==================== mem_bus_controller
==> mem_bus_controller/layer_met1.png <==
Drawn at 2 px/um. Supply wires on this layer in grey.
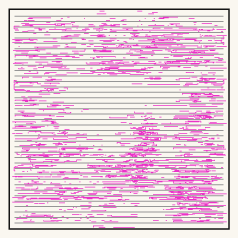
==> mem_bus_controller/layer_met3.png <==
Drawn at 4 px/um. Cells faint in the background.
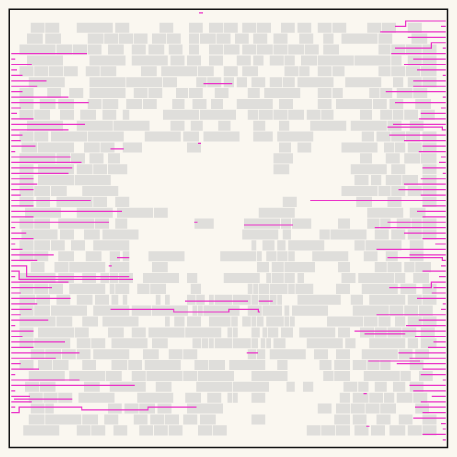
==> src/rtl/mem_bus_controller_pkg.sv <==
// mem_bus_controller_pkg: FSM states, default region indices and wait-field width.
package mem_bus_controller_pkg;
  typedef enum logic [1:0] {ST_IDLE, ST_STROBE, ST_WAIT, ST_DONE} state_e;
  localparam int RGN_DRAM = 0;
  localparam int RGN_VGA  = 1;
  localparam int RGN_IO   = 3;
  localparam int WAIT_W   = 8;
endpackage

==> src/rtl/mem_bus_controller_wait_counter.sv <==
// wait_counter: loadable 8-bit down counter that saturates at zero and flags the last wait cycle.
module wait_counter
  import mem_bus_controller_pkg::*;
(
  input  logic              clk,
  input  logic              reset,
  input  logic              load,
  input  logic              dec,
  input  logic [WAIT_W-1:0] load_val,
  output logic              last
);
  logic [WAIT_W-1:0] cnt_q, cnt_d;
  always_comb cnt_d = load ? load_val : (dec && cnt_q != '0) ? cnt_q - 1'b1 : cnt_q;
  assign last = cnt_q == WAIT_W'(1);
  always_ff @(posedge clk or posedge reset)
    if (reset) cnt_q <= '0;
    else cnt_q <= cnt_d;
endmodule

==> src/rtl/mem_bus_controller.sv <==
// mem_bus_controller: registered region decoder with per-region wait states and a req/ready/ack CPU handshake.
module mem_bus_controller
  import mem_bus_controller_pkg::*;
#(
  parameter int                   WIDTH    = 32,
  parameter int                   ADDR_W   = 16,
  parameter int                   SEL_W    = 2,
  parameter int                   NREG     = 4,
  parameter logic [NREG-1:0]      MAP_MASK = 4'b1011,
  parameter logic [NREG*8-1:0]    WAITS    = 32'h00020100
) (
  input  logic                    clk,
  input  logic                    reset,
  input  logic                    cpu_req,
  input  logic                    cpu_we,
  input  logic [ADDR_W-1:0]       cpu_addr,
  input  logic [WIDTH-1:0]        cpu_wdata,
  output logic                    cpu_ready,
  output logic                    cpu_ack,
  output logic [WIDTH-1:0]        cpu_rdata,
  output logic                    cpu_err,
  output logic [ADDR_W-SEL_W-1:0] reg_addr,
  output logic [WIDTH-1:0]        reg_wdata,
  output logic [NREG-1:0]         reg_wr_en,
  output logic [NREG-1:0]         reg_rd_en,
  input  logic [NREG*WIDTH-1:0]   reg_rdata
);
  localparam int OFF_W = ADDR_W - SEL_W;
  state_e             state_q, state_d;
  logic [SEL_W-1:0]   rgn_q, rgn_d;
  logic               we_q, we_d, ack_q, ack_d, err_q, err_d;
  logic [OFF_W-1:0]   addr_q, addr_d;
  logic [WIDTH-1:0]   wdata_q, wdata_d, rdata_q, rdata_d;
  logic [NREG-1:0]    wr_q, wr_d, rd_q, rd_d;
  logic               load, dec, last, mapped, new_mapped;
  logic [SEL_W-1:0]   sel;
  logic [WAIT_W-1:0]  waits_r;
  assign sel        = cpu_addr[ADDR_W-1 -: SEL_W];
  assign new_mapped = MAP_MASK[sel];
  assign mapped     = MAP_MASK[rgn_q];
  assign waits_r    = WAITS[int'(rgn_q)*WAIT_W +: WAIT_W];
  wait_counter u_wait (.clk(clk), .reset(reset), .load(load), .dec(dec), .load_val(waits_r), .last(last));
  always_comb begin
    state_d = state_q;
    rgn_d   = rgn_q;
    we_d    = we_q;
    addr_d  = addr_q;
    wdata_d = wdata_q;
    rdata_d = rdata_q;
    wr_d    = '0;
    rd_d    = '0;
    ack_d   = 1'b0;
    err_d   = 1'b0;
    load    = 1'b0;
    dec     = 1'b0;
    case (state_q)
      ST_IDLE: if (cpu_req) begin
        state_d = ST_STROBE;
        rgn_d   = sel;
        we_d    = cpu_we;
        addr_d  = cpu_addr[OFF_W-1:0];
        wdata_d = cpu_wdata;
        wr_d    = (new_mapped && cpu_we) ? NREG'(1) << sel : '0;
        rd_d    = (new_mapped && !cpu_we) ? NREG'(1) << sel : '0;
      end
      ST_STROBE: begin
        load    = mapped;
        state_d = (!mapped || waits_r == '0) ? ST_DONE : ST_WAIT;
      end
      ST_WAIT: begin
        dec     = 1'b1;
        state_d = last ? ST_DONE : ST_WAIT;
      end
      default: begin
        state_d = ST_IDLE;
        ack_d   = 1'b1;
        err_d   = !mapped;
        rdata_d = !mapped ? '0 : we_q ? rdata_q : reg_rdata[int'(rgn_q)*WIDTH +: WIDTH];
      end
    endcase
  end
  always_ff @(posedge clk or posedge reset)
    if (reset) begin
      state_q <= ST_IDLE;
      rgn_q   <= '0;
      we_q    <= 1'b0;
      addr_q  <= '0;
      wdata_q <= '0;
      rdata_q <= '0;
      wr_q    <= '0;
      rd_q    <= '0;
      ack_q   <= 1'b0;
      err_q   <= 1'b0;
    end else begin
      state_q <= state_d;
      rgn_q   <= rgn_d;
      we_q    <= we_d;
      addr_q  <= addr_d;
      wdata_q <= wdata_d;
      rdata_q <= rdata_d;
      wr_q    <= wr_d;
      rd_q    <= rd_d;
      ack_q   <= ack_d;
      err_q   <= err_d;
    end
  assign cpu_ready = state_q == ST_IDLE;
  assign cpu_ack   = ack_q;
  assign cpu_err   = err_q;
  assign cpu_rdata = rdata_q;
  assign reg_addr  = addr_q;
  assign reg_wdata = wdata_q;
  assign reg_wr_en = wr_q;
  assign reg_rd_en = rd_q;
endmodule

==> config.mk <==
export PLATFORM = sky130hd
export DESIGN_NAME = mem_bus_controller
export DESIGN_NICKNAME = d
export VERILOG_FILES = /design/src/rtl/mem_bus_controller_pkg.sv /design/src/rtl/mem_bus_controller_wait_counter.sv /design/src/rtl/mem_bus_controller.sv
export SDC_FILE = /design/constraint.sdc
export NUM_CORES = 1
export LEC_CHECK = 0
export CORE_MARGIN = 2
export CORE_UTILIZATION = 41
export DETAILED_ROUTE_END_ITERATION = 7
export PLACE_DENSITY = 0.87
export SYNTH_ARGS = -nofsm -noshare
export SYNTH_HDL_FRONTEND = slang
export SYNTH_SLANG_ARGS = --single-unit
==> constraint.sdc <==
create_clock -name clk -period 8.5 [get_ports clk]
set_clock_uncertainty 0.05 [all_clocks]
set_input_delay 0.85 -clock clk [delete_from_list [all_inputs] [get_ports clk]]
set_output_delay 0.85 -clock clk [all_outputs]
set_load 0.02 [all_outputs]
==> results.txt <==
Status on the layout run. In the final layout, multi-input gates take up 26.1% of the cell area. Endpoints failing hold in the final report were tallied at 0. The script computed a power per unit cell area of 353 nW/um2. Met2 global-route usage landed at 37.0%.

Number of unique standard cell types used by synthesis landed at 33. Share of synthesized cell area in and, or, nand and nor gates landed at 5.05%. Tap insertion was completed with 140 tapcells.

Worst-margin pin slew landed at 1.18 ns. The largest total area in the synthesized netlist belongs to sky130_fd_sc_hd__dfrtp_1. For this run the aggregate overflow at the end of global routing stands at 0. Delay contributed by the slowest stage of the critical path landed at 0.65 ns. Final count of pins violating max slew landed at 0. Final RePlAce weighted congestion landed at 0.781. Routed length on met2 landed at 6360 um. Logic depth along the worst register-to-register path is recorded as 5. The flow ran to the end, and the final reports show no timing, DRC or antenna violations.

The timing report shows that the slowest cell on the worst path is sky130_fd_sc_hd__clkdlybuf4s50_1. Leakage power landed at 0.00292 uW. Per STA, the worst path accumulates the most delay in the family buffers and inverters. Non-clock inverter total of the final layout landed at 8.

Setup slack after layout landed at 5.81 ns. TritonCTS built the clock tree. Number of clock buffers in the layout landed at 9.

Combinational logic is responsible for 55.1% of the overall power. Among all cell types in the netlist, the one instantiated most often is sky130_fd_sc_hd__dfrtp_1. Number of iterations in the first detailed-routing pass landed at 6. Number of DRC violations after detailed routing landed at 0. The final layout contains a sequential cell count of 101.

Post-route antenna net violation count landed at 0. Summing all placed instances gives a cell area of 7020 um2. The overall die size recorded for this design is 11,900 um2. Clock insertion delay at the later pin of the skew report landed at 0.36 ns. The share of total power dissipated in sequential elements is 32.5%.
Notes on mem_bus_controller/layer_met1.png above:
main direction: horizontal
wire length on this layer: 4,900 um
share of all routed wire: 38%
longest straight run: 51.1 um
nets with wire on the layer: 614
met1 track utilization from global routing: 23.3%
drt total wl: 12,800 um
vias after detailed routing: 3,739

Notes on mem_bus_controller/layer_met3.png above:
nets with wire on the layer: 153
longest straight run: 33.6 um

## cells in the final DEF (no fill, tap or decap), types with 3 or more instances in the layout
cell | Yosys | final
sky130_fd_sc_hd__a211oi_1 | 4 | 4
sky130_fd_sc_hd__a21oi_1 | 5 | 5
sky130_fd_sc_hd__a22oi_1 | 32 | 32
sky130_fd_sc_hd__buf_4 | 0 | 5
sky130_fd_sc_hd__clkbuf_8 | 0 | 9
sky130_fd_sc_hd__clkdlybuf4s50_1 | 0 | 236
sky130_fd_sc_hd__dfrtp_1 | 101 | 101
sky130_fd_sc_hd__ha_1 | 7 | 7
sky130_fd_sc_hd__inv_1 | 8 | 7
sky130_fd_sc_hd__mux2_2 | 80 | 80
sky130_fd_sc_hd__nand2_1 | 9 | 9
sky130_fd_sc_hd__nand2b_1 | 5 | 5
sky130_fd_sc_hd__nor2_1 | 9 | 8
sky130_fd_sc_hd__o21ai_0 | 3 | 3
sky130_fd_sc_hd__o2bb2ai_1 | 32 | 32
sky130_fd_sc_hd__xnor2_1 | 3 | 3

==================== pulse_event_log
==> src/rtl/pulse_event_log.sv <==
// Timestamped event FIFO with a first-word-fall-through read port; drops on full.
// Optional PULSE_EVENT_LOG_DELTA_EN: ts field holds cycles since previous accepted event.
module pulse_event_log #(
    parameter int unsigned DEPTH    = 16,
    parameter int unsigned TS_WIDTH = 24
) (
    input  logic                          clk,
    input  logic                          rst,
    input  logic                          trigger,
    input  logic [7:0]                    index,
    input  logic                          clear,
    input  logic                          rd_pop,
    output logic                          rd_valid,
    output logic [8+TS_WIDTH-1:0]         rd_data,
    output logic [$clog2(DEPTH):0]        count,
    output logic                          overflow,
    output logic [15:0]                   drop_count
);

    localparam int unsigned AW = $clog2(DEPTH);
    localparam int unsigned W  = 8 + TS_WIDTH;
    localparam logic [AW:0] FULL_CNT = (AW + 1)'(DEPTH);

    logic [W-1:0]        mem_q [DEPTH];
    logic [AW-1:0]       wr_ptr_q, wr_ptr_d;
    logic [AW-1:0]       rd_ptr_q, rd_ptr_d;
    logic [AW:0]         count_q, count_d;
    logic [W-1:0]        rd_data_q, rd_data_d;
    logic                overflow_q, overflow_d;
    logic [15:0]         drop_q, drop_d;
    logic [TS_WIDTH-1:0] ts_field;
    logic [W-1:0]        wr_entry;
    logic                full, empty, do_pop, do_push, do_drop;

    assign full    = (count_q == FULL_CNT);
    assign empty   = (count_q == '0);
    assign do_pop  = rd_pop && !empty && !clear;
    assign do_push = trigger && !clear && (!full || do_pop);
    assign do_drop = trigger && !clear && full && !do_pop;
    assign wr_entry = {index, ts_field};

`ifdef PULSE_EVENT_LOG_DELTA_EN
    logic [TS_WIDTH-1:0] delta_q, delta_d;

    // A push restarts counting so the next cycle already reads one elapsed cycle.
    always_comb begin
        delta_d = delta_q;
        if (clear) begin
            delta_d = '0;
        end else if (do_push) begin
            delta_d = TS_WIDTH'(1);
        end else if (!(&delta_q)) begin
            delta_d = delta_q + TS_WIDTH'(1);
        end
    end

    always_ff @(posedge clk) begin
        if (rst) begin
            delta_q <= '0;
        end else begin
            delta_q <= delta_d;
        end
    end

    assign ts_field = delta_q;
`else
    logic [TS_WIDTH-1:0] ts_q;

    always_ff @(posedge clk) begin
        if (rst) begin
            ts_q <= '0;
        end else begin
            ts_q <= ts_q + TS_WIDTH'(1);
        end
    end

    assign ts_field = ts_q;
`endif

    always_comb begin
        wr_ptr_d   = wr_ptr_q;
        rd_ptr_d   = rd_ptr_q;
        count_d    = count_q;
        overflow_d = overflow_q;
        drop_d     = drop_q;
        if (clear) begin
            wr_ptr_d   = '0;
            rd_ptr_d   = '0;
            count_d    = '0;
            overflow_d = 1'b0;
            drop_d     = '0;
        end else begin
            if (do_push) begin
                wr_ptr_d = wr_ptr_q + AW'(1);
            end
            if (do_pop) begin
                rd_ptr_d = rd_ptr_q + AW'(1);
            end
            count_d = count_q + {{AW{1'b0}}, do_push} - {{AW{1'b0}}, do_pop};
            if (do_drop) begin
                overflow_d = 1'b1;
                if (drop_q != 16'hFFFF) begin
                    drop_d = drop_q + 16'd1;
                end
            end
        end
    end

    // The new head is the entry being written only when it lands as the sole entry.
    always_comb begin
        rd_data_d = rd_data_q;
        if (!clear && count_d != '0) begin
            if (do_push && wr_ptr_q == rd_ptr_d) begin
                rd_data_d = wr_entry;
            end else begin
                rd_data_d = mem_q[rd_ptr_d];
            end
        end
    end

    always_ff @(posedge clk) begin
        if (do_push) begin
            mem_q[wr_ptr_q] <= wr_entry;
        end
    end

    always_ff @(posedge clk) begin
        if (rst) begin
            wr_ptr_q   <= '0;
            rd_ptr_q   <= '0;
            count_q    <= '0;
            rd_data_q  <= '0;
            overflow_q <= 1'b0;
            drop_q     <= '0;
        end else begin
            wr_ptr_q   <= wr_ptr_d;
            rd_ptr_q   <= rd_ptr_d;
            count_q    <= count_d;
            rd_data_q  <= rd_data_d;
            overflow_q <= overflow_d;
            drop_q     <= drop_d;
        end
    end

    assign rd_valid   = !empty;
    assign rd_data    = rd_data_q;
    assign count      = count_q;
    assign overflow   = overflow_q;
    assign drop_count = drop_q;

endmodule
==> config.mk <==
export PLATFORM = sky130hd
export DESIGN_NAME = pulse_event_log
export DESIGN_NICKNAME = d
export VERILOG_FILES = /design/src/rtl/pulse_event_log.sv
export SDC_FILE = /design/constraint.sdc
export NUM_CORES = 1
export LEC_CHECK = 0
export CAP_MARGIN = 20
export CORE_ASPECT_RATIO = 1.5
export CORE_MARGIN = 2
export CORE_UTILIZATION = 55
export DETAILED_ROUTE_END_ITERATION = 6
export PLACE_DENSITY_LB_ADDON = 0.08
export SYNTH_ARGS = -nofsm -noshare
export SYNTH_HDL_FRONTEND = slang
export SYNTH_SLANG_ARGS = --single-unit
==> constraint.sdc <==
create_clock -name clk -period 4.29 [get_ports clk]
set_input_delay 0.858 -clock clk [delete_from_list [all_inputs] [get_ports clk]]
set_output_delay 0.858 -clock clk [all_outputs]
set_load 0.1 [all_outputs]
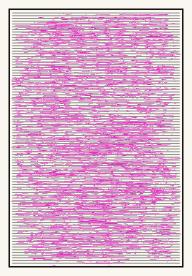
(pulse_event_log/layer_met1.png)
Drawn at 1 px/um. Supply wires on this layer in grey.
main direction: horizontal
wire length on this layer: 22.7 mm
longest straight run: 54.7 um
share of all routed wire: 39%
nets with wire on the layer: 1,617
met1 track utilization from global routing: 34.0%
drt total wl: 58,700 um
vias after detailed routing: 14,585

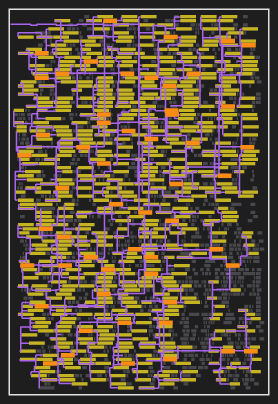
(pulse_event_log/clk_routes.png)
Drawn at 1.5 px/um.
[purple] clock wires | length: 6,090 um
[yellow] flip-flops | count: 598
[orange] clock drivers | count: 54
flops lie: spread over the die
routed clock nets: 55
Clock group: 4750 uW
latest clock arrival within the worst-skew pair: 0.58 ns
portion of total power attributed to the clock network: 38.3%
Layout Skew: 0.0228 ns

==> results.txt <==
Status on the layout run. The number of hold buffers added after CTS was 0. Fraction of standard cell area that is sequential landed at 63.8%. Share of the synthesized area in the top cell type landed at 66.0%. The flow ran to the end, and the final reports show no timing, DRC or antenna violations.

Height of the die landed at 256 um. Deepest level of the CTS H-tree landed at 2. Post-placement worst setup slack landed at -0.441 ns. The iteration count recorded for the first detailed-route pass is 5. For hold timing, the worst endpoint is overflow.

Checking hold timing, the worst path is listed with class flip-flop to flip-flop. Post-synthesis sequential area ratio landed at 73.4%. Traced cell by cell, the critical path runs through inv_1, ha_1, nor4b_4, inv_2, nand2_1, nor2_1, ha_1, inv_1, ha_1, inv_1, fa_1, nand2b_1, a21oi_1, o21ai_0, and2_1, a31oi_1, nand2_1, buf_12, o31ai_1. The synthesis report names the predominant flop master as sky130_fd_sc_hd__edfxtp_1. By count the netlist is led by sky130_fd_sc_hd__edfxtp_1 (512), sky130_fd_sc_hd__nand3_1 (139), sky130_fd_sc_hd__nand2_1 (133). Post-CTS repair ended up resizing 0 cells. TritonCTS built the clock tree. Ranked by total cell area, the synthesized netlist is headed by sky130_fd_sc_hd__edfxtp_1 (66%), sky130_fd_sc_hd__dfxtp_1 (7.4%), sky130_fd_sc_hd__nand3_1 (3.0%). Number of nets in the finished design landed at 1,724. The biggest slice of the total power is consumed by sequential cells.

In this run, the synthesized area fraction spent on adder and majority cells is recorded as 0.784%. Final design area excluding fillers landed at 26,800 um2. Remaining max-slew budget at the tightest pin landed at 30.5%. Summed over all routing layers, the global router reports a total usage of 27.0%. Number of well taps landed at 564. Along the worst path, the maximum fanout reaches 30.

After its last routability iteration, the placer logged a weighted congestion of 0.772. Sequential cell count landed at 598. The mapped netlist covers 23,300 um2.
[per-layer routing]
metal,global-route usage [%],wire length [um],vias to the layer above
met1,34.0,22700,7406
li1,-,-,6508
met4,9.52,1860,0
met3,2.91,3310,124
met5,0,0,-
met2,48.1,30900,547
[worst max-delay path by stage]
stage / start / end / slack [ns] / cells past startpoint
after floorplan: count[1] / rd_data[4] / 0.02 / 18
after global placement: clear / rd_data[20] / -0.32 / 17
after detailed placement: clear / rd_data[14] / -0.44 / 17
after CTS: count[2] / rd_data[22] / 0.04 / 18
after global routing: count[2] / rd_data[17] / 0.11 / 19
final: count[2] / rd_data[14] / 0.45 / 19
[cells by family after synthesis]
| family | Yosys count |
|---|---|
| AND-OR/OR-AND | 392 |
| XOR/XNOR | 39 |
| adder cells (fa/ha/maj) | 14 |
| buffers and inverters | 130 |
| flip-flops | 598 |
| multiplexers | 35 |
| AND/OR/NAND/NOR | 413 |
[metrics by stage]
step	total power [uW]	TNS (ns)	util, %
final	12400	0	64.0
after global routing	12800	0	64.0
after CTS	12500	0	63.9
after detailed placement	7780	-13.05	59.8
after global placement	7760	-10.15	59.7
after floorplan	7380	0	-

==================== seq_fixed_divider_flat
==> seq_fixed_divider_flat/clk_routes.png <==
Drawn at 4 px/um.
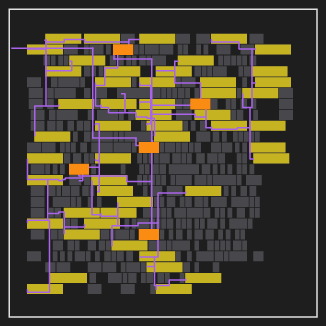
### src/rtl/seq_fixed_divider_pkg.sv
// Shared types and default widths for the sequential fixed-point divider.
// The remainder output is enabled by defining DIV_REMAINDER_EN.
package div_pkg;

  localparam int unsigned DIV_IN_W    = 8;
  localparam int unsigned DIV_FRAC_W  = 8;
  localparam int unsigned DIV_MAX_Q_W = 64;

  // Saturated quotient reported for a zero divisor; sliced to the quotient width.
  localparam logic [DIV_MAX_Q_W-1:0] DIV_DBZ_QUOT = '1;

  typedef enum logic [1:0] {
    IDLE = 2'd0,
    BUSY = 2'd1,
    DONE = 2'd2
  } div_state_e;

endpackage

### src/rtl/seq_fixed_divider_if.sv
// Operand/result handshake bundle for seq_fixed_divider.
// The rem signal exists only when DIV_REMAINDER_EN is defined.
interface seq_fixed_divider_if #(
  parameter int unsigned IN_W   = div_pkg::DIV_IN_W,
  parameter int unsigned FRAC_W = div_pkg::DIV_FRAC_W
) ();

  localparam int unsigned Q_W = IN_W + FRAC_W;

  logic            in_valid;
  logic            in_ready;
  logic [IN_W-1:0] a;
  logic [IN_W-1:0] b;
  logic            out_valid;
  logic            out_ready;
  logic [Q_W-1:0]  quot;
  logic            div_by_zero;
`ifdef DIV_REMAINDER_EN
  logic [IN_W-1:0] rem;

  modport master (output in_valid, a, b, out_ready,
                  input  in_ready, out_valid, quot, div_by_zero, rem);
  modport slave  (input  in_valid, a, b, out_ready,
                  output in_ready, out_valid, quot, div_by_zero, rem);
`else
  modport master (output in_valid, a, b, out_ready,
                  input  in_ready, out_valid, quot, div_by_zero);
  modport slave  (input  in_valid, a, b, out_ready,
                  output in_ready, out_valid, quot, div_by_zero);
`endif

endinterface

### src/rtl/seq_fixed_divider_step.sv
// One restoring-division step: shift in the next dividend bit, subtract the
// divisor when it fits.
module div_step #(
  parameter int unsigned IN_W = 8
) (
  input  logic [IN_W:0]   r,
  input  logic            n_bit,
  input  logic [IN_W-1:0] d,
  output logic [IN_W:0]   r_next_c,
  output logic            q_bit_c
);

  logic [IN_W+1:0] r_shift;

  // One spare MSB keeps the shifted remainder and compare free of overflow.
  always_comb begin
    r_shift = {r, n_bit};
    q_bit_c = (r_shift >= {2'b00, d});
    if (q_bit_c) begin
      r_next_c = (IN_W+1)'(r_shift - {2'b00, d});
    end else begin
      r_next_c = (IN_W+1)'(r_shift);
    end
  end

endmodule

### src/rtl/seq_fixed_divider.sv
// Iterative restoring divider: quot = floor((a << FRAC_W) / b), one bit per clock.
// Define DIV_REMAINDER_EN to expose the final remainder on the rem port.
module seq_fixed_divider
  import div_pkg::*;
#(
  parameter int unsigned IN_W   = DIV_IN_W,
  parameter int unsigned FRAC_W = DIV_FRAC_W
) (
  input logic               clk,
  input logic               rst_n,
  seq_fixed_divider_if.slave bus
);

  localparam int unsigned Q_W   = IN_W + FRAC_W;
  localparam int unsigned CNT_W = $clog2(Q_W);

  div_state_e       state_q, state_d;
  logic [Q_W-1:0]   n_q, n_d;
  logic [IN_W-1:0]  d_q, d_d;
  logic [IN_W:0]    r_q, r_d;
  logic [Q_W-1:0]   quot_q, quot_d;
  logic [CNT_W-1:0] cnt_q, cnt_d;
  logic             dbz_q, dbz_d;
  logic             in_ready_q, in_ready_d;
  logic             out_valid_q, out_valid_d;

  logic [IN_W:0]    step_r_c;
  logic             step_q_c;

  div_step #(.IN_W(IN_W)) u_step (
    .r        (r_q),
    .n_bit    (n_q[Q_W-1]),
    .d        (d_q),
    .r_next_c (step_r_c),
    .q_bit_c  (step_q_c)
  );

  always_ff @(posedge clk or negedge rst_n) begin
    if (!rst_n) begin
      state_q     <= IDLE;
      n_q         <= '0;
      d_q         <= '0;
      r_q         <= '0;
      quot_q      <= '0;
      cnt_q       <= '0;
      dbz_q       <= 1'b0;
      in_ready_q  <= 1'b1;
      out_valid_q <= 1'b0;
    end else begin
      state_q     <= state_d;
      n_q         <= n_d;
      d_q         <= d_d;
      r_q         <= r_d;
      quot_q      <= quot_d;
      cnt_q       <= cnt_d;
      dbz_q       <= dbz_d;
      in_ready_q  <= in_ready_d;
      out_valid_q <= out_valid_d;
    end
  end

  always_comb begin
    state_d     = state_q;
    n_d         = n_q;
    d_d         = d_q;
    r_d         = r_q;
    quot_d      = quot_q;
    cnt_d       = cnt_q;
    dbz_d       = dbz_q;
    in_ready_d  = in_ready_q;
    out_valid_d = out_valid_q;

    case (state_q)
      IDLE: begin
        if (bus.in_valid && in_ready_q) begin
          n_d        = {bus.a, {FRAC_W{1'b0}}};
          d_d        = bus.b;
          r_d        = '0;
          cnt_d      = CNT_W'(Q_W - 1);
          in_ready_d = 1'b0;
          if (bus.b == '0) begin
            state_d = DONE;
            quot_d  = DIV_DBZ_QUOT[Q_W-1:0];
            dbz_d   = 1'b1;
          end else begin
            state_d = BUSY;
            quot_d  = '0;
            dbz_d   = 1'b0;
          end
        end
      end

      BUSY: begin
        n_d    = {n_q[Q_W-2:0], 1'b0};
        r_d    = step_r_c;
        quot_d = {quot_q[Q_W-2:0], step_q_c};
        if (cnt_q == '0) begin
          state_d     = DONE;
          out_valid_d = 1'b1;
        end else begin
          cnt_d = cnt_q - CNT_W'(1);
        end
      end

      DONE: begin
        // A zero-divisor result raises out_valid one cycle after entry.
        if (out_valid_q && bus.out_ready) begin
          state_d     = IDLE;
          out_valid_d = 1'b0;
          in_ready_d  = 1'b1;
        end else begin
          out_valid_d = 1'b1;
        end
      end

      default: begin
        state_d = IDLE;
      end
    endcase
  end

  assign bus.in_ready    = in_ready_q;
  assign bus.out_valid   = out_valid_q;
  assign bus.quot        = quot_q;
  assign bus.div_by_zero = dbz_q;
`ifdef DIV_REMAINDER_EN
  assign bus.rem         = r_q[IN_W-1:0];
`endif

endmodule

### src/flat_wrapper.sv
// flat-port wrapper written by rule: the top's interface ports become plain ports
module seq_fixed_divider_flat import div_pkg::*;
#(
  parameter int unsigned IN_W   = DIV_IN_W,
  parameter int unsigned FRAC_W = DIV_FRAC_W
)
  (clk, rst_n, bus_in_valid, bus_a, bus_b, bus_out_ready, bus_in_ready, bus_out_valid, bus_quot, bus_div_by_zero);
  seq_fixed_divider_if #(.IN_W(IN_W), .FRAC_W(FRAC_W)) bus_i ();
  input logic clk;
  input logic rst_n;
  input wire logic [$bits(bus_i.in_valid)-1:0] bus_in_valid;
  input wire logic [$bits(bus_i.a)-1:0] bus_a;
  input wire logic [$bits(bus_i.b)-1:0] bus_b;
  input wire logic [$bits(bus_i.out_ready)-1:0] bus_out_ready;
  output wire logic [$bits(bus_i.in_ready)-1:0] bus_in_ready;
  output wire logic [$bits(bus_i.out_valid)-1:0] bus_out_valid;
  output wire logic [$bits(bus_i.quot)-1:0] bus_quot;
  output wire logic [$bits(bus_i.div_by_zero)-1:0] bus_div_by_zero;
  assign bus_i.in_valid = bus_in_valid;
  assign bus_i.a = bus_a;
  assign bus_i.b = bus_b;
  assign bus_i.out_ready = bus_out_ready;
  assign bus_in_ready = bus_i.in_ready;
  assign bus_out_valid = bus_i.out_valid;
  assign bus_quot = bus_i.quot;
  assign bus_div_by_zero = bus_i.div_by_zero;
  seq_fixed_divider #(.IN_W(IN_W), .FRAC_W(FRAC_W)) u_core (.clk(clk), .rst_n(rst_n), .bus(bus_i));
endmodule
### config.mk
export PLATFORM = sky130hd
export DESIGN_NAME = seq_fixed_divider_flat
export DESIGN_NICKNAME = d
export VERILOG_FILES = /design/src/rtl/seq_fixed_divider_pkg.sv /design/src/rtl/seq_fixed_divider_if.sv /design/src/rtl/seq_fixed_divider_step.sv /design/src/rtl/seq_fixed_divider.sv /design/src/flat_wrapper.sv
export SDC_FILE = /design/constraint.sdc
export NUM_CORES = 1
export LEC_CHECK = 0
export ABC_AREA = 1
export CORE_MARGIN = 4
export CORE_UTILIZATION = 59
export CTS_CLUSTER_DIAMETER = 40
export DETAILED_ROUTE_END_ITERATION = 16
export PLACE_DENSITY = 0.89
export SKIP_CTS_REPAIR_TIMING = 1
export SLEW_MARGIN = 20
export SYNTH_ARGS = -nofsm -noshare
export SYNTH_HDL_FRONTEND = slang
export SYNTH_SLANG_ARGS = --single-unit
### constraint.sdc
create_clock -name clk -period 4.4 [get_ports clk]
set_input_delay 0.88 -clock clk [delete_from_list [all_inputs] [get_ports clk]]
set_output_delay 0.88 -clock clk [all_outputs]
set_load 0.03 [all_outputs]
==> results.txt <==
Status on the layout run. The run finished with clean final reports. Initial DRC count landed at 175. Number of I/O port buffers landed at 38. Sorting the synthesized cells by how often they occur yields sky130_fd_sc_hd__nand2_1 (101), sky130_fd_sc_hd__dfrtp_1 (49), sky130_fd_sc_hd__inv_1 (46).

Of the available clock period, the critical path in the final layout requires 54.7%. Multiplexer share of the synthesized area landed at 0%. The cell-mix breakdown from Yosys lists the simple-gate area share as 29.8%. Per the detail_route report, DRC violations left total 0.

The largest individual stage delay along the critical path comes from the cell sky130_fd_sc_hd__clkdlybuf4s50_1. Leaving out fill and tap cells, the most frequent cells in the layout are sky130_fd_sc_hd__nand2_1 (101), sky130_fd_sc_hd__dfrtp_1 (49), sky130_fd_sc_hd__inv_1 (46). The type recorded for the worst min-delay path is flip-flop to flip-flop. Number of warnings in the stage logs landed at 26. Routed length on met2 landed at 3190 um. Traced cell by cell, the critical path runs through clkdlybuf4s50_1. The synthesis report lists the most area-consuming cells as sky130_fd_sc_hd__dfrtp_1 (44%), sky130_fd_sc_hd__nand2_1 (14%), sky130_fd_sc_hd__inv_1 (6.2%). Summed over all failing endpoints, the final setup total negative slack is 0 ns. Synthesized chip area reported by yosys landed at 2770 um2.
## Picture notes: seq_fixed_divider_flat/clk_routes.png
[purple] clock wires | length: 587 um
[orange] clock drivers | count: 5
[yellow] flip-flops | count: 50
routed clock nets: 6

==> worst paths after layout <==
check | end | startpoint | slack, ns
max | bus_in_ready | u_core.bus.in_ready | 1.99
min | u_core.cnt_q[0] | u_core.cnt_q[0] | 0.50
max reg2reg | u_core.cnt_q[3] | u_core.state_q[1] | 2.24
min reg2reg | u_core.cnt_q[0] | u_core.cnt_q[0] | 0.50
max in group asynchronous | u_core.d_q[3] | rst_n | 3.41
min in group asynchronous | u_core.bus.out_valid | rst_n | 0.57
==> layout make-up <==
cell class,instances,area (um2),share of cell area (%)
sequential,50,1250,38.3
multi-input combinational,226,1260,38.6
inverter,50,188,5.74
tap,52,65.1,1.99
clock buffer,5,68.8,2.11
clock inverter,3,47.5,1.45
timing repair buffer,39,385,11.8
==> through the flow <==
step	cells	util [%]	area (um2)	hold slack, ns	total power, uW
after floorplan	337	-	2770	0.445	2140
final	425	73.5	3270	0.495	2900
after CTS	425	73.5	3270	0.494	2890
after global placement	417	70.9	3150	0.464	2450
after detailed placement	417	70.9	3150	0.478	2520
after global routing	425	73.5	3270	0.528	3130

==================== regfile_sequencer
File: src/rtl/regfile_sequencer.sv
// Command-driven select/strobe sequencer for the 8085 register-pair file.
// Optional FETCH opcode (op 12, PC forced) is enabled by defining REGSEQ_FETCH_EN.
module regfile_sequencer #(
  parameter int unsigned STROBE_W = 2,
  parameter int unsigned PAIR_W   = 3
) (
  input  logic              clk,
  input  logic              rst,
  input  logic              cmd_valid,
  output logic              cmd_ready,
  input  logic [3:0]        cmd_op,
  input  logic [PAIR_W-1:0] cmd_pair,
  input  logic [15:0]       wr_data,
  output logic              bc_rw,
  output logic              de_rw,
  output logic              hl_rw,
  output logic              wz_rw,
  output logic              pc_rw,
  output logic              sp_rw,
  output logic              rreg_rd,
  output logic              lreg_rd,
  output logic              rreg_wr,
  output logic              lreg_wr,
  output logic              dreg_rd,
  output logic              dreg_wr,
  output logic              dreg_inc,
  output logic              dreg_dec,
  output logic              dreg_cnt,
  output logic              dreg_cnt2,
  output logic [7:0]        data_out,
  output logic              data_oe,
  input  logic [7:0]        data_in,
  input  logic              carry_in,
  output logic              done,
  output logic              err,
  output logic [15:0]       rd_data,
  output logic              cy_out
);

  typedef enum logic [2:0] {StIdle, StSetup, StStrobe, StHold, StDone} state_e;

  localparam logic [3:0] OpNop  = 4'd0;
  localparam logic [3:0] OpRdl  = 4'd1;
  localparam logic [3:0] OpRdh  = 4'd2;
  localparam logic [3:0] OpRdw  = 4'd3;
  localparam logic [3:0] OpWrl  = 4'd4;
  localparam logic [3:0] OpWrh  = 4'd5;
  localparam logic [3:0] OpWrw  = 4'd6;
  localparam logic [3:0] OpAddr = 4'd7;
  localparam logic [3:0] OpInc1 = 4'd8;
  localparam logic [3:0] OpInc2 = 4'd9;
  localparam logic [3:0] OpDec1 = 4'd10;
  localparam logic [3:0] OpDec2 = 4'd11;
  localparam logic [3:0] OpFetch = 4'd12;

  localparam logic [1:0] CntLast = 2'(STROBE_W - 1);

  // Strobe vector order: {dreg_wr, dreg_rd, lreg_wr, rreg_wr, lreg_rd, rreg_rd}
  function automatic logic [5:0] phase_strobe(input logic [3:0] op, input logic ph);
    logic [5:0] s;
    s = 6'b000000;
    case (op)
      OpRdl:  s = 6'b000001;
      OpRdh:  s = 6'b000010;
      OpRdw:  s = ph ? 6'b000010 : 6'b000001;
      OpWrl:  s = 6'b000100;
      OpWrh:  s = 6'b001000;
      OpWrw:  s = ph ? 6'b001000 : 6'b000100;
      OpAddr: s = 6'b010000;
      OpInc1, OpInc2, OpDec1, OpDec2: s = ph ? 6'b100000 : 6'b010000;
`ifdef REGSEQ_FETCH_EN
      OpFetch: s = ph ? 6'b100000 : 6'b010000;
`endif
      default: s = 6'b000000;
    endcase
    return s;
  endfunction

  function automatic logic op_legal(input logic [3:0] op);
`ifdef REGSEQ_FETCH_EN
    return op <= OpFetch;
`else
    return op <= OpDec2;
`endif
  endfunction

  function automatic logic two_phase(input logic [3:0] op);
    logic tp;
    tp = op inside {OpRdw, OpWrw, OpInc1, OpInc2, OpDec1, OpDec2};
`ifdef REGSEQ_FETCH_EN
    tp = tp || (op == OpFetch);
`endif
    return tp;
  endfunction

  state_e            state_q, state_d;
  logic              phase_q, phase_d;
  logic [1:0]        cnt_q, cnt_d;
  logic [3:0]        op_q, op_d;
  logic [PAIR_W-1:0] pair_q, pair_d;
  logic [15:0]       wdata_q, wdata_d;
  logic              ill_q, ill_d;
  logic [15:0]       rd_data_q, rd_data_d;
  logic              cy_q, cy_d;
  logic [5:0]        sel_q, sel_d;
  logic [5:0]        strb_q, strb_d;
  logic [3:0]        ctrl_q, ctrl_d;
  logic [7:0]        dout_q, dout_d;
  logic              oe_q, oe_d;
  logic              done_q, done_d;
  logic              err_q, err_d;
  logic              ready_q, ready_d;

  logic [5:0] strb_now;
  logic       active, is_wr, is_inc, is_dec, is_cnt1;

  always_comb begin
    state_d   = state_q;
    phase_d   = phase_q;
    cnt_d     = cnt_q;
    op_d      = op_q;
    pair_d    = pair_q;
    wdata_d   = wdata_q;
    ill_d     = ill_q;
    rd_data_d = rd_data_q;
    cy_d      = cy_q;
    strb_now  = phase_strobe(op_q, phase_q);

    unique case (state_q)
      StIdle: begin
        if (cmd_valid) begin
          op_d    = cmd_op;
          pair_d  = cmd_pair;
          wdata_d = wr_data;
          phase_d = 1'b0;
          cnt_d   = 2'd0;
`ifdef REGSEQ_FETCH_EN
          if (cmd_op == OpFetch) pair_d = PAIR_W'(4);
`endif
          ill_d   = !op_legal(cmd_op) || (pair_d >= PAIR_W'(6));
          state_d = (ill_d || cmd_op == OpNop) ? StDone : StSetup;
        end
      end
      StSetup: begin
        state_d = StStrobe;
        cnt_d   = 2'd0;
      end
      StStrobe: begin
        if (cnt_q == CntLast) begin
          state_d = StHold;
          // Sample on the last strobe cycle so the register file has settled.
          if (strb_now[0]) rd_data_d[7:0]  = data_in;
          if (strb_now[1]) rd_data_d[15:8] = data_in;
          if (strb_now[5]) cy_d = carry_in;
        end else begin
          cnt_d = cnt_q + 2'd1;
        end
      end
      StHold: begin
        if (two_phase(op_q) && !phase_q) begin
          state_d = StStrobe;
          phase_d = 1'b1;
          cnt_d   = 2'd0;
        end else begin
          state_d = StDone;
        end
      end
      StDone:  state_d = StIdle;
      default: state_d = StIdle;
    endcase

    // Outputs are decoded from the next state so they leave the flops glitch-free.
    active  = state_d inside {StSetup, StStrobe, StHold};
    is_wr   = op_d inside {OpWrl, OpWrh, OpWrw};
    is_inc  = op_d inside {OpInc1, OpInc2};
    is_dec  = op_d inside {OpDec1, OpDec2};
    is_cnt1 = op_d inside {OpInc1, OpDec1};
`ifdef REGSEQ_FETCH_EN
    is_inc  = is_inc || (op_d == OpFetch);
    is_cnt1 = is_cnt1 || (op_d == OpFetch);
`endif
    sel_d = 6'b000000;
    for (int i = 0; i < 6; i++) begin
      sel_d[i] = active && (pair_d == PAIR_W'(i));
    end
    strb_d  = (state_d == StStrobe) ? phase_strobe(op_d, phase_d) : 6'b000000;
    ctrl_d  = active ? {is_inc, is_dec, is_cnt1, is_inc || is_dec ? !is_cnt1 : 1'b0}
                     : 4'b0000;
    oe_d    = active && is_wr;
    dout_d  = 8'h00;
    if (oe_d) begin
      dout_d = (op_d == OpWrh || (op_d == OpWrw && phase_d)) ? wdata_d[15:8] : wdata_d[7:0];
    end
    done_d  = state_d == StDone;
    err_d   = done_d && ill_d;
    ready_d = state_d == StIdle;
  end

  always_ff @(posedge clk) begin
    if (rst) begin
      state_q   <= StIdle;
      phase_q   <= 1'b0;
      cnt_q     <= 2'd0;
      op_q      <= 4'd0;
      pair_q    <= '0;
      wdata_q   <= 16'h0000;
      ill_q     <= 1'b0;
      rd_data_q <= 16'h0000;
      cy_q      <= 1'b0;
      sel_q     <= 6'b000000;
      strb_q    <= 6'b000000;
      ctrl_q    <= 4'b0000;
      dout_q    <= 8'h00;
      oe_q      <= 1'b0;
      done_q    <= 1'b0;
      err_q     <= 1'b0;
      ready_q   <= 1'b1;
    end else begin
      state_q   <= state_d;
      phase_q   <= phase_d;
      cnt_q     <= cnt_d;
      op_q      <= op_d;
      pair_q    <= pair_d;
      wdata_q   <= wdata_d;
      ill_q     <= ill_d;
      rd_data_q <= rd_data_d;
      cy_q      <= cy_d;
      sel_q     <= sel_d;
      strb_q    <= strb_d;
      ctrl_q    <= ctrl_d;
      dout_q    <= dout_d;
      oe_q      <= oe_d;
      done_q    <= done_d;
      err_q     <= err_d;
      ready_q   <= ready_d;
    end
  end

  assign cmd_ready = ready_q;
  assign {sp_rw, pc_rw, wz_rw, hl_rw, de_rw, bc_rw} = sel_q;
  assign {dreg_wr, dreg_rd, lreg_wr, rreg_wr, lreg_rd, rreg_rd} = strb_q;
  assign {dreg_inc, dreg_dec, dreg_cnt, dreg_cnt2} = ctrl_q;
  assign data_out = dout_q;
  assign data_oe  = oe_q;
  assign done     = done_q;
  assign err      = err_q;
  assign rd_data  = rd_data_q;
  assign cy_out   = cy_q;

endmodule
File: config.mk
export PLATFORM = sky130hd
export DESIGN_NAME = regfile_sequencer
export DESIGN_NICKNAME = d
export VERILOG_FILES = /design/src/rtl/regfile_sequencer.sv
export SDC_FILE = /design/constraint.sdc
export NUM_CORES = 1
export LEC_CHECK = 0
export CAP_MARGIN = 10
export CORE_MARGIN = 2
export CORE_UTILIZATION = 45
export CTS_CLUSTER_SIZE = 8
export DETAILED_ROUTE_END_ITERATION = 8
export PLACE_DENSITY = 0.82
export SLEW_MARGIN = 10
export SYNTH_ARGS = -nofsm -noshare
export SYNTH_HDL_FRONTEND = slang
export SYNTH_SLANG_ARGS = --single-unit
File: constraint.sdc
create_clock -name clk -period 4.2 [get_ports clk]
set_input_delay 0.84 -clock clk [delete_from_list [all_inputs] [get_ports clk]]
set_output_delay 0.84 -clock clk [all_outputs]
set_load 0.02 [all_outputs]
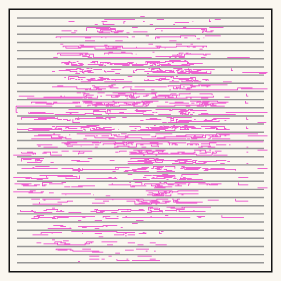
(regfile_sequencer/layer_met1.png)
Drawn at 3 px/um. Supply wires on this layer in grey.
share of all routed wire: 44%
main direction: horizontal
wire length on this layer: 3,150 um
longest straight run: 24.4 um
met1 track utilization from global routing: 26.4%
vias after detailed routing: 2,571
drt total wl: 7200 um

==> results.txt <==
Status on the layout run. Endpoint required time on the critical path landed at 4.45 ns. After floorplanning, the core was sized to cover 6720 um2. Counting instances, the worst hold path has a depth of 2. The path class of the tightest hold or removal check is flip-flop to flip-flop.

Compared with the post-synthesis result, the final layout area differs by 31.4%. Floorplan row count landed at 30. The largest part of the power goes to sequential cells. Number of synthesized flops with an enable pin landed at 0. The critical path crosses 7 cells after its start point.

Global-route wire length before repair landed at 12,000 um. Sequential elements use 48.4% of the synthesized area. The worst setup path is captured at a flip-flop. The run finished with clean final reports. Post-CTS repair changed the size of 0 cells. HPWL reported at the end of detailed placement landed at 5100 um. The main area contributors are sky130_fd_sc_hd__dfxtp_1 (48%), sky130_fd_sc_hd__mux2i_1 (8.7%), sky130_fd_sc_hd__nor2_1 (8.0%).

Setup slack after layout landed at 1.26 ns. The number of cells on the worst reg-to-reg path is 6. Post-route antenna net violation count landed at 0. Total overflow reported by the global router landed at 0. TritonCTS built the clock tree.

Final design area excluding fillers landed at 4070 um2. Tracing the worst setup path back leads to its startpoint at cmd_valid. In the hold report, the worst path ends at wdata_q[5]. Number of unique standard cell types used by synthesis landed at 55. The synthesized design spends more area on one cell type than any other, namely sky130_fd_sc_hd__dfxtp_1. The floorplan step records an initial core utilization of 46.1%.

By count the netlist is led by sky130_fd_sc_hd__dfxtp_1 (75), sky130_fd_sc_hd__nor2_1 (66), sky130_fd_sc_hd__mux2i_1 (27). After the first detailed-routing iteration, the DRC count stood at 329. Part of the total power dissipated in sequential elements landed at 49.2%. Hold-check failures listed in the final report amount to 0. Initial antenna violation count landed at 0. The cell area that synthesis handed to floorplanning was 3100 um2. The cell family contributing the most delay on the critical path is buffers and inverters. Worst hold slack landed at 0.459 ns.

Leakage power landed at 0.00163 uW. Async set or reset register ratio after synthesis landed at 0%. Part of the total power dissipated in the clock network landed at 35.6%. Power density over the cells landed at 379 nW/um2. Net count entering floorplan landed at 363. Number of global-route vias before repair landed at 2,503. For the pin with the worst max-slew slack, the measured transition is 0.838 ns.

Summed over all combinational cells, the power is 234 uW. CTS placed an instance of sky130_fd_sc_hd__clkbuf_8 at the clock tree root. Max capacitance violation total landed at 0. Clock-pin slew on the worst setup and hold paths landed at 0.07 ns. Data arrival time of the worst path landed at 3.19 ns. Number of post-CTS setup repair buffers landed at 0. The worst setup path is of the input port to flip-flop kind. The most critical setup path has its endpoint at data_out[4].
==> layer usage <==
layer	vias to the layer above	GRT usage (%)	share of wire, %
met5	-	0	0
met4	0	10.5	2.7
met3	18	5.59	6.4
met2	87	31.6	47
met1	1192	26.4	44
li1	1274	-	-
==> cells by family (layout without fill, tap and decap cells) <==
kind of cell,count (synthesis),count (layout),synth area share [%]
buf+inv,26,104,4.93
mux,29,29,9.89
compound gates,47,47,11.7
simple gates,149,149,24.6
flops,75,75,48.4
fa+ha+maj,1,1,0.404
==> registers in the layout (all words and copies together), names as in the netlist, 2 cells and up <==
register  count
data_out      8
rd_data      16
sel_q         6
strb_q        6
pair_q        3
ctrl_q        4
cnt_q         2
wdata_q      16
op_q          4
state_q       3
==> metrics by stage <==
step | cells | total power [uW]
final | 485 | 1540
after global routing | 485 | 1610
after CTS | 485 | 1550
after detailed placement | 470 | 1000
after global placement | 470 | 997
after floorplan | 327 | 933
==> layout make-up <==
class / instances / area (um2)
Fill cell: 579 / 2650
Sequential cell: 75 / 1500
Multi-Input combinational cell: 226 / 1450
Timing Repair Buffer: 81 / 801
Clock buffer: 13 / 159
Tap cell: 80 / 100
Clock inverter: 2 / 35.0
Inverter: 8 / 30.0

==================== systolic_sequencer
==> systolic_sequencer/layer_met3.png <==
Drawn at 1.5 px/um. Cells faint in the background.
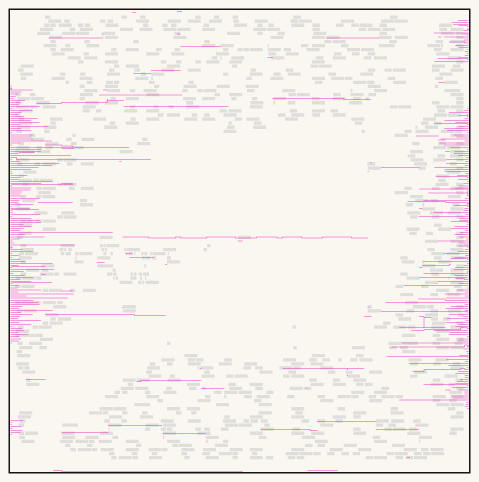
==> systolic_sequencer/cell_density.png <==
Drawn at 1 px/um. 31 x 31 tiles, from white (low) to dark blue (high), 0 to 100% covered.
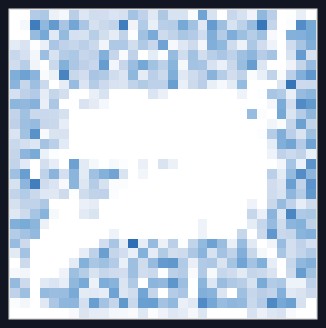
==> systolic_sequencer/layer_met1.png <==
Drawn at 1 px/um. Supply wires on this layer in grey.
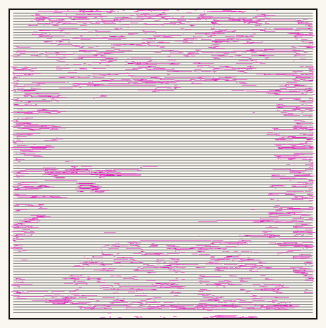
**config.mk**
```make
export PLATFORM = sky130hd
export DESIGN_NAME = systolic_sequencer
export DESIGN_NICKNAME = d
export VERILOG_FILES = /design/src/rtl/systolic_pkg.sv /design/src/rtl/systolic_sequencer.sv
export SDC_FILE = /design/constraint.sdc
export NUM_CORES = 1
export LEC_CHECK = 0
export CELL_PAD_IN_SITES_DETAIL_PLACEMENT = 0
export CELL_PAD_IN_SITES_GLOBAL_PLACEMENT = 1
export CORE_AREA = 3 3 303 305
export DETAILED_ROUTE_END_ITERATION = 10
export DIE_AREA = 0 0 306 308
export DONT_BUFFER_PORTS = 1
export PLACE_DENSITY_LB_ADDON = 0.1
export SKIP_LAST_GASP = 1
export SYNTH_ARGS = -nofsm -noshare
export SYNTH_HDL_FRONTEND = slang
export SYNTH_SLANG_ARGS = --single-unit
```
**constraint.sdc**
```tcl
create_clock -name i_clk -period 20.2 [get_ports i_clk]
set_input_delay 6.06 -clock i_clk [delete_from_list [all_inputs] [get_ports i_clk]]
set_output_delay 6.06 -clock i_clk [all_outputs]
set_load 0.005 [all_outputs]
```
**src/rtl/systolic_pkg.sv**
```systemverilog
// rtl/systolic_pkg.sv - shared sizes, state encoding and matrix types for the systolic sequencer
package systolic_pkg;

  localparam int N           = 4;
  localparam int W           = 8;
  localparam int W_C         = 8;
  localparam int FEED_CYCLES = 3 * N - 2;
  localparam int CNT_W       = $clog2(FEED_CYCLES);

  typedef enum logic [2:0] {
    IDLE  = 3'd0,
    LOAD  = 3'd1,
    FEED  = 3'd2,
    DRAIN = 3'd3,
    DONE  = 3'd4
  } state_t;

  typedef logic [N-1:0][N-1:0][W-1:0]   matrix_t;
  typedef logic [N-1:0][N-1:0][W_C-1:0] result_t;

endpackage

```
**src/rtl/systolic_sequencer.sv**
```systemverilog
// rtl/systolic_sequencer.sv - times one 4x4 systolic multiply: operand capture, load/clear/feed, result hold
module systolic_sequencer
  import systolic_pkg::*;
(
  input  logic                   i_clk,
  input  logic                   i_arst,
  input  logic                   i_valid,
  output logic                   o_ready,
  input  logic [N*N*W-1:0]       i_a,
  input  logic [N*N*W-1:0]       i_b,
  output logic [N*N*W-1:0]       o_a,
  output logic [N*N*W-1:0]       o_b,
  output logic                   o_load,
  output logic                   o_clear,
  output logic                   o_feedEn,
  input  logic [N*N*W_C-1:0]     i_c,
  output logic [N*N*W_C-1:0]     o_c,
  output logic                   o_validResult,
  input  logic                   i_resultReady,
  output logic                   o_busy
);

  // The last shift needs the skew of row N-1 plus column N-1 to drain into PE(N-1,N-1).
  localparam logic [CNT_W-1:0] LAST_CNT = CNT_W'(FEED_CYCLES - 1);

  state_t            state_q, state_d;
  logic [CNT_W-1:0]  feed_cnt_q, feed_cnt_d;
  matrix_t           a_q, a_d;
  matrix_t           b_q, b_d;
  result_t           c_q, c_d;

  logic load_q, load_d;
  logic clear_q, clear_d;
  logic feed_en_q, feed_en_d;
  logic valid_result_q, valid_result_d;
  logic ready_q, ready_d;
  logic busy_q, busy_d;

  // Next-state, counter and operand/result register updates; controls decode from the next state so they come out of flops.
  always_comb begin
    state_d    = state_q;
    feed_cnt_d = feed_cnt_q;
    a_d        = a_q;
    b_d        = b_q;
    c_d        = c_q;
    case (state_q)
      IDLE: begin
        if (i_valid) begin
          a_d     = i_a;
          b_d     = i_b;
          state_d = LOAD;
        end
      end
      LOAD: begin
        feed_cnt_d = '0;
        state_d    = FEED;
      end
      FEED: begin
        if (feed_cnt_q == LAST_CNT) begin
          state_d = DRAIN;
        end else begin
          feed_cnt_d = feed_cnt_q + 1'b1;
        end
      end
      DRAIN: begin
        c_d     = i_c;
        state_d = DONE;
      end
      DONE: begin
        if (i_resultReady) begin
          state_d = IDLE;
        end
      end
      default: state_d = IDLE;
    endcase

    load_d         = (state_d == LOAD);
    clear_d        = (state_d == LOAD);
    feed_en_d      = (state_d == FEED);
    valid_result_d = (state_d == DONE);
    ready_d        = (state_d == IDLE);
    busy_d         = (state_d != IDLE);
  end

  // FSM state, counter, datapath registers and registered control outputs; reset drops every pulse at once.
  always_ff @(posedge i_clk or posedge i_arst) begin
    if (i_arst) begin
      state_q        <= IDLE;
      feed_cnt_q     <= '0;
      a_q            <= '0;
      b_q            <= '0;
      c_q            <= '0;
      load_q         <= 1'b0;
      clear_q        <= 1'b0;
      feed_en_q      <= 1'b0;
      valid_result_q <= 1'b0;
      ready_q        <= 1'b1;
      busy_q         <= 1'b0;
    end else begin
      state_q        <= state_d;
      feed_cnt_q     <= feed_cnt_d;
      a_q            <= a_d;
      b_q            <= b_d;
      c_q            <= c_d;
      load_q         <= load_d;
      clear_q        <= clear_d;
      feed_en_q      <= feed_en_d;
      valid_result_q <= valid_result_d;
      ready_q        <= ready_d;
      busy_q         <= busy_d;
    end
  end

  assign o_a           = a_q;
  assign o_b           = b_q;
  assign o_c           = c_q;
  assign o_load        = load_q;
  assign o_clear       = clear_q;
  assign o_feedEn      = feed_en_q;
  assign o_validResult = valid_result_q;
  assign o_ready       = ready_q;
  assign o_busy        = busy_q;

endmodule

```
==> results.txt <==
Status on the layout run. The worst register-to-register path ends at o_a[51]. Sequential cell count landed at 396. Portion of total power attributed to combinational logic landed at 24.1%. The pin closest to its max-slew limit shows a slew of 1.11 ns.

Cell internal power was estimated by the tool at 2360 uW. HPWL reported at the end of detailed placement landed at 37,800 um. Yosys mapped the design onto 27 distinct sky130hd cell types. After layout, the buffer instance count without clock buffers stands at 11. Once detail routing completed, the nets flagged for antenna violations numbered 0.

Number of clock buffers in the layout landed at 73. Final count of pins violating max slew landed at 0. Final RePlAce weighted congestion landed at 0.715. Across all layers, the routed design uses 7,466 vias.

After detailed placement, the design holds a cell count of 2,009. The post-route report lists met1 wire length as 15,600 um. Final period demand of the worst path landed at 8.84 ns.

The die is 306 um wide. Number of iterations in the first detailed-routing pass landed at 6. Routed length on met2 landed at 29,300 um.

The highest metal layer carrying signal wires in the routed design is met5. Cell depth of the worst min-delay path landed at 1. The power report shows net switching accounting for 31.3% of the total.

Count of yosys warnings during synthesis landed at 0. Number of nets in the finished design landed at 1,276. 6 antenna diodes ended up in the layout. Sequential standard cell area landed at 9910 um2. Part of the cycle the worst path needs landed at 43.8%.

Number of cells upsized or downsized after cts landed at 0. Data arrival time of the worst path landed at 9.31 ns. Looking at the clock tree report, the root buffer type is sky130_fd_sc_hd__clkbuf_16. Power dissipated in combinational cells landed at 827 uW. Deepest level of the CTS H-tree landed at 2.

Wire length per cell after detailed routing landed at 24.3 um. Final-layout clock-cell area share landed at 9.60%. From synthesis to final layout, the design area changed by 17.5%. The buffer_ports step reported a buffer count of 0.

Share of the synthesized area in the top cell type landed at 62.3%. The flow ran to the end, and the final reports show no timing, DRC or antenna violations. Multi-input combinational area share landed at 28.7%.

The worst setup path is launched from an input port. Per the STA report, the cell with the highest stage delay on the worst path is sky130_fd_sc_hd__buf_4. STA classifies the critical path endpoint as a flip-flop. The biggest area contributor in the post-synthesis netlist is sky130_fd_sc_hd__dfrtp_1. The worst hold path begins at o_c[63]. The violation tally recorded at the end of detailed-routing iteration 0 is 365. Floorplan utilization landed at 17.7%. Number of global-route vias before repair landed at 8,574. Measured against its own limit, the worst slew margin works out to 25.9%. Number of hold-repair buffers added at the cts stage landed at 0.

Counting stages on the worst path, the most repeated cell is sky130_fd_sc_hd__buf_4. The post-synth count of flops with an enable pin is 0. Netlist area before placement landed at 15,900 um2.

Initial antenna violation count landed at 9. Per the layout report, the design carries 4 non-clock inverters. Power density over the cells landed at 184 nW/um2. Among all cell classes, the greatest summed area belongs to flip-flops and latches. Clock-pin slew on the worst setup and hold paths landed at 0.06 ns.

The filler cells instantiated in the layout total 9,383. Final sum of negative setup slack landed at 0 ns. For this design, Yosys synthesis ends with a cell count of 870. In this run, CTS created clock tree buffers numbering 51. Net count entering floorplan landed at 1,260. Global-route wire length before repair landed at 70,000 um.

Non-clock buffering takes up 0.443% of total cell area after layout. The leakage component of the power was reported as 0.00795 uW. In the final layout, flip-flops and latches take up 53.2% of the cell area. Entering global routing, the biggest net connects 88 pins.

The worst setup path is of the input port to flip-flop kind. Total global-route track usage over all layers is 10.3%. After the flow finishes, the layout carries non-filler instances totaling 2,109.
Notes on systolic_sequencer/layer_met3.png above:
longest straight run: 121 um
main direction: horizontal

Notes on systolic_sequencer/cell_density.png above:
emptiest ninth of the die: centre
tiles over 75% full: 0.10%
nearly empty tiles: 36%

Notes on systolic_sequencer/layer_met1.png above:
longest straight run: 98.9 um
main direction: horizontal

## worst max-delay path, delay by kind of cell
kind          cells  cell delay [ns]
buf+inv           3             2.18
mux               1             0.36
simple gates      1             0.58
## logic make-up (layout without fill, tap and decap cells)
group,count (synthesis),after routing,share of synthesized area [%]
and+or+nand+nor,18,18,0.757
AOI/OAI and AO/OA,18,18,0.749
muxes,384,384,32.0
adders and majority gates,2,2,0.158
other,0,6,0
buffers and inverters,52,109,3.93
DFF,396,396,62.4
## metrics by stage
stage                     setup WS (ns)  util, %  power [uW]  cell area (um2)
after global placement            10.63     18.8        2530            16800
final                             11.36     20.8        3440            18600
after CTS                         11.27     20.8        3530            18600
after global routing              11.19     20.8        3640            18600
after detailed placement          10.59     18.8        2520            16800
after floorplan                    3.13        -        2280            15900
## per-layer routing
metal	vias to the layer above	global-route usage, %
met5	-	0
met4	6	3.87
met3	70	4.58
met2	387	19.8
met1	3887	9.39
li1	3116	-
## sequential cells by signal, summed over array words and instances (netlist names)
| signal | flops |
|---|---|
| o_a | 128 |
| o_b | 128 |
| o_c | 128 |
| feed_cnt_q | 4 |
| state_q | 3 |
| o_busy | 1 |
| o_clear | 1 |
| o_feedEn | 1 |
| o_ready | 1 |
| o_validResult | 1 |

==================== johnson_timer_arbiter
[src/rtl/johnson_arb_pkg.sv]
// -----------------------------------------------------------------------------
// johnson_arb_pkg
//   Shared types and helpers for the Johnson timer arbiter.
//   - arb_state_e    : arbiter FSM states (IDLE, RUN, DONE)
//   - DEF_* widths   : default parameter values for the arbiter
//   - next_johnson() : one Johnson step of a register up to MAX_CNT_WIDTH bits
// -----------------------------------------------------------------------------
package johnson_arb_pkg;

  localparam int unsigned DEF_NUM_REQ   = 4;
  localparam int unsigned DEF_CNT_WIDTH = 8;
  localparam int unsigned DEF_LEN_WIDTH = 8;

  // Widest Johnson register the helper supports.
  localparam int unsigned MAX_CNT_WIDTH = 32;
  localparam int unsigned MAX_IDX_W     = $clog2(MAX_CNT_WIDTH);

  typedef enum logic [1:0] {
    ST_IDLE = 2'd0,
    ST_RUN  = 2'd1,
    ST_DONE = 2'd2
  } arb_state_e;

  // Shift left and feed back the inverted MSB of the 'width'-bit register.
  // Bits above 'width' are don't-care; the caller truncates the result.
  function automatic logic [MAX_CNT_WIDTH-1:0] next_johnson(
    input logic [MAX_CNT_WIDTH-1:0] value,
    input int unsigned              width
  );
    next_johnson = {value[MAX_CNT_WIDTH-2:0], ~value[MAX_IDX_W'(width - 1)]};
  endfunction

endpackage

[src/rtl/johnson_step_reg.sv]
// -----------------------------------------------------------------------------
// johnson_step_reg
//   Johnson register with load-to-1, step and hold controls.
//   Ports:
//     clk     in   clock, rising edge
//     rst_n   in   asynchronous active-low reset (register -> 1)
//     load_i  in   reload the register to 1 (wins over step_i)
//     step_i  in   advance one Johnson step
//     j_o     out  current register value
// -----------------------------------------------------------------------------
module johnson_step_reg
  import johnson_arb_pkg::*;
#(
  parameter int unsigned CNT_WIDTH = DEF_CNT_WIDTH
) (
  input  logic                 clk,
  input  logic                 rst_n,
  input  logic                 load_i,
  input  logic                 step_i,
  output logic [CNT_WIDTH-1:0] j_o
);

  logic [CNT_WIDTH-1:0] j_q;
  logic [CNT_WIDTH-1:0] j_d;

  always_comb begin
    j_d = j_q;
    if (load_i) begin
      j_d = {{(CNT_WIDTH-1){1'b0}}, 1'b1};
    end else if (step_i) begin
      j_d = CNT_WIDTH'(next_johnson(MAX_CNT_WIDTH'(j_q), CNT_WIDTH));
    end
  end

  always_ff @(posedge clk or negedge rst_n) begin
    if (!rst_n) begin
      j_q <= {{(CNT_WIDTH-1){1'b0}}, 1'b1};
    end else begin
      j_q <= j_d;
    end
  end

  assign j_o = j_q;

endmodule

[src/rtl/johnson_timer_arbiter.sv]
// -----------------------------------------------------------------------------
// johnson_timer_arbiter
//   Shares one Johnson-sequence timer between NUM_REQ requesters. A winner is
//   picked in IDLE, the timer is reloaded to 1 and stepped once per cycle for
//   the requested length, then a one-cycle Done pulse goes to the owner.
//   Ports:
//     Clk_In             in   clock, rising edge
//     Reset_In           in   asynchronous active-low reset
//     Enable_In          in   1 = operate, 0 = freeze all state
//     Req_In             in   level request per requester
//     Req_Len_In         in   step count per requester, LEN_WIDTH bits each
//     Grant_Out          out  one-hot timer owner, zero when idle
//     Busy_Out           out  timer owned (RUN or DONE)
//     Done_Out           out  one-cycle completion pulse to the owner
//     Johnson_State_Out  out  current Johnson register value
//     Steps_Left_Out     out  remaining steps of the current run
//   Build option:
//     JOHNSON_ARB_FIXED_PRIO_EN - fixed priority (lowest index wins), no
//     round-robin pointer. Undefined: round-robin arbitration.
// -----------------------------------------------------------------------------
module johnson_timer_arbiter
  import johnson_arb_pkg::*;
#(
  parameter int unsigned NUM_REQ   = DEF_NUM_REQ,
  parameter int unsigned CNT_WIDTH = DEF_CNT_WIDTH,
  parameter int unsigned LEN_WIDTH = DEF_LEN_WIDTH
) (
  input  logic                         Clk_In,
  input  logic                         Reset_In,
  input  logic                         Enable_In,
  input  logic [NUM_REQ-1:0]           Req_In,
  input  logic [NUM_REQ*LEN_WIDTH-1:0] Req_Len_In,
  output logic [NUM_REQ-1:0]           Grant_Out,
  output logic                         Busy_Out,
  output logic [NUM_REQ-1:0]           Done_Out,
  output logic [CNT_WIDTH-1:0]         Johnson_State_Out,
  output logic [LEN_WIDTH-1:0]         Steps_Left_Out
);

  localparam int unsigned IDX_W = (NUM_REQ > 1) ? $clog2(NUM_REQ) : 1;

  arb_state_e           state_q, state_d;
  logic [IDX_W-1:0]     owner_q, owner_d;
  logic [LEN_WIDTH-1:0] steps_q, steps_d;
  logic                 j_load, j_step;
  logic                 pick_valid;
  logic [IDX_W-1:0]     pick_idx;
  int unsigned          search_base;
  logic [LEN_WIDTH-1:0] req_len [NUM_REQ];

  for (genvar gi = 0; gi < NUM_REQ; gi++) begin : g_len
    assign req_len[gi] = Req_Len_In[gi*LEN_WIDTH +: LEN_WIDTH];
  end

`ifdef JOHNSON_ARB_FIXED_PRIO_EN
  assign search_base = 0;
`else
  logic [IDX_W-1:0] ptr_q, ptr_d;
  logic [IDX_W-1:0] owner_inc;

  assign owner_inc   = (owner_q == IDX_W'(NUM_REQ - 1)) ? '0 : owner_q + 1'b1;
  assign search_base = 32'(ptr_q);

  // The pointer moves past the owner whenever ownership ends, whether by
  // completion (DONE) or by the owner dropping its request (abort).
  always_comb begin
    ptr_d = ptr_q;
    if (Enable_In && (state_q != ST_IDLE) && (state_d == ST_IDLE)) begin
      ptr_d = owner_inc;
    end
  end

  always_ff @(posedge Clk_In or negedge Reset_In) begin
    if (!Reset_In) begin
      ptr_q <= '0;
    end else begin
      ptr_q <= ptr_d;
    end
  end
`endif

  // Circular search: first set request at or after search_base.
  always_comb begin
    int unsigned cand;
    pick_valid = 1'b0;
    pick_idx   = '0;
    for (int unsigned k = 0; k < NUM_REQ; k++) begin
      cand = search_base + k;
      if (cand >= NUM_REQ) begin
        cand = cand - NUM_REQ;
      end
      if (!pick_valid && Req_In[cand[IDX_W-1:0]]) begin
        pick_valid = 1'b1;
        pick_idx   = cand[IDX_W-1:0];
      end
    end
  end

  always_comb begin
    state_d = state_q;
    owner_d = owner_q;
    steps_d = steps_q;
    j_load  = 1'b0;
    j_step  = 1'b0;
    if (Enable_In) begin
      case (state_q)
        ST_IDLE: begin
          if (pick_valid) begin
            owner_d = pick_idx;
            steps_d = req_len[pick_idx];
            j_load  = 1'b1;
            state_d = (req_len[pick_idx] == '0) ? ST_DONE : ST_RUN;
          end
        end
        ST_RUN: begin
          // Dropping the request aborts the run; the timer keeps its value.
          if (!Req_In[owner_q]) begin
            state_d = ST_IDLE;
          end else begin
            j_step  = 1'b1;
            steps_d = steps_q - 1'b1;
            if (steps_q == LEN_WIDTH'(1)) begin
              state_d = ST_DONE;
            end
          end
        end
        ST_DONE: begin
          state_d = ST_IDLE;
        end
        default: begin
          state_d = ST_IDLE;
        end
      endcase
    end
  end

  always_ff @(posedge Clk_In or negedge Reset_In) begin
    if (!Reset_In) begin
      state_q <= ST_IDLE;
      owner_q <= '0;
      steps_q <= '0;
    end else begin
      state_q <= state_d;
      owner_q <= owner_d;
      steps_q <= steps_d;
    end
  end

  johnson_step_reg #(
    .CNT_WIDTH (CNT_WIDTH)
  ) u_step_reg (
    .clk    (Clk_In),
    .rst_n  (Reset_In),
    .load_i (j_load),
    .step_i (j_step),
    .j_o    (Johnson_State_Out)
  );

  assign Busy_Out       = (state_q != ST_IDLE);
  assign Steps_Left_Out = steps_q;

  // Done is gated by Enable_In so a frozen DONE state pulses only once
  // operation resumes.
  for (genvar gi = 0; gi < NUM_REQ; gi++) begin : g_out
    assign Grant_Out[gi] = Busy_Out && (owner_q == IDX_W'(gi));
    assign Done_Out[gi]  = (state_q == ST_DONE) && Enable_In && (owner_q == IDX_W'(gi));
  end

endmodule

[config.mk]
export PLATFORM = sky130hd
export DESIGN_NAME = johnson_timer_arbiter
export DESIGN_NICKNAME = d
export VERILOG_FILES = /design/src/rtl/johnson_arb_pkg.sv /design/src/rtl/johnson_step_reg.sv /design/src/rtl/johnson_timer_arbiter.sv
export SDC_FILE = /design/constraint.sdc
export NUM_CORES = 1
export LEC_CHECK = 0
export CORE_MARGIN = 1.5
export CORE_UTILIZATION = 44
export DETAILED_ROUTE_END_ITERATION = 16
export GPL_TIMING_DRIVEN = 1
export PLACE_DENSITY = 0.8
export SLEW_MARGIN = 40
export SYNTH_ARGS = -nofsm -noshare
export SYNTH_HDL_FRONTEND = slang
export SYNTH_SLANG_ARGS = --single-unit
[constraint.sdc]
create_clock -name Clk_In -period 2.65 [get_ports Clk_In]
set_input_delay 0.6625 -clock Clk_In [delete_from_list [all_inputs] [get_ports Clk_In]]
set_output_delay 0.6625 -clock Clk_In [all_outputs]
set_load 0.01 [all_outputs]
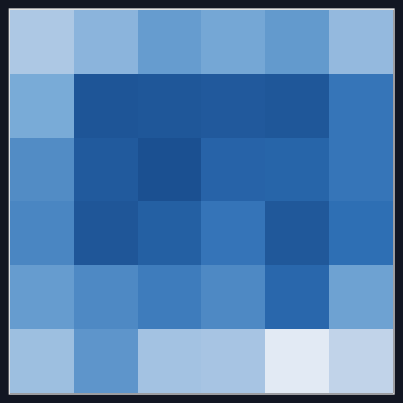
(johnson_timer_arbiter/cell_density.png)
Drawn at 6 px/um. 6 x 6 tiles, from white (low) to dark blue (high), 0 to 100% covered.
fullest tile: 87%
tiles over 75% full: 33%
emptiest ninth of the die: lower right

==> results.txt <==
Status on the layout run. The run finished with clean final reports. Post-detailed-placement cell area landed at 2430 um2. Final design area excluding fillers landed at 2620 um2. In the post-route analysis, the smallest setup slack over all paths is 0.0952 ns.

Multi-input combinational area share landed at 41.6%. Post-route clock skew landed at 0.00164 ns. Broken down by cell family, the worst path's largest delay share belongs to AND-OR/OR-AND gates. The worst hold path begins at u_step_reg.j_o[7]. Global routing usage on met3 landed at 2.11%. Fraction of standard cell area that is sequential landed at 21.1%.

In this run the mean area of a mapped cell was 8.77 um2. Slack of the worst reg-to-reg path landed at 0.47 ns. Post-synthesis share of cell area spent on full adders, half adders and majority gates landed at 4.60%. The tree is rooted in a sky130_fd_sc_hd__clkbuf_8. Number of global-route vias before repair landed at 1,561.

Summing the areas of all and, or, nand and nor instances in the mapped netlist gives 21.9% of the synthesized area. By startpoint and endpoint, the worst setup path is classified as input port to flip-flop. Delay contributed by the slowest stage of the critical path landed at 0.53 ns. In this run, synthesis inferred 0 flip-flops with an integrated enable.

Multiplexer share of the synthesized area landed at 17.3%. Total overflow reported by the global router landed at 0. Hold analysis lists the worst path endpoint as u_step_reg.j_o[0]. Post-placement worst setup slack landed at -0.182 ns.

The flow reported a cell area power density of 1010 nW/um2. Non-clock inverters in the final layout number 6. Async set or reset register ratio after synthesis landed at 100%. Count of cell instances traversed by the critical path landed at 9.

Met1 track demand over resource landed at 29.2%. Once detailed placement completed, the half-perimeter wirelength came to 3420 um. Number of DRC violations after detailed routing landed at 0.

The tightest min-delay check is of the flip-flop to flip-flop type. Total power landed at 2630 uW. Looking at the reg2reg group, the worst path ends at state_q[1]. The report shows a maximum critical-path fanout of 7. The worst setup path is launched from an input port. Post-synthesis share of cell area spent on and-or and or-and gates landed at 18.3%.

Counting I/O delays and the setup requirement, the final critical path takes 2.55 ns. Final cell utilization of the core landed at 76.0%. Clock-pin slew on the worst setup and hold paths landed at 0.08 ns. The synthesized netlist occupies a cell area of 1630 um2. Number of post-CTS setup repair buffers landed at 0.

Relative area of non-clock buffer cells in the final design landed at 31.5%. Cell depth of the worst min-delay path landed at 1. The initial antenna violation count was 0. Per the area breakdown, the dominant cell category is multi-input combinational cells. Final-layout clock-cell area share landed at 2.72%. For met2 alone, demand over resource in global routing was 38.0%. Leakage power landed at 0.00117 uW.

The most critical setup path has its endpoint at state_q[1]. Floorplan utilization landed at 47.4%. The skew report gives the latency at the later pin of the worst-skew pair as 0.26 ns. Global routing put the most usage on met2.
[metrics by stage]
step | setup TNS (ns) | instances
floorplan | 0 | 186
global placement | -0.937 | 307
detailed placement | -1.11 | 307
CTS | 0 | 311
global route | -0.0310 | 313
finish | 0 | 313
[power by group]
group / switching (uW) / internal (uW) / leakage (uW)
clock: 111 / 202 / 0.0000357
sequential: 186 / 476 / 0.000277
combinational: 780 / 877 / 0.000856
total: 1080 / 1550 / 0.00117
[worst reg2reg max path: stages (launching register included)]
cell,delay [ns]
sky130_fd_sc_hd__dfrtp_1,0.51
sky130_fd_sc_hd__a21oi_2,0.09
sky130_fd_sc_hd__o32a_4,0.42
sky130_fd_sc_hd__clkbuf_16,0.18
sky130_fd_sc_hd__mux2i_4,0.17
sky130_fd_sc_hd__mux2_4,0.18
sky130_fd_sc_hd__nand4_1,0.12
sky130_fd_sc_hd__o31a_1,0.32
sky130_fd_sc_hd__a21oi_2,0.12
[registers in the layout (all words and copies together), names as in the netlist]
register        cells
Steps_Left_Out      8
owner_q             2
ptr_q               2
state_q             2
u_step_reg.j_o      8

==================== mmio_bridge
$ cat src/rtl/mmio_bridge.sv
// CPU-facing MMIO bridge: RAM pass-through, UART RX read port, UART TX FIFO,
// free-running cycle counter with snapshot, and sticky finish/overflow flags.
module mmio_bridge #(
    parameter int TX_DEPTH_BIT = 3,
    parameter int FULL_MARGIN  = 2
) (
    input  logic        clk_in,
    input  logic        rst_in,
    input  logic        rdy_in,
    input  logic [31:0] mem_a,
    input  logic [7:0]  mem_dout,
    input  logic        mem_wr,
    output logic [7:0]  mem_din,
    output logic        io_buffer_full,
    output logic [16:0] ram_a,
    output logic        ram_wr,
    output logic [7:0]  ram_din,
    input  logic [7:0]  ram_dout,
    input  logic [7:0]  rx_data,
    input  logic        rx_valid,
    output logic        rx_pop,
    output logic [7:0]  tx_data,
    output logic        tx_valid,
    input  logic        tx_ready,
    output logic        program_finish,
    output logic        tx_overflow
);
    localparam int              CW        = TX_DEPTH_BIT + 1;
    localparam int              DEPTH     = 1 << TX_DEPTH_BIT;
    localparam logic [CW-1:0]   DEPTH_W   = CW'(DEPTH);
    localparam logic [CW-1:0]   MARGIN_W  = CW'(FULL_MARGIN);
    localparam logic [17:0]     ADDR_UART = 18'h30000;
    localparam logic [17:0]     ADDR_CNT0 = 18'h30004;
    localparam logic [17:0]     ADDR_CNT1 = 18'h30005;
    localparam logic [17:0]     ADDR_CNT2 = 18'h30006;
    localparam logic [17:0]     ADDR_CNT3 = 18'h30007;

    typedef enum logic [1:0] {
        SRC_ZERO = 2'd0,
        SRC_RAM  = 2'd1,
        SRC_RX   = 2'd2,
        SRC_CNT  = 2'd3
    } src_e;

    logic [17:0]             w_addr;
    logic                    w_is_io;
    logic                    w_rd;
    logic                    w_wr;
    logic                    w_push;
    logic                    w_pop;
    logic                    w_full;
    logic                    w_accept;
    logic [CW-1:0]           w_count_next;
    logic [7:0]              w_mux;
    logic                    w_unused_addr;

    logic [31:0]             r_cnt;
    logic [31:0]             r_snap;
    src_e                    r_src;
    logic [7:0]              r_byte;
    logic [TX_DEPTH_BIT-1:0] r_head;
    logic [TX_DEPTH_BIT-1:0] r_tail;
    logic [CW-1:0]           r_count;
    logic                    r_finish;
    logic                    r_overflow;
    logic                    r_buffer_full;
    logic                    r_live;
    logic [7:0]              r_held;
    logic [7:0]              r_mem [DEPTH];

    assign w_addr        = mem_a[17:0];
    assign w_unused_addr = ^mem_a[31:18];
    assign w_is_io       = (w_addr[17:16] == 2'b11);
    assign w_rd          = rdy_in & ~mem_wr & ~rst_in;
    assign w_wr          = rdy_in &  mem_wr & ~rst_in;

    assign ram_a   = mem_a[16:0];
    assign ram_din = mem_dout;
    assign ram_wr  = w_wr & ~w_is_io;
    assign rx_pop  = w_rd & (w_addr == ADDR_UART) & rx_valid;

    // A zero byte is never queued; a full FIFO still accepts when it pops the same cycle.
    assign w_push   = w_wr & (w_addr == ADDR_UART) & (mem_dout != 8'h00);
    assign w_full   = (r_count == DEPTH_W);
    assign tx_valid = (r_count != {CW{1'b0}});
    assign w_pop    = rdy_in & tx_valid & tx_ready;
    assign w_accept = w_push & (~w_full | w_pop);
    assign tx_data  = tx_valid ? r_mem[r_head] : 8'h00;

    assign io_buffer_full = r_buffer_full;
    assign program_finish = r_finish;
    assign tx_overflow    = r_overflow;

    // Next FIFO occupancy from the accepted push and the pop.
    always_comb begin
        w_count_next = r_count;
        case ({w_accept, w_pop})
            2'b10:   w_count_next = r_count + CW'(1);
            2'b01:   w_count_next = r_count - CW'(1);
            default: w_count_next = r_count;
        endcase
    end

    // Read data mux selected by the source registered in the access cycle.
    always_comb begin
        w_mux = 8'h00;
        case (r_src)
            SRC_RAM:  w_mux = ram_dout;
            SRC_ZERO: w_mux = 8'h00;
            default:  w_mux = r_byte;
        endcase
    end

    // While stalled, mem_din replays the value captured before the stall began.
    assign mem_din = r_live ? w_mux : r_held;

    // Main control state: counter, snapshot, read select, FIFO pointers and flags.
    always_ff @(posedge clk_in or posedge rst_in) begin
        if (rst_in) begin
            r_cnt         <= 32'd0;
            r_snap        <= 32'd0;
            r_src         <= SRC_ZERO;
            r_byte        <= 8'h00;
            r_head        <= {TX_DEPTH_BIT{1'b0}};
            r_tail        <= {TX_DEPTH_BIT{1'b0}};
            r_count       <= {CW{1'b0}};
            r_finish      <= 1'b0;
            r_overflow    <= 1'b0;
            r_buffer_full <= 1'b0;
        end else if (rdy_in) begin
            r_cnt         <= r_cnt + 32'd1;
            r_count       <= w_count_next;
            r_buffer_full <= ((DEPTH_W - w_count_next) <= MARGIN_W);
            if (w_accept) r_tail <= r_tail + TX_DEPTH_BIT'(1);
            if (w_pop) r_head <= r_head + TX_DEPTH_BIT'(1);
            if (w_wr && (w_addr == ADDR_CNT0)) r_finish <= 1'b1;
            if (w_push && w_full && !w_pop) r_overflow <= 1'b1;
            if (w_rd) begin
                if (!w_is_io) begin
                    r_src  <= SRC_RAM;
                    r_byte <= 8'h00;
                end else begin
                    case (w_addr)
                        ADDR_UART: begin r_src <= SRC_RX;  r_byte <= rx_valid ? rx_data : 8'h00; end
                        ADDR_CNT0: begin r_src <= SRC_CNT; r_snap <= r_cnt; r_byte <= r_cnt[7:0]; end
                        ADDR_CNT1: begin r_src <= SRC_CNT; r_byte <= r_snap[15:8];  end
                        ADDR_CNT2: begin r_src <= SRC_CNT; r_byte <= r_snap[23:16]; end
                        ADDR_CNT3: begin r_src <= SRC_CNT; r_byte <= r_snap[31:24]; end
                        default:   begin r_src <= SRC_ZERO; r_byte <= 8'h00; end
                    endcase
                end
            end
        end
    end

    // Hold register for mem_din across rdy_in-low stretches.
    always_ff @(posedge clk_in or posedge rst_in) begin
        if (rst_in) begin
            r_live <= 1'b0;
            r_held <= 8'h00;
        end else begin
            r_live <= rdy_in;
            if (r_live) r_held <= w_mux;
        end
    end

    // FIFO storage needs no reset; occupancy alone defines validity.
    always_ff @(posedge clk_in) begin
        if (w_accept) r_mem[r_tail] <= mem_dout;
    end
endmodule

$ cat config.mk
export PLATFORM = sky130hd
export DESIGN_NAME = mmio_bridge
export DESIGN_NICKNAME = d
export VERILOG_FILES = /design/src/rtl/mmio_bridge.sv
export SDC_FILE = /design/constraint.sdc
export NUM_CORES = 1
export LEC_CHECK = 0
export CAP_MARGIN = 10
export CORE_UTILIZATION = 49
export DETAILED_ROUTE_END_ITERATION = 8
export PLACE_DENSITY = 0.84
export SYNTH_ARGS = -nofsm -noshare
export SYNTH_HDL_FRONTEND = slang
export SYNTH_SLANG_ARGS = --single-unit
$ cat constraint.sdc
create_clock -name clk_in -period 8.4 [get_ports clk_in]
set_clock_uncertainty 0.15 [all_clocks]
set_input_delay 1.68 -clock clk_in [delete_from_list [all_inputs] [get_ports clk_in]]
set_output_delay 1.68 -clock clk_in [all_outputs]
set_load 0.02 [all_outputs]
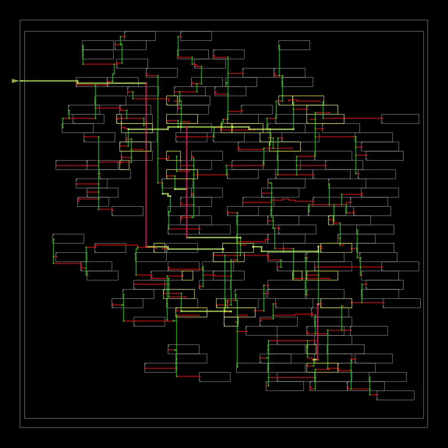
(mmio_bridge/clocks.png)
total CTS buffers: 17
number of clock buffers in the layout: 17
sink count of the clock tree: 152

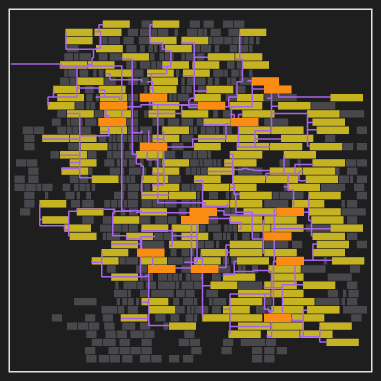
(mmio_bridge/clk_routes.png)
Drawn at 3 px/um.
[orange] clock drivers | count: 17
[yellow] flip-flops | count: 152
[purple] clock wires | length: 1,660 um
routed clock nets: 18
latest clock arrival within the worst-skew pair: 0.41 ns
portion of total power attributed to the clock network: 34.2%
Clock group: 726 uW

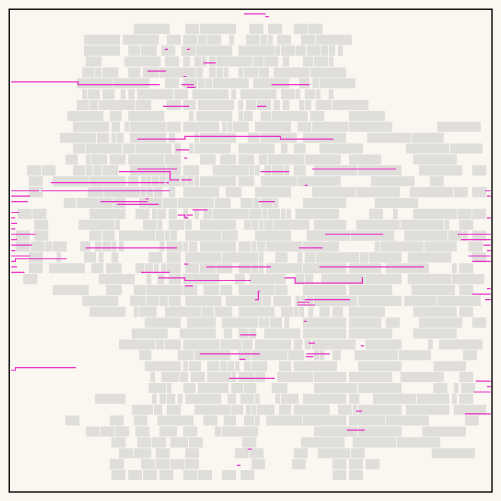
(mmio_bridge/layer_met3.png)
Drawn at 4 px/um. Cells faint in the background.
nets with wire on the layer: 72
wire length on this layer: 603 um
share of all routed wire: 4.2%
main direction: horizontal
longest straight run: 31.7 um
vias after detailed routing: 4,362
GRT met3 Usage: 4.10%
drt total wl: 14,500 um

power groups by stage:
stage / clock [uW] / sequential [uW] / combinational, uW
3_3_place_gp: 0 / 927 / 465
5_1_grt: 771 / 929 / 520
2_1_floorplan: 0 / 867 / 368
3_5_place_dp: 0 / 934 / 480
6_report: 726 / 917 / 483
4_1_cts: 736 / 919 / 486
critical path, delay by kind of cell:
kind                   cells  cell delay [ns]
and+or+nand+nor            5             1.30
buffers and inverters      2             1.33
area by class of cell:
cell class	count	area [um2]	area share, %
Clock buffer	17	425	5.10
Clock inverter	15	145	1.74
Inverter	8	31.3	0.375
Multi-Input combinational cell	304	2430	29.2
Sequential cell	152	4120	49.4
Tap cell	176	220	2.64
Timing Repair Buffer	97	963	11.5
flip-flops by register name, indices dropped and copies added (netlist names), 2 cells and up:
register and count:
r_mem 64, r_cnt 32, r_snap 24, r_byte 8, r_held 8, r_count 4
r_head 3, r_tail 3, r_src 2
routing by layer:
metal | global-route usage, % | part of all wire [%] | vias to the layer above
met2 | 35.5 | 51 | 135
met1 | 27.0 | 43 | 2216
met4 | 8.95 | 2.5 | 0
met3 | 4.10 | 4.2 | 28
li1 | - | - | 1983
met5 | 0 | 0 | -
==> results.txt <==
Status on the layout run. By startpoint and endpoint, the worst setup path is classified as input port to output port. Number of iterations in the first detailed-routing pass landed at 5. Number of warnings in the stage logs landed at 41. The root buffer cell chosen for the clock tree is sky130_fd_sc_hd__clkbuf_16. According to the floorplan report, the die height is 120 um. Number of antenna diodes landed at 0.

Chip footprint landed at 14,500 um2. Net switching power figure landed at 631 uW. Async set or reset register ratio after synthesis landed at 57.9%. The longest incremental delay of any stage on the critical path is reported as 0.71 ns. Total internal power landed at 1490 uW. Number of hold-repair buffers added at the cts stage landed at 0. Multiplexer share of the synthesized area landed at 12.6%. For reference, the clock transition at the flip-flops on the worst setup and hold paths is 0.06 ns. The net count after synthesis is 577. Among logic cells in the layout, the one with the most instances is sky130_fd_sc_hd__clkdlybuf4s50_1. 109 I/O pins were placed. For this run the detailed placement stage logged an HPWL of 9890 um. Count of fill cells added during filler insertion landed at 998. Wire length per cell after detailed routing landed at 18.8 um. The run finished with clean final reports. Cell depth of the worst min-delay path landed at 1.

==================== fifo_uart_tx
==> fifo_uart_tx/layer_met1.png <==
Drawn at 4 px/um. Supply wires on this layer in grey.
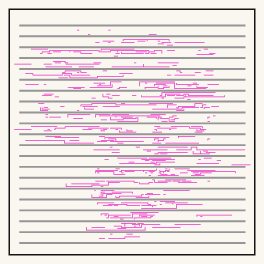
==> fifo_uart_tx/clk_routes.png <==
Drawn at 6 px/um.
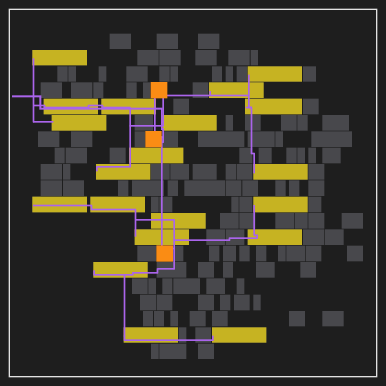
==> fifo_uart_tx/layer_met3.png <==
Drawn at 8 px/um. Cells faint in the background.
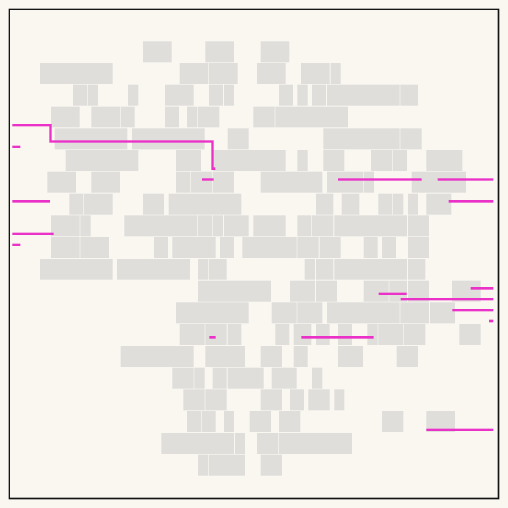
### config.mk
export PLATFORM = sky130hd
export DESIGN_NAME = fifo_uart_tx
export DESIGN_NICKNAME = d
export VERILOG_FILES = /design/src/rtl/uart_pkg.sv /design/src/rtl/uart_baud_cnt.sv /design/src/rtl/fifo_uart_tx.sv
export SDC_FILE = /design/constraint.sdc
export NUM_CORES = 1
export LEC_CHECK = 0
export ABC_CLOCK_PERIOD_IN_PS = 1910
export CAP_MARGIN = 20
export CORE_MARGIN = 2
export CORE_UTILIZATION = 36
export CTS_CLUSTER_DIAMETER = 100
export DETAILED_ROUTE_END_ITERATION = 10
export SLEW_MARGIN = 0
export SYNTH_ARGS = -nofsm -noshare
export SYNTH_HDL_FRONTEND = slang
export SYNTH_SLANG_ARGS = --single-unit
### constraint.sdc
create_clock -name i_clk -period 1.91 [get_ports i_clk]
set_input_delay 0.382 -clock i_clk [delete_from_list [all_inputs] [get_ports i_clk]]
set_output_delay 0.382 -clock i_clk [all_outputs]
set_load 0.03 [all_outputs]
### src/rtl/uart_pkg.sv
// Shared definitions for the FIFO-fed UART transmitter: FSM encoding,
// parity-sense constants and a frame-length helper.
package uart_pkg;

    typedef enum logic [2:0] {
        StIdle,
        StPop,
        StLoad,
        StStart,
        StData,
        StParity,
        StStop
    } tx_state_e;

    localparam bit ParityEven = 1'b0;
    localparam bit ParityOdd  = 1'b1;

    // Clock cycles occupied by one frame, start bit through the last stop bit.
    function automatic int unsigned frame_len(input int unsigned data_width,
                                              input int unsigned parity_en,
                                              input int unsigned stop_bits,
                                              input int unsigned clks_per_bit);
        return (1 + data_width + parity_en + stop_bits) * clks_per_bit;
    endfunction

endpackage

### src/rtl/uart_baud_cnt.sv
// Bit-period counter: counts 0..CLKS_PER_BIT-1 and wraps, with a synchronous
// clear and a tick flagging the final cycle of each bit period.
module uart_baud_cnt #(
    parameter int unsigned CLKS_PER_BIT = 16
) (
    input  logic i_clk,
    input  logic i_rts_n,
    input  logic i_clear,
    output logic o_bit_tick
);

    localparam int unsigned CntW = (CLKS_PER_BIT > 1) ? $clog2(CLKS_PER_BIT) : 1;
    localparam logic [CntW-1:0] CntMax = CntW'(CLKS_PER_BIT - 1);

    logic [CntW-1:0] cnt_q, cnt_d;

    // Next count: clear wins, otherwise wrap at the end of the bit period.
    always_comb begin
        cnt_d = cnt_q + 1'b1;
        if (i_clear || (cnt_q == CntMax)) begin
            cnt_d = '0;
        end
    end

    // Counter register.
    always_ff @(posedge i_clk or negedge i_rts_n) begin
        if (!i_rts_n) begin
            cnt_q <= '0;
        end else begin
            cnt_q <= cnt_d;
        end
    end

    assign o_bit_tick = (cnt_q == CntMax);

endmodule

### src/rtl/fifo_uart_tx.sv
// Drain stage for the byte FIFO: pops one word when allowed and serialises it
// as start bit, data LSB first, optional parity, then one or two stop bits.
module fifo_uart_tx
    import uart_pkg::*;
#(
    parameter int unsigned DATA_WIDTH   = 8,
    parameter int unsigned CLKS_PER_BIT = 16,
    parameter bit          PARITY_EN    = 1'b0,
    parameter bit          PARITY_ODD   = ParityEven,
    parameter int unsigned STOP_BITS    = 1
) (
    input  logic                  i_clk,
    input  logic                  i_rts_n,
    input  logic                  i_enable,
    input  logic                  i_fifo_empty,
    output logic                  o_fifo_pop,
    input  logic [DATA_WIDTH-1:0] i_fifo_data,
    output logic                  o_tx,
    output logic                  o_busy,
    output logic                  o_frame_done
);

    localparam int unsigned BitCntW = $clog2(DATA_WIDTH + 1);
    localparam logic [BitCntW-1:0] LastDataBit = BitCntW'(DATA_WIDTH - 1);
    localparam logic [BitCntW-1:0] LastStopBit = BitCntW'(STOP_BITS - 1);

    tx_state_e             state_q;
    logic [DATA_WIDTH-1:0] shift_q;
    logic [DATA_WIDTH-1:0] shift_next;
    logic [BitCntW-1:0]    bit_cnt_q;
    logic                  parity_q;
    logic                  tx_q;
    logic                  bit_tick;
    logic                  start_ok;
    logic                  last_stop;

    assign start_ok   = i_enable & ~i_fifo_empty;
    assign shift_next = shift_q >> 1;
    assign last_stop  = (bit_cnt_q == LastStopBit);

    // Baud counter restarts as the start bit begins so bit edges align to the frame.
    uart_baud_cnt #(
        .CLKS_PER_BIT(CLKS_PER_BIT)
    ) u_baud_cnt (
        .i_clk     (i_clk),
        .i_rts_n   (i_rts_n),
        .i_clear   (state_q == StLoad),
        .o_bit_tick(bit_tick)
    );

    // Frame FSM with shift register, bit counter, parity accumulator and line driver.
    always_ff @(posedge i_clk or negedge i_rts_n) begin
        if (!i_rts_n) begin
            state_q   <= StIdle;
            shift_q   <= '0;
            bit_cnt_q <= '0;
            parity_q  <= 1'b0;
            tx_q      <= 1'b1;
        end else begin
            unique case (state_q)
                StIdle: begin
                    if (start_ok) begin
                        state_q <= StPop;
                    end
                end
                StPop: begin
                    state_q <= StLoad;
                end
                StLoad: begin
                    // FIFO data is valid this cycle, one cycle after the pop.
                    shift_q   <= i_fifo_data;
                    parity_q  <= PARITY_ODD;
                    bit_cnt_q <= '0;
                    tx_q      <= 1'b0;
                    state_q   <= StStart;
                end
                StStart: begin
                    if (bit_tick) begin
                        tx_q     <= shift_q[0];
                        parity_q <= parity_q ^ shift_q[0];
                        state_q  <= StData;
                    end
                end
                StData: begin
                    if (bit_tick) begin
                        if (bit_cnt_q == LastDataBit) begin
                            bit_cnt_q <= '0;
                            if (PARITY_EN) begin
                                tx_q    <= parity_q;
                                state_q <= StParity;
                            end else begin
                                tx_q    <= 1'b1;
                                state_q <= StStop;
                            end
                        end else begin
                            bit_cnt_q <= bit_cnt_q + 1'b1;
                            shift_q   <= shift_next;
                            tx_q      <= shift_next[0];
                            parity_q  <= parity_q ^ shift_next[0];
                        end
                    end
                end
                StParity: begin
                    if (bit_tick) begin
                        bit_cnt_q <= '0;
                        tx_q      <= 1'b1;
                        state_q   <= StStop;
                    end
                end
                StStop: begin
                    if (bit_tick) begin
                        if (last_stop) begin
                            bit_cnt_q <= '0;
                            state_q   <= start_ok ? StPop : StIdle;
                        end else begin
                            bit_cnt_q <= bit_cnt_q + 1'b1;
                        end
                    end
                end
                default: begin
                    state_q <= StIdle;
                    tx_q    <= 1'b1;
                end
            endcase
        end
    end

    assign o_tx         = tx_q;
    assign o_fifo_pop   = (state_q == StPop);
    assign o_busy       = (state_q != StIdle);
    assign o_frame_done = (state_q == StStop) & bit_tick & last_stop;

endmodule

==> results.txt <==
Status on the layout run. Final cell utilization of the core landed at 48.3%. Looking at the critical path, the single cell with the biggest stage delay is sky130_fd_sc_hd__dfrtp_1. Count of fill cells added during filler insertion landed at 307. Multi-input combinational area share landed at 41.1%.

Post-route antenna net violation count landed at 0. The flow reports an fmax of 0.522 GHz. In this run the worst setup path terminates at o_frame_done. The largest registers in the layout are shift_q: 8 flops, bit_cnt_q: 4 flops, u_baud_cnt.cnt_q: 4 flops. The chip occupies 3720 um2.

Number of cells traversed by the worst register-to-register path landed at 5. The checks that failed: negative setup slack. Clock insertion delay at the later pin of the skew report landed at 0.30 ns. Per the detail_route log, met3 wirelength is 103 um. The critical path contains buffers and inverters numbering 2 combined. Cell total in the yosys stat output landed at 117. The analysis attributes to net switching a power of 506 uW. Power density over the cells landed at 983 nW/um2. The root buffer cell chosen for the clock tree is sky130_fd_sc_hd__clkbuf_4. Number of antenna diodes landed at 0.

In this design, the largest share of critical-path delay is due to flip-flops. The most used flip-flop cell after synthesis is sky130_fd_sc_hd__dfrtp_1. Warnings reported by Yosys during synthesis add up to 0. Across the whole layout, storage elements make up 33.7% of the cell area.

The final layout report lists a non-clock inverter count of 4. Multiplexer share of the synthesized area landed at 6.00%. Looking at the clock tree report, the H-tree level count equals 1.

Of the total synthesized cell area, the portion taken by AND-OR and OR-AND cells is 18.2%. Area of the multi-input gates landed at 612 um2. Of the combinational cells, the family taking the most area is simple AND/OR/NAND/NOR gates. Part of the total power dissipated in sequential elements landed at 45.6%.

Data arrival time of the worst path landed at 1.53 ns. Final-layout clock-cell area share landed at 2.44%. The run finished, with violations left. Switching power as a fraction of the total was reported as 34.6%. According to the floorplan report, the placeable core area is 3080 um2. Setup repair after global routing could not meet its margin everywhere. Overall routing resource usage landed at 14.6%. Setup total negative slack on the finished layout was measured at -0.00614 ns. Portion of total power attributed to combinational logic landed at 37.3%. Slack of the worst reg-to-reg path landed at 0.31 ns. The synthesized instance count is 117.

Async set or reset register ratio after synthesis landed at 100%. Netlist area before placement landed at 1170 um2. Number of global-route vias before repair landed at 927.

The end-of-flow timing check tallies setup violations at 1. Per the repair_timing log after CTS, setup buffers inserted total 4. Share of synthesized cell area in and, or, nand and nor gates landed at 21.7%.

The library cell used most frequently in the layout, excluding fill and tap cells, is sky130_fd_sc_hd__dfrtp_1. Met1 wire length landed at 1150 um. Largest net degree at the start of global routing landed at 21. The power report lists the combinational group at 546 uW.

Number of warnings in the stage logs landed at 28. Number of synthesized flops with an enable pin landed at 0. Number of standard cells in the final layout excluding fillers landed at 190. Number of I/O pins landed at 16. Width of the die landed at 61.0 um. IR analysis of the VDD net gives a maximum drop of 459 uV. Number of hold violations in the final report landed at 0.

Setup slack after layout landed at -0.00614 ns. Post-synthesis xor/xnor area fraction landed at 1.50%. Final period demand of the worst path landed at 1.92 ns. The launch point of the critical path was reported as bit_cnt_q[1].

The registers of the reported paths see a clock transition of 0.12 ns. Per the timing report, the most critical flop-to-flop path originates at state_q[0].
About fifo_uart_tx/layer_met1.png:
main direction: horizontal
longest straight run: 16.1 um
share of all routed wire: 46%
nets with wire on the layer: 143
wire length on this layer: 1,150 um
drt total wl: 2490 um
met1 track utilization from global routing: 18.9%
vias after detailed routing: 942

About fifo_uart_tx/clk_routes.png:
[yellow] flip-flops | count: 20
[orange] clock drivers | count: 3
[purple] clock wires | length: 256 um
routed clock nets: 4
portion of total power attributed to the clock network: 17.0%
Clock group: 249 uW
Layout Skew: 0.00600 ns

About fifo_uart_tx/layer_met3.png:
nets with wire on the layer: 16
wire length on this layer: 103 um
GRT met3 Usage: 1.92%

## Yosys cell counts, types with 2 or more instances
library cell / count / area (um2)
sky130_fd_sc_hd__dfrtp_1: 19 / 475
sky130_fd_sc_hd__o21ai_0: 15 / 75.1
sky130_fd_sc_hd__nand2_1: 14 / 52.6
sky130_fd_sc_hd__mux2i_1: 7 / 70.1
sky130_fd_sc_hd__buf_6: 4 / 45.0
sky130_fd_sc_hd__inv_1: 4 / 15.0
sky130_fd_sc_hd__nand3_1: 4 / 20.0
sky130_fd_sc_hd__nor2_1: 4 / 15.0
sky130_fd_sc_hd__ha_1: 3 / 37.5
sky130_fd_sc_hd__nand3b_1: 3 / 22.5
sky130_fd_sc_hd__nor3_1: 3 / 15.0
sky130_fd_sc_hd__a21oi_1: 2 / 10.0
sky130_fd_sc_hd__and2b_2: 2 / 17.5
sky130_fd_sc_hd__buf_4: 2 / 15.0
sky130_fd_sc_hd__nand4b_1: 2 / 17.5
sky130_fd_sc_hd__nor2b_1: 2 / 12.5
sky130_fd_sc_hd__nor3b_1: 2 / 15.0
sky130_fd_sc_hd__o211ai_1: 2 / 15.0
sky130_fd_sc_hd__o31ai_1: 2 / 15.0

==================== wb_slave_mux_flat
==> wb_slave_mux_flat/layer_met3.png <==
Drawn at 1.5 px/um. Cells faint in the background.
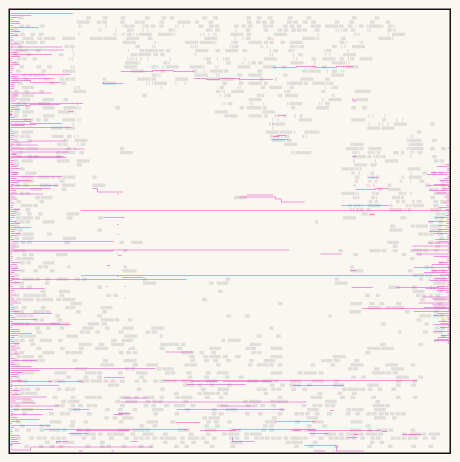
==> wb_slave_mux_flat/clocks.png <==
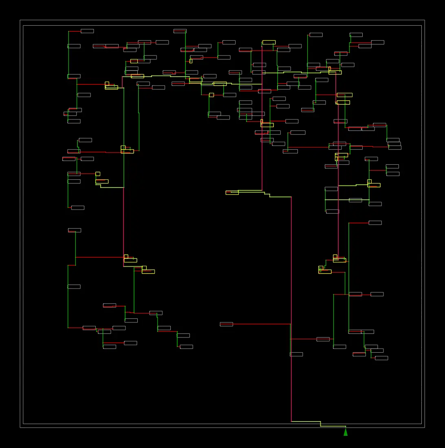
### src/rtl/wb_slave_mux_if.sv
// Wishbone classic bus bundle between one master, the slave mux and N slaves.
// Modport slave is the mux side; modport master is the side that drives requests and slave replies.
interface wb_slave_mux_if #(
    parameter int unsigned SLAVES = 16,
    parameter int unsigned AW     = 28,
    parameter int unsigned DW     = 32
);
    logic                   cyc_i;
    logic                   stb_i;
    logic                   we_i;
    logic [AW-1:0]          adr_i;
    logic [DW-1:0]          dat_i;
    logic [DW/8-1:0]        sel_i;
    logic                   ack_o;
    logic                   err_o;
    logic [DW-1:0]          dat_o;
    logic [SLAVES-1:0]      slv_cyc_o;
    logic [SLAVES-1:0]      slv_stb_o;
    logic                   slv_we_o;
    logic [AW-1:0]          slv_adr_o;
    logic [DW-1:0]          slv_dat_o;
    logic [DW/8-1:0]        slv_sel_o;
    logic [SLAVES-1:0]      slv_ack_i;
    logic [SLAVES-1:0]      slv_err_i;
    logic [SLAVES*DW-1:0]   slv_dat_i;

    modport slave (
        input  cyc_i, stb_i, we_i, adr_i, dat_i, sel_i,
        output ack_o, err_o, dat_o,
        output slv_cyc_o, slv_stb_o, slv_we_o, slv_adr_o, slv_dat_o, slv_sel_o,
        input  slv_ack_i, slv_err_i, slv_dat_i
    );

    modport master (
        output cyc_i, stb_i, we_i, adr_i, dat_i, sel_i,
        input  ack_o, err_o, dat_o,
        input  slv_cyc_o, slv_stb_o, slv_we_o, slv_adr_o, slv_dat_o, slv_sel_o,
        output slv_ack_i, slv_err_i, slv_dat_i
    );
endinterface

### src/rtl/wb_slave_mux.sv
// Registered Wishbone classic 1:N decoder/mux with write path, population mask, unmapped bus
// error and per-transfer watchdog. Define WB_MUX_STATS_EN to add err_cnt_o / err_adr_o.
module wb_slave_mux #(
    parameter int unsigned          SLAVES     = 16,
    parameter int unsigned          SW         = $clog2(SLAVES),
    parameter int unsigned          AW         = 28,
    parameter int unsigned          DW         = 32,
    parameter logic [SLAVES-1:0]    SLAVE_MASK = {SLAVES{1'b1}},
    parameter int unsigned          TIMEOUT    = 255,
    parameter int unsigned          TW         = $clog2(TIMEOUT + 1)
) (
    input  logic                clk_i,
    input  logic                rst_i,
    wb_slave_mux_if.slave       bus
`ifdef WB_MUX_STATS_EN
    ,
    output logic [15:0]         err_cnt_o,
    output logic [AW-1:0]       err_adr_o
`endif
);

    typedef enum logic [1:0] {StIdle, StBusy, StResp} state_e;

    state_e             state;
    logic [SW-1:0]      idx;
    logic [TW-1:0]      cnt;

    logic [SW-1:0]      req_idx;
    logic [SLAVES-1:0]  req_onehot;
    logic               req_mapped;
    logic               sel_ack;
    logic               sel_err;
    logic [DW-1:0]      sel_dat;
    logic [TW-1:0]      cnt_next;
    logic               timeout_hit;

    // Decode of the incoming request; indices beyond SLAVES are treated as unmapped.
    always_comb begin
        req_idx    = bus.adr_i[AW-1 -: SW];
        req_onehot = SLAVES'(1) << req_idx;
        req_mapped = 1'b0;
        if (32'(req_idx) < SLAVES) begin
            req_mapped = SLAVE_MASK[req_idx];
        end
    end

    // Only the addressed slave's reply lines are observed during BUSY.
    always_comb begin
        sel_ack     = bus.slv_ack_i[idx];
        sel_err     = bus.slv_err_i[idx];
        sel_dat     = bus.slv_dat_i[idx*DW +: DW];
        cnt_next    = cnt + 1'b1;
        timeout_hit = (cnt_next == TW'(TIMEOUT));
    end

    always_ff @(posedge clk_i or posedge rst_i) begin
        if (rst_i) begin
            state         <= StIdle;
            idx           <= '0;
            cnt           <= '0;
            bus.ack_o     <= 1'b0;
            bus.err_o     <= 1'b0;
            bus.dat_o     <= '0;
            bus.slv_cyc_o <= '0;
            bus.slv_stb_o <= '0;
            bus.slv_we_o  <= 1'b0;
            bus.slv_adr_o <= '0;
            bus.slv_dat_o <= '0;
            bus.slv_sel_o <= '0;
        end else begin
            unique case (state)
                StIdle: begin
                    bus.ack_o <= 1'b0;
                    bus.err_o <= 1'b0;
                    if (bus.cyc_i && bus.stb_i) begin
                        idx           <= req_idx;
                        bus.slv_we_o  <= bus.we_i;
                        bus.slv_adr_o <= bus.adr_i;
                        bus.slv_dat_o <= bus.dat_i;
                        bus.slv_sel_o <= bus.sel_i;
                        if (req_mapped) begin
                            state         <= StBusy;
                            cnt           <= '0;
                            bus.slv_cyc_o <= req_onehot;
                            bus.slv_stb_o <= req_onehot;
                        end else begin
                            state     <= StResp;
                            bus.err_o <= 1'b1;
                        end
                    end
                end
                StBusy: begin
                    if (!bus.cyc_i) begin
                        // Master abort: drop the slave quietly, no response.
                        state         <= StIdle;
                        bus.slv_cyc_o <= '0;
                        bus.slv_stb_o <= '0;
                    end else if (sel_err || sel_ack || timeout_hit) begin
                        state         <= StResp;
                        bus.slv_cyc_o <= '0;
                        bus.slv_stb_o <= '0;
                        // Error beats ack; timeout only fires when the slave stayed silent.
                        if (sel_err || !sel_ack) begin
                            bus.err_o <= 1'b1;
                        end else begin
                            bus.ack_o <= 1'b1;
                            if (!bus.slv_we_o) begin
                                bus.dat_o <= sel_dat;
                            end
                        end
                    end else begin
                        cnt <= cnt_next;
                    end
                end
                StResp: begin
                    state     <= StIdle;
                    bus.ack_o <= 1'b0;
                    bus.err_o <= 1'b0;
                end
                default: begin
                    state         <= StIdle;
                    bus.ack_o     <= 1'b0;
                    bus.err_o     <= 1'b0;
                    bus.slv_cyc_o <= '0;
                    bus.slv_stb_o <= '0;
                end
            endcase
        end
    end

`ifdef WB_MUX_STATS_EN
    // The latched address is still stable while err_o is high.
    always_ff @(posedge clk_i or posedge rst_i) begin
        if (rst_i) begin
            err_cnt_o <= '0;
            err_adr_o <= '0;
        end else if (bus.err_o) begin
            if (err_cnt_o != 16'hFFFF) begin
                err_cnt_o <= err_cnt_o + 16'd1;
            end
            err_adr_o <= bus.slv_adr_o;
        end
    end
`endif

endmodule

### src/flat_wrapper.sv
// flat-port wrapper written by rule: the top's interface ports become plain ports
module wb_slave_mux_flat 
#(
    parameter int unsigned          SLAVES     = 16,
    parameter int unsigned          SW         = $clog2(SLAVES),
    parameter int unsigned          AW         = 28,
    parameter int unsigned          DW         = 32,
    parameter logic [SLAVES-1:0]    SLAVE_MASK = {SLAVES{1'b1}},
    parameter int unsigned          TIMEOUT    = 255,
    parameter int unsigned          TW         = $clog2(TIMEOUT + 1)
)
  (clk_i, rst_i, bus_cyc_i, bus_stb_i, bus_we_i, bus_adr_i, bus_dat_i, bus_sel_i, bus_ack_o, bus_err_o, bus_dat_o, bus_slv_cyc_o, bus_slv_stb_o, bus_slv_we_o, bus_slv_adr_o, bus_slv_dat_o, bus_slv_sel_o, bus_slv_ack_i, bus_slv_err_i, bus_slv_dat_i);
  wb_slave_mux_if #(.SLAVES(SLAVES), .AW(AW), .DW(DW)) bus_i ();
  input  logic clk_i;
  input  logic rst_i;
  input wire logic [$bits(bus_i.cyc_i)-1:0] bus_cyc_i;
  input wire logic [$bits(bus_i.stb_i)-1:0] bus_stb_i;
  input wire logic [$bits(bus_i.we_i)-1:0] bus_we_i;
  input wire logic [$bits(bus_i.adr_i)-1:0] bus_adr_i;
  input wire logic [$bits(bus_i.dat_i)-1:0] bus_dat_i;
  input wire logic [$bits(bus_i.sel_i)-1:0] bus_sel_i;
  output wire logic [$bits(bus_i.ack_o)-1:0] bus_ack_o;
  output wire logic [$bits(bus_i.err_o)-1:0] bus_err_o;
  output wire logic [$bits(bus_i.dat_o)-1:0] bus_dat_o;
  output wire logic [$bits(bus_i.slv_cyc_o)-1:0] bus_slv_cyc_o;
  output wire logic [$bits(bus_i.slv_stb_o)-1:0] bus_slv_stb_o;
  output wire logic [$bits(bus_i.slv_we_o)-1:0] bus_slv_we_o;
  output wire logic [$bits(bus_i.slv_adr_o)-1:0] bus_slv_adr_o;
  output wire logic [$bits(bus_i.slv_dat_o)-1:0] bus_slv_dat_o;
  output wire logic [$bits(bus_i.slv_sel_o)-1:0] bus_slv_sel_o;
  input wire logic [$bits(bus_i.slv_ack_i)-1:0] bus_slv_ack_i;
  input wire logic [$bits(bus_i.slv_err_i)-1:0] bus_slv_err_i;
  input wire logic [$bits(bus_i.slv_dat_i)-1:0] bus_slv_dat_i;
  assign bus_i.cyc_i = bus_cyc_i;
  assign bus_i.stb_i = bus_stb_i;
  assign bus_i.we_i = bus_we_i;
  assign bus_i.adr_i = bus_adr_i;
  assign bus_i.dat_i = bus_dat_i;
  assign bus_i.sel_i = bus_sel_i;
  assign bus_ack_o = bus_i.ack_o;
  assign bus_err_o = bus_i.err_o;
  assign bus_dat_o = bus_i.dat_o;
  assign bus_slv_cyc_o = bus_i.slv_cyc_o;
  assign bus_slv_stb_o = bus_i.slv_stb_o;
  assign bus_slv_we_o = bus_i.slv_we_o;
  assign bus_slv_adr_o = bus_i.slv_adr_o;
  assign bus_slv_dat_o = bus_i.slv_dat_o;
  assign bus_slv_sel_o = bus_i.slv_sel_o;
  assign bus_i.slv_ack_i = bus_slv_ack_i;
  assign bus_i.slv_err_i = bus_slv_err_i;
  assign bus_i.slv_dat_i = bus_slv_dat_i;
  wb_slave_mux #(.SLAVES(SLAVES), .SW(SW), .AW(AW), .DW(DW), .SLAVE_MASK(SLAVE_MASK), .TIMEOUT(TIMEOUT), .TW(TW)) u_core (.clk_i(clk_i), .rst_i(rst_i), .bus(bus_i));
endmodule
### config.mk
export PLATFORM = sky130hd
export DESIGN_NAME = wb_slave_mux_flat
export DESIGN_NICKNAME = d
export VERILOG_FILES = /design/src/rtl/wb_slave_mux_if.sv /design/src/rtl/wb_slave_mux.sv /design/src/flat_wrapper.sv
export SDC_FILE = /design/constraint.sdc
export NUM_CORES = 1
export LEC_CHECK = 0
export CORE_AREA = 2 2 291 293
export CTS_CLUSTER_SIZE = 10
export DETAILED_ROUTE_END_ITERATION = 6
export DIE_AREA = 0 0 293 295
export MAX_ROUTING_LAYER = met4
export PLACE_DENSITY_LB_ADDON = 0.15
export SLEW_MARGIN = 0
export SYNTH_ARGS = -nofsm -noshare
export SYNTH_HDL_FRONTEND = slang
export SYNTH_SLANG_ARGS = --single-unit
export TNS_END_PERCENT = 5
### constraint.sdc
create_clock -name clk_i -period 10.1 [get_ports clk_i]
set_input_delay 2.02 -clock clk_i [delete_from_list [all_inputs] [get_ports clk_i]]
set_output_delay 2.02 -clock clk_i [all_outputs]
set_load 0.03 [all_outputs]
==> results.txt <==
Status on the layout run. Row generation in the floorplan step produced 106 rows. Number of I/O pins landed at 744. The run reported a max-capacitance violation count of 0. The critical path contains buffers and inverters numbering 2 combined. The setup path with the least slack is of type input port to flip-flop. Deepest level of the CTS H-tree landed at 4. Once detail routing completed, the nets flagged for antenna violations numbered 0. For this run the aggregate overflow at the end of global routing stands at 0. In this run the most critical hold path is launched from u_core.bus.slv_adr_o[16]. For the pin with the worst max-slew slack, the measured transition is 0.946 ns. Wire length per cell after detailed routing landed at 25.4 um.

The startpoint identified for the worst register-to-register timing path is u_core.idx[0]. Met1 wire length landed at 26,300 um. Number of warnings in the stage logs landed at 27. The pre-antenna-repair detailed-routing pass consisted of 4 iterations. Initial DRC count landed at 459. The post-route utilization of the core is recorded as 21.9%. Width of the die landed at 293 um.

Chip footprint landed at 86,400 um2. In the hold timing report, the worst path depth is 2. Summed over all failing endpoints, the final setup total negative slack is 0 ns. The synthesis report gives the async set-or-reset register share as 100%. The critical path endpoint has a required time of 10.44 ns. Post-CTS repair ended up resizing 0 cells. Delay contributed by the slowest stage of the critical path landed at 0.46 ns.

The synthesis run shows the most used standard cells to be sky130_fd_sc_hd__nand2_1 (200), sky130_fd_sc_hd__mux4_2 (168), sky130_fd_sc_hd__dfrtp_1 (125). Worst hold slack landed at 0.474 ns. After detailed routing, the number of vias per cell comes to 3.70. Data arrival time of the worst path landed at 4.54 ns. Counting every instance in the synthesized netlist gives 704. Among logic cells in the layout, the one with the most instances is sky130_fd_sc_hd__clkdlybuf4s50_1. The routed design uses 31,600 um of met2 wire. The flow ran to the end, and the final reports show no timing, DRC or antenna violations.

For reference, full adder, half adder and majority cells occupy 0.274% of the area reported after synthesis. The synthesized netlist occupies a cell area of 9140 um2. HPWL reported at the end of detailed placement landed at 54,100 um. Remaining max-slew budget at the tightest pin landed at 37.0%.

STA classifies the critical path startpoint as an input port. In this run, the synthesized area fraction spent on AND-OR/OR-AND gates is recorded as 3.64%. STA shows the worst min-delay path finishing at u_core.bus.slv_adr_o[16]. Final count of pins violating max slew landed at 0. TritonCTS built the clock tree.

The synthesis stats list as the most numerous cell sky130_fd_sc_hd__nand2_1. Multiplexer share of the synthesized area landed at 45.8%. Worst-case vdd ir drop landed at 119 uV. The most common logic cells in the final layout are sky130_fd_sc_hd__clkdlybuf4s50_1 (743), sky130_fd_sc_hd__nand2_1 (200), sky130_fd_sc_hd__mux4_2 (168). Number of global-route vias before repair landed at 10,461. Synthesized flop and latch total landed at 125. Post-CTS timing repair inserted 0 buffers for setup. Total via count in the routed design landed at 9,292.

Final period demand of the worst path landed at 4.20 ns. Number of nets in the finished design landed at 2,015. Of the cells placed in the final design, the portion with a size suffix greater than 1 is 18.0%. Post-synth the commonest register cell is sky130_fd_sc_hd__dfrtp_1.

Count of yosys warnings during synthesis landed at 0. Including well taps, the total number of placed cells is 2,461. In this run the deepest clock path goes through 2 buffers. Cell total in the yosys stat output landed at 704.

On the reported timing paths, the clock transition at the registers reads 0.06 ns. The endpoint identified for the worst register-to-register timing path is u_core.bus.dat_o[20]. The tree is rooted in a sky130_fd_sc_hd__clkbuf_16. The first global-routing pass estimated 86,400 um of wire. In this run, post-CTS hold repair placed 0 buffers. The timing report lists the critical path depth as 8 cells. For reference, the critical path cell chain is clkdlybuf4s50_1, mux4_2, mux2_2, mux2i_4, nand2_1, nor3_4, buf_4, mux2_2.
About wb_slave_mux_flat/layer_met3.png:
nets with wire on the layer: 350
wire length on this layer: 5,090 um
drt total wl: 63,700 um
GRT met3 Usage: 4.79%

About wb_slave_mux_flat/clocks.png:
total CTS buffers: 17
count of sequential standard cells: 125
latest clock arrival within the worst-skew pair: 0.47 ns
Clock group: 621 uW
number of clock buffers in the layout: 20

[sequential cells by signal (all words and copies together), names as in the netlist]
name	count
u_core.bus.slv_adr_o	24
u_core.bus.slv_cyc_o	16
u_core.bus.dat_o	32
u_core.bus.slv_we_o	1
u_core.state	2
u_core.bus.err_o	1
u_core.cnt	8
u_core.bus.ack_o	1
u_core.idx	4
u_core.bus.slv_dat_o	32
u_core.bus.slv_sel_o	4
[area by class of cell]
cell class	instances	area (um2)
fill	8916	64900
inverter	7	31.3
multi-input combinational	495	5600
antenna	17	42.5
tap	1080	1350
timing repair buffer	754	7520
sequential	125	3140
clock buffer	20	447
clock inverter	12	114
[power breakdown]
group | total, uW | switching (uW) | internal, uW
registers | 764 | 124 | 640
clock network | 621 | 275 | 346
logic | 1730 | 832 | 902
total | 3120 | 1230 | 1890
[through the flow]
stage,worst slack [ns],area (um2),total power [uW]
finish,5.90,18200,3120
global route,5.81,18200,3310
CTS,5.90,18200,3220
detailed placement,5.42,17600,2550
global placement,5.44,17600,2550
floorplan,4.75,9140,1710
[per-layer routing]
metal  GRT usage, %  vias up
met1           17.6     4685
met5              -        -
li1               -     4137
met2           25.2      438
met3           4.79       32
met4           3.24        0

==================== wb_stage
==> wb_stage/layer_met1.png <==
Drawn at 2 px/um. Supply wires on this layer in grey.
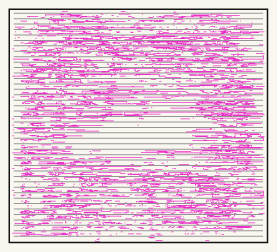
--- src/rtl/mips_defs_pkg.sv ---
// rtl/mips_defs_pkg.sv - shared MIPS opcode/funct constants and load-type codes
package mips_defs;

  // Primary opcodes
  localparam logic [5:0] OP_RTYPE = 6'h00;
  localparam logic [5:0] OP_JAL   = 6'h03;
  localparam logic [5:0] OP_BEQ   = 6'h04;
  localparam logic [5:0] OP_ADDI  = 6'h08;
  localparam logic [5:0] OP_ADDIU = 6'h09;
  localparam logic [5:0] OP_SLTI  = 6'h0a;
  localparam logic [5:0] OP_SLTIU = 6'h0b;
  localparam logic [5:0] OP_ANDI  = 6'h0c;
  localparam logic [5:0] OP_ORI   = 6'h0d;
  localparam logic [5:0] OP_XORI  = 6'h0e;
  localparam logic [5:0] OP_LUI   = 6'h0f;
  localparam logic [5:0] OP_LB    = 6'h20;
  localparam logic [5:0] OP_LH    = 6'h21;
  localparam logic [5:0] OP_LW    = 6'h23;
  localparam logic [5:0] OP_LBU   = 6'h24;
  localparam logic [5:0] OP_LHU   = 6'h25;
  localparam logic [5:0] OP_SW    = 6'h2b;

  // R-type funct codes
  localparam logic [5:0] FN_SLL   = 6'h00;
  localparam logic [5:0] FN_SRL   = 6'h02;
  localparam logic [5:0] FN_SRA   = 6'h03;
  localparam logic [5:0] FN_SLLV  = 6'h04;
  localparam logic [5:0] FN_SRLV  = 6'h06;
  localparam logic [5:0] FN_SRAV  = 6'h07;
  localparam logic [5:0] FN_JALR  = 6'h09;
  localparam logic [5:0] FN_MFHI  = 6'h10;
  localparam logic [5:0] FN_MFLO  = 6'h12;
  localparam logic [5:0] FN_ADD   = 6'h20;
  localparam logic [5:0] FN_ADDU  = 6'h21;
  localparam logic [5:0] FN_SUB   = 6'h22;
  localparam logic [5:0] FN_SUBU  = 6'h23;
  localparam logic [5:0] FN_AND   = 6'h24;
  localparam logic [5:0] FN_OR    = 6'h25;
  localparam logic [5:0] FN_XOR   = 6'h26;
  localparam logic [5:0] FN_NOR   = 6'h27;
  localparam logic [5:0] FN_SLT   = 6'h2a;
  localparam logic [5:0] FN_SLTU  = 6'h2b;

  // Return-address register written by jal
  localparam logic [4:0] RA_IDX   = 5'd31;

  // Load-type code consumed by load_ext
  typedef enum logic [2:0] {
    LD_W  = 3'd0,
    LD_B  = 3'd1,
    LD_BU = 3'd2,
    LD_H  = 3'd3,
    LD_HU = 3'd4
  } ld_type_e;

  // Map a load opcode onto its extension code; non-loads fall back to word
  function automatic ld_type_e ld_type_of(input logic [5:0] op);
    case (op)
      OP_LB:   return LD_B;
      OP_LBU:  return LD_BU;
      OP_LH:   return LD_H;
      OP_LHU:  return LD_HU;
      default: return LD_W;
    endcase
  endfunction

endpackage

--- src/rtl/wb_stage_load_ext.sv ---
// rtl/wb_stage_load_ext.sv - sub-word load extension (little-endian byte lanes)
module load_ext
  import mips_defs::*;
(
  input  logic [31:0] word,
  input  logic [1:0]  offset,
  input  ld_type_e    ld_type,
  output logic [31:0] ext
);

  logic [7:0]  byte_sel;
  logic [15:0] half_sel;

  // Pick the addressed byte lane and halfword; offset[0] is ignored for halfwords
  always_comb begin
    byte_sel = 8'h00;
    case (offset)
      2'd0: byte_sel = word[7:0];
      2'd1: byte_sel = word[15:8];
      2'd2: byte_sel = word[23:16];
      2'd3: byte_sel = word[31:24];
      default: byte_sel = 8'h00;
    endcase
    half_sel = offset[1] ? word[31:16] : word[15:0];
  end

  // Sign- or zero-extend the selected lane according to the load type
  always_comb begin
    ext = word;
    case (ld_type)
      LD_B:    ext = {{24{byte_sel[7]}}, byte_sel};
      LD_BU:   ext = {24'h000000, byte_sel};
      LD_H:    ext = {{16{half_sel[15]}}, half_sel};
      LD_HU:   ext = {16'h0000, half_sel};
      default: ext = word;
    endcase
  end

endmodule

--- src/rtl/wb_stage.sv ---
// rtl/wb_stage.sv - M/W pipeline register and RF write-port decode; WB_LOAD_EXT_EN enables lb/lbu/lh/lhu
module wb_stage
  import mips_defs::*;
(
  input  logic        clk,
  input  logic        reset,
  input  logic        clr,
  input  logic [31:0] IR_M,
  input  logic [31:0] PC8_M,
  input  logic [31:0] ALUOut_M,
  input  logic [31:0] DMRead_M,
  input  logic [31:0] MDOut_M,
  output logic [31:0] IR_W,
  output logic [31:0] PC8_W,
  output logic [31:0] PC_W,
  output logic        RegWrite,
  output logic [4:0]  A3_W,
  output logic [31:0] WData
);

  logic [31:0] alu_w;
  logic [31:0] dm_w;
  logic [31:0] md_w;

  // M/W register: reset and clr both load a bubble, otherwise load every cycle
  always_ff @(posedge clk) begin
    if (reset || clr) begin
      IR_W  <= 32'h0;
      PC8_W <= 32'h0;
      alu_w <= 32'h0;
      dm_w  <= 32'h0;
      md_w  <= 32'h0;
    end else begin
      IR_W  <= IR_M;
      PC8_W <= PC8_M;
      alu_w <= ALUOut_M;
      dm_w  <= DMRead_M;
      md_w  <= MDOut_M;
    end
  end

  logic [5:0]  op;
  logic [5:0]  funct;
  logic [4:0]  rt;
  logic [4:0]  rd;
  logic        rd_class;
  logic        rt_class;
  logic        is_jal;
  logic        is_jalr;
  logic        is_mf;
  logic        is_load;
  logic [4:0]  dest;
  logic [31:0] load_data;

  assign op    = IR_W[31:26];
  assign rt    = IR_W[20:16];
  assign rd    = IR_W[15:11];
  assign funct = IR_W[5:0];

  // Classify the W instruction by which register field (if any) it writes
  always_comb begin
    rd_class = (op == OP_RTYPE) &&
               (funct inside {FN_SLL, FN_SRL, FN_SRA, FN_SLLV, FN_SRLV, FN_SRAV,
                              FN_JALR, FN_MFHI, FN_MFLO, FN_ADD, FN_ADDU, FN_SUB,
                              FN_SUBU, FN_AND, FN_OR, FN_XOR, FN_NOR, FN_SLT, FN_SLTU});
`ifdef WB_LOAD_EXT_EN
    is_load  = op inside {OP_LB, OP_LH, OP_LW, OP_LBU, OP_LHU};
`else
    is_load  = (op == OP_LW);
`endif
    rt_class = is_load ||
               (op inside {OP_ADDI, OP_ADDIU, OP_SLTI, OP_SLTIU,
                           OP_ANDI, OP_ORI, OP_XORI, OP_LUI});
    is_jal   = (op == OP_JAL);
    is_jalr  = (op == OP_RTYPE) && (funct == FN_JALR);
    is_mf    = (op == OP_RTYPE) && ((funct == FN_MFHI) || (funct == FN_MFLO));
  end

  // Destination index; jal wins because its rt/rd fields are jump-target bits
  always_comb begin
    dest = 5'd0;
    if (is_jal)        dest = RA_IDX;
    else if (rd_class) dest = rd;
    else if (rt_class) dest = rt;
  end

  // Writes to $0 are suppressed so the hazard unit never sees A3_W=0 with RegWrite
  assign RegWrite = (dest != 5'd0);
  assign A3_W     = dest;

`ifdef WB_LOAD_EXT_EN
  load_ext u_load_ext (
    .word    (dm_w),
    .offset  (alu_w[1:0]),
    .ld_type (ld_type_of(op)),
    .ext     (load_data)
  );
`else
  assign load_data = dm_w;
`endif

  // Write-data mux; non-writing instructions fall through to the ALU result
  always_comb begin
    WData = alu_w;
    if (is_load)                WData = load_data;
    else if (is_jal || is_jalr) WData = PC8_W;
    else if (is_mf)             WData = md_w;
  end

  assign PC_W = PC8_W - 32'd8;

endmodule

--- config.mk ---
export PLATFORM = sky130hd
export DESIGN_NAME = wb_stage
export DESIGN_NICKNAME = d
export VERILOG_FILES = /design/src/rtl/mips_defs_pkg.sv /design/src/rtl/wb_stage_load_ext.sv /design/src/rtl/wb_stage.sv
export SDC_FILE = /design/constraint.sdc
export NUM_CORES = 1
export LEC_CHECK = 0
export ABC_AREA = 1
export CAP_MARGIN = 20
export CORE_ASPECT_RATIO = 0.9
export CORE_MARGIN = 1.5
export CORE_UTILIZATION = 45
export CTS_CLUSTER_SIZE = 24
export DETAILED_ROUTE_END_ITERATION = 8
export GPL_TIMING_DRIVEN = 0
export PLACE_DENSITY = 0.93
export SLEW_MARGIN = 20
export SYNTH_ARGS = -nofsm -noshare
export SYNTH_HDL_FRONTEND = slang
export SYNTH_SLANG_ARGS = --single-unit
--- constraint.sdc ---
create_clock -name clk -period 2.8 [get_ports clk]
set_input_delay 0.42 -clock clk [delete_from_list [all_inputs] [get_ports clk]]
set_output_delay 0.42 -clock clk [all_outputs]
set_load 0.02 [all_outputs]
==> results.txt <==
Status on the layout run. The worst setup path is captured at an output port. In this run the worst path has a maximum fanout of 4. Post-detailed-placement cell area landed at 9570 um2.

Per the synthesis report, the dominant area consumer among library cells is sky130_fd_sc_hd__dfxtp_1. Traced cell by cell, the critical path runs through inv_2, ha_1, inv_1, nor2_4, nand2_1, nor3_2, nand3_2, nor3_1, o22ai_1, dlygate4sd2_1. The commonest cells after synthesis are sky130_fd_sc_hd__inv_1 (188), sky130_fd_sc_hd__nor2_1 (187), sky130_fd_sc_hd__dfxtp_1 (160). In this run the tools logged warnings totalling 28.

Setup slack after layout landed at 0.0684 ns. For the pin with the worst max-slew slack, the measured transition is 0.748 ns. Count of yosys warnings during synthesis landed at 0.

The run finished with clean final reports. After detailed routing, the wire length on met1 is 8020 um. TritonCTS reports the number of clock sinks as 160. Per the post-synthesis report, the nets total 1,046. Number of I/O pins landed at 297. Number of standard cells in the final layout excluding fillers landed at 1,407.

Layout overhead on the synthesized area landed at 59.2%. The synthesized netlist occupies a cell area of 6370 um2. Looking at the global route congestion table, the highest-usage layer is met2. Data arrives at the worst endpoint at 2.31 ns. In the final report, the number of pins over their slew limit comes to 0. The OpenROAD report gives the critical path a required time of 2.38 ns. Total power normalized to cell area comes to 571 nW/um2. After Yosys synthesis, and, or, nand and nor cells account for 24.3% of the synthesized area. Number of DRC violations after detailed routing landed at 0. Routed length on met2 landed at 10,500 um. The stat command in Yosys gives a chip area of 6370 um2. For this design the static power due to leakage is 0.00495 uW. The vertical die dimension reported for this design is 116 um. Maximum buffer depth of the clock tree landed at 2.

Final sum of negative setup slack landed at 0 ns. By area the synthesized netlist is led by sky130_fd_sc_hd__dfxtp_1 (50%), sky130_fd_sc_hd__inv_1 (11%), sky130_fd_sc_hd__nor2_1 (11%). In the global route stage, met2 resource usage came out at 51.5%. After detailed routing, the number of vias per cell comes to 4.76.

Entering global routing, the biggest net connects 17 pins. Number of buffers created by CTS landed at 17. Across every metal layer, demand over resource in global routing totals 28.7%. Count of fill cells added during filler insertion landed at 1,025.
## Picture notes: wb_stage/layer_met1.png
main direction: horizontal
wire length on this layer: 8,020 um
nets with wire on the layer: 1,218
met1 track utilization from global routing: 31.1%
drt total wl: 21,400 um
vias after detailed routing: 6,693

==> power breakdown <==
group          switching, uW  total (uW)  internal, uW  leakage (uW)
logic                    475         955           480       0.00334
clock network            918        2410          1490      0.000294
registers               58.2        2430          2370       0.00131
==> state kept, by name (all words and copies together), names as in the netlist <==
register  cells
PC8_W        32
md_w         32
dm_w         32
alu_w        32
IR_W         32
==> worst max-delay path: cells and delay by family, from the launching register on <==
kind | cells | cell delay (ns)
adder cells (fa/ha/maj) | 1 | 0.14
flip-flops | 1 | 0.34
AND/OR/NAND/NOR | 5 | 0.82
buffers and inverters | 3 | 0.50
AND-OR/OR-AND | 1 | 0.09
==> layout make-up <==
type / instances / area share (%)
Buffer: 39 / 1.86
Clock buffer: 22 / 4.78
Tap cell: 193 / 2.38
Clock inverter: 9 / 1.30
Timing Repair Buffer: 300 / 27.9
Multi-Input combinational cell: 492 / 23.0
Inverter: 191 / 7.11
Sequential cell: 160 / 31.6
Antenna cell: 1 / 0.0247
==> path summary, 6_finish.rpt <==
check / startpoint / end / slack [ns] / depth (start not counted)
worst max-delay path: PC8_W[3] / PC_W[19] / 0.07 / 10
worst min-delay path: PC8_M[22] / PC8_W[22] / 0.51 / 3


==> screenshots <==
Placement density heat map.
(a)
Drawn at 6 px/um. 6 x 6 tiles, from white (low) to dark blue (high), 0 to 100% covered.
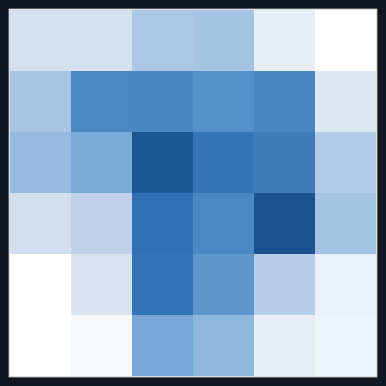
(b)
Drawn at 3 px/um. 12 x 12 tiles, from white (low) to dark blue (high), 0 to 100% covered.
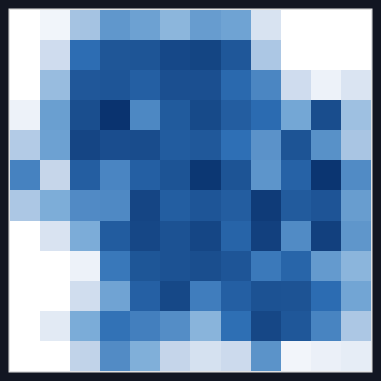
(c)
Drawn at 1 px/um. 29 x 30 tiles, from white (low) to dark blue (high), 0 to 100% covered.
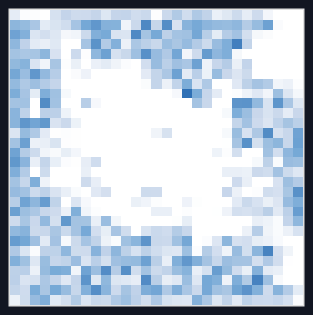
(d)
Drawn at 3 px/um. 11 x 11 tiles, from white (low) to dark blue (high), 0 to 100% covered.
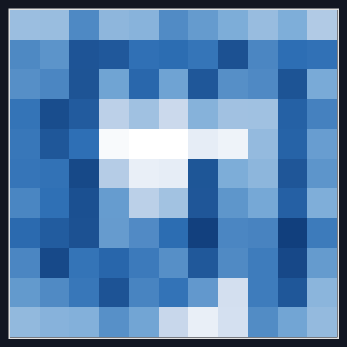
(e)
Drawn at 4 px/um. 9 x 9 tiles, from white (low) to dark blue (high), 0 to 100% covered.
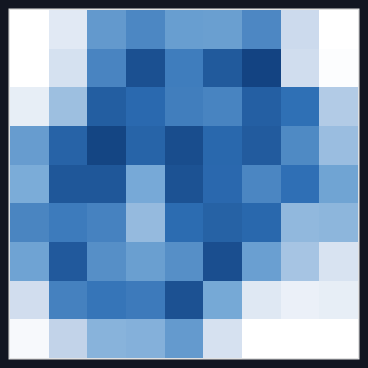
(f)
Drawn at 3 px/um. 13 x 12 tiles, from white (low) to dark blue (high), 0 to 100% covered.
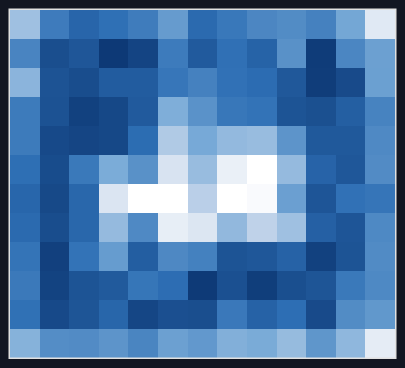
wb_slave_mux_flat: (c)
regfile_sequencer: (e)
mem_bus_controller: (d)
mmio_bridge: (b)
wb_stage: (f)
fifo_uart_tx: (a)
Of these, smallest die: (a)
Of these, lowest utilization: (c)

Key to (c):
fullest tile: 74%
nearly empty tiles: 32%
mean over tiles: 20%
emptiest ninth of the die: centre


==> notes/layouts.md <==
Pictures saved along the way, in no particular order.

Met1 routing.
Plate I
Drawn at 2 px/um. Supply wires on this layer in grey.
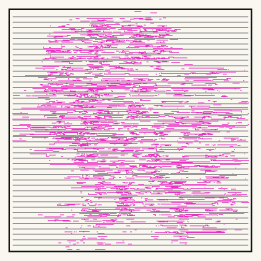
Plate II
Drawn at 4 px/um. Supply wires on this layer in grey.
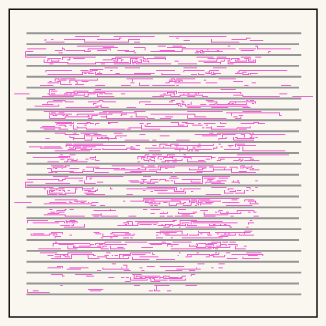
Plate III
Drawn at 4 px/um. Supply wires on this layer in grey.
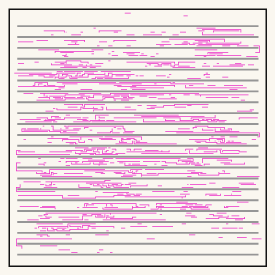
Plate IV
Drawn at 1 px/um. Supply wires on this layer in grey.
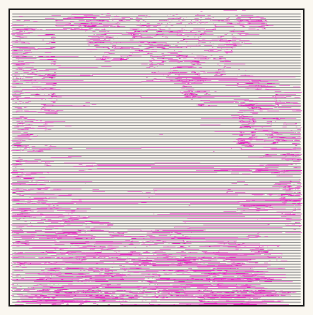
| picture | from |
|---|---|
| Plate I | mmio_bridge |
| Plate II | seq_fixed_divider_flat |
| Plate III | johnson_timer_arbiter |
| Plate IV | wb_slave_mux_flat |

Power figures rest on the tool's default switching activity, not on a simulated workload.
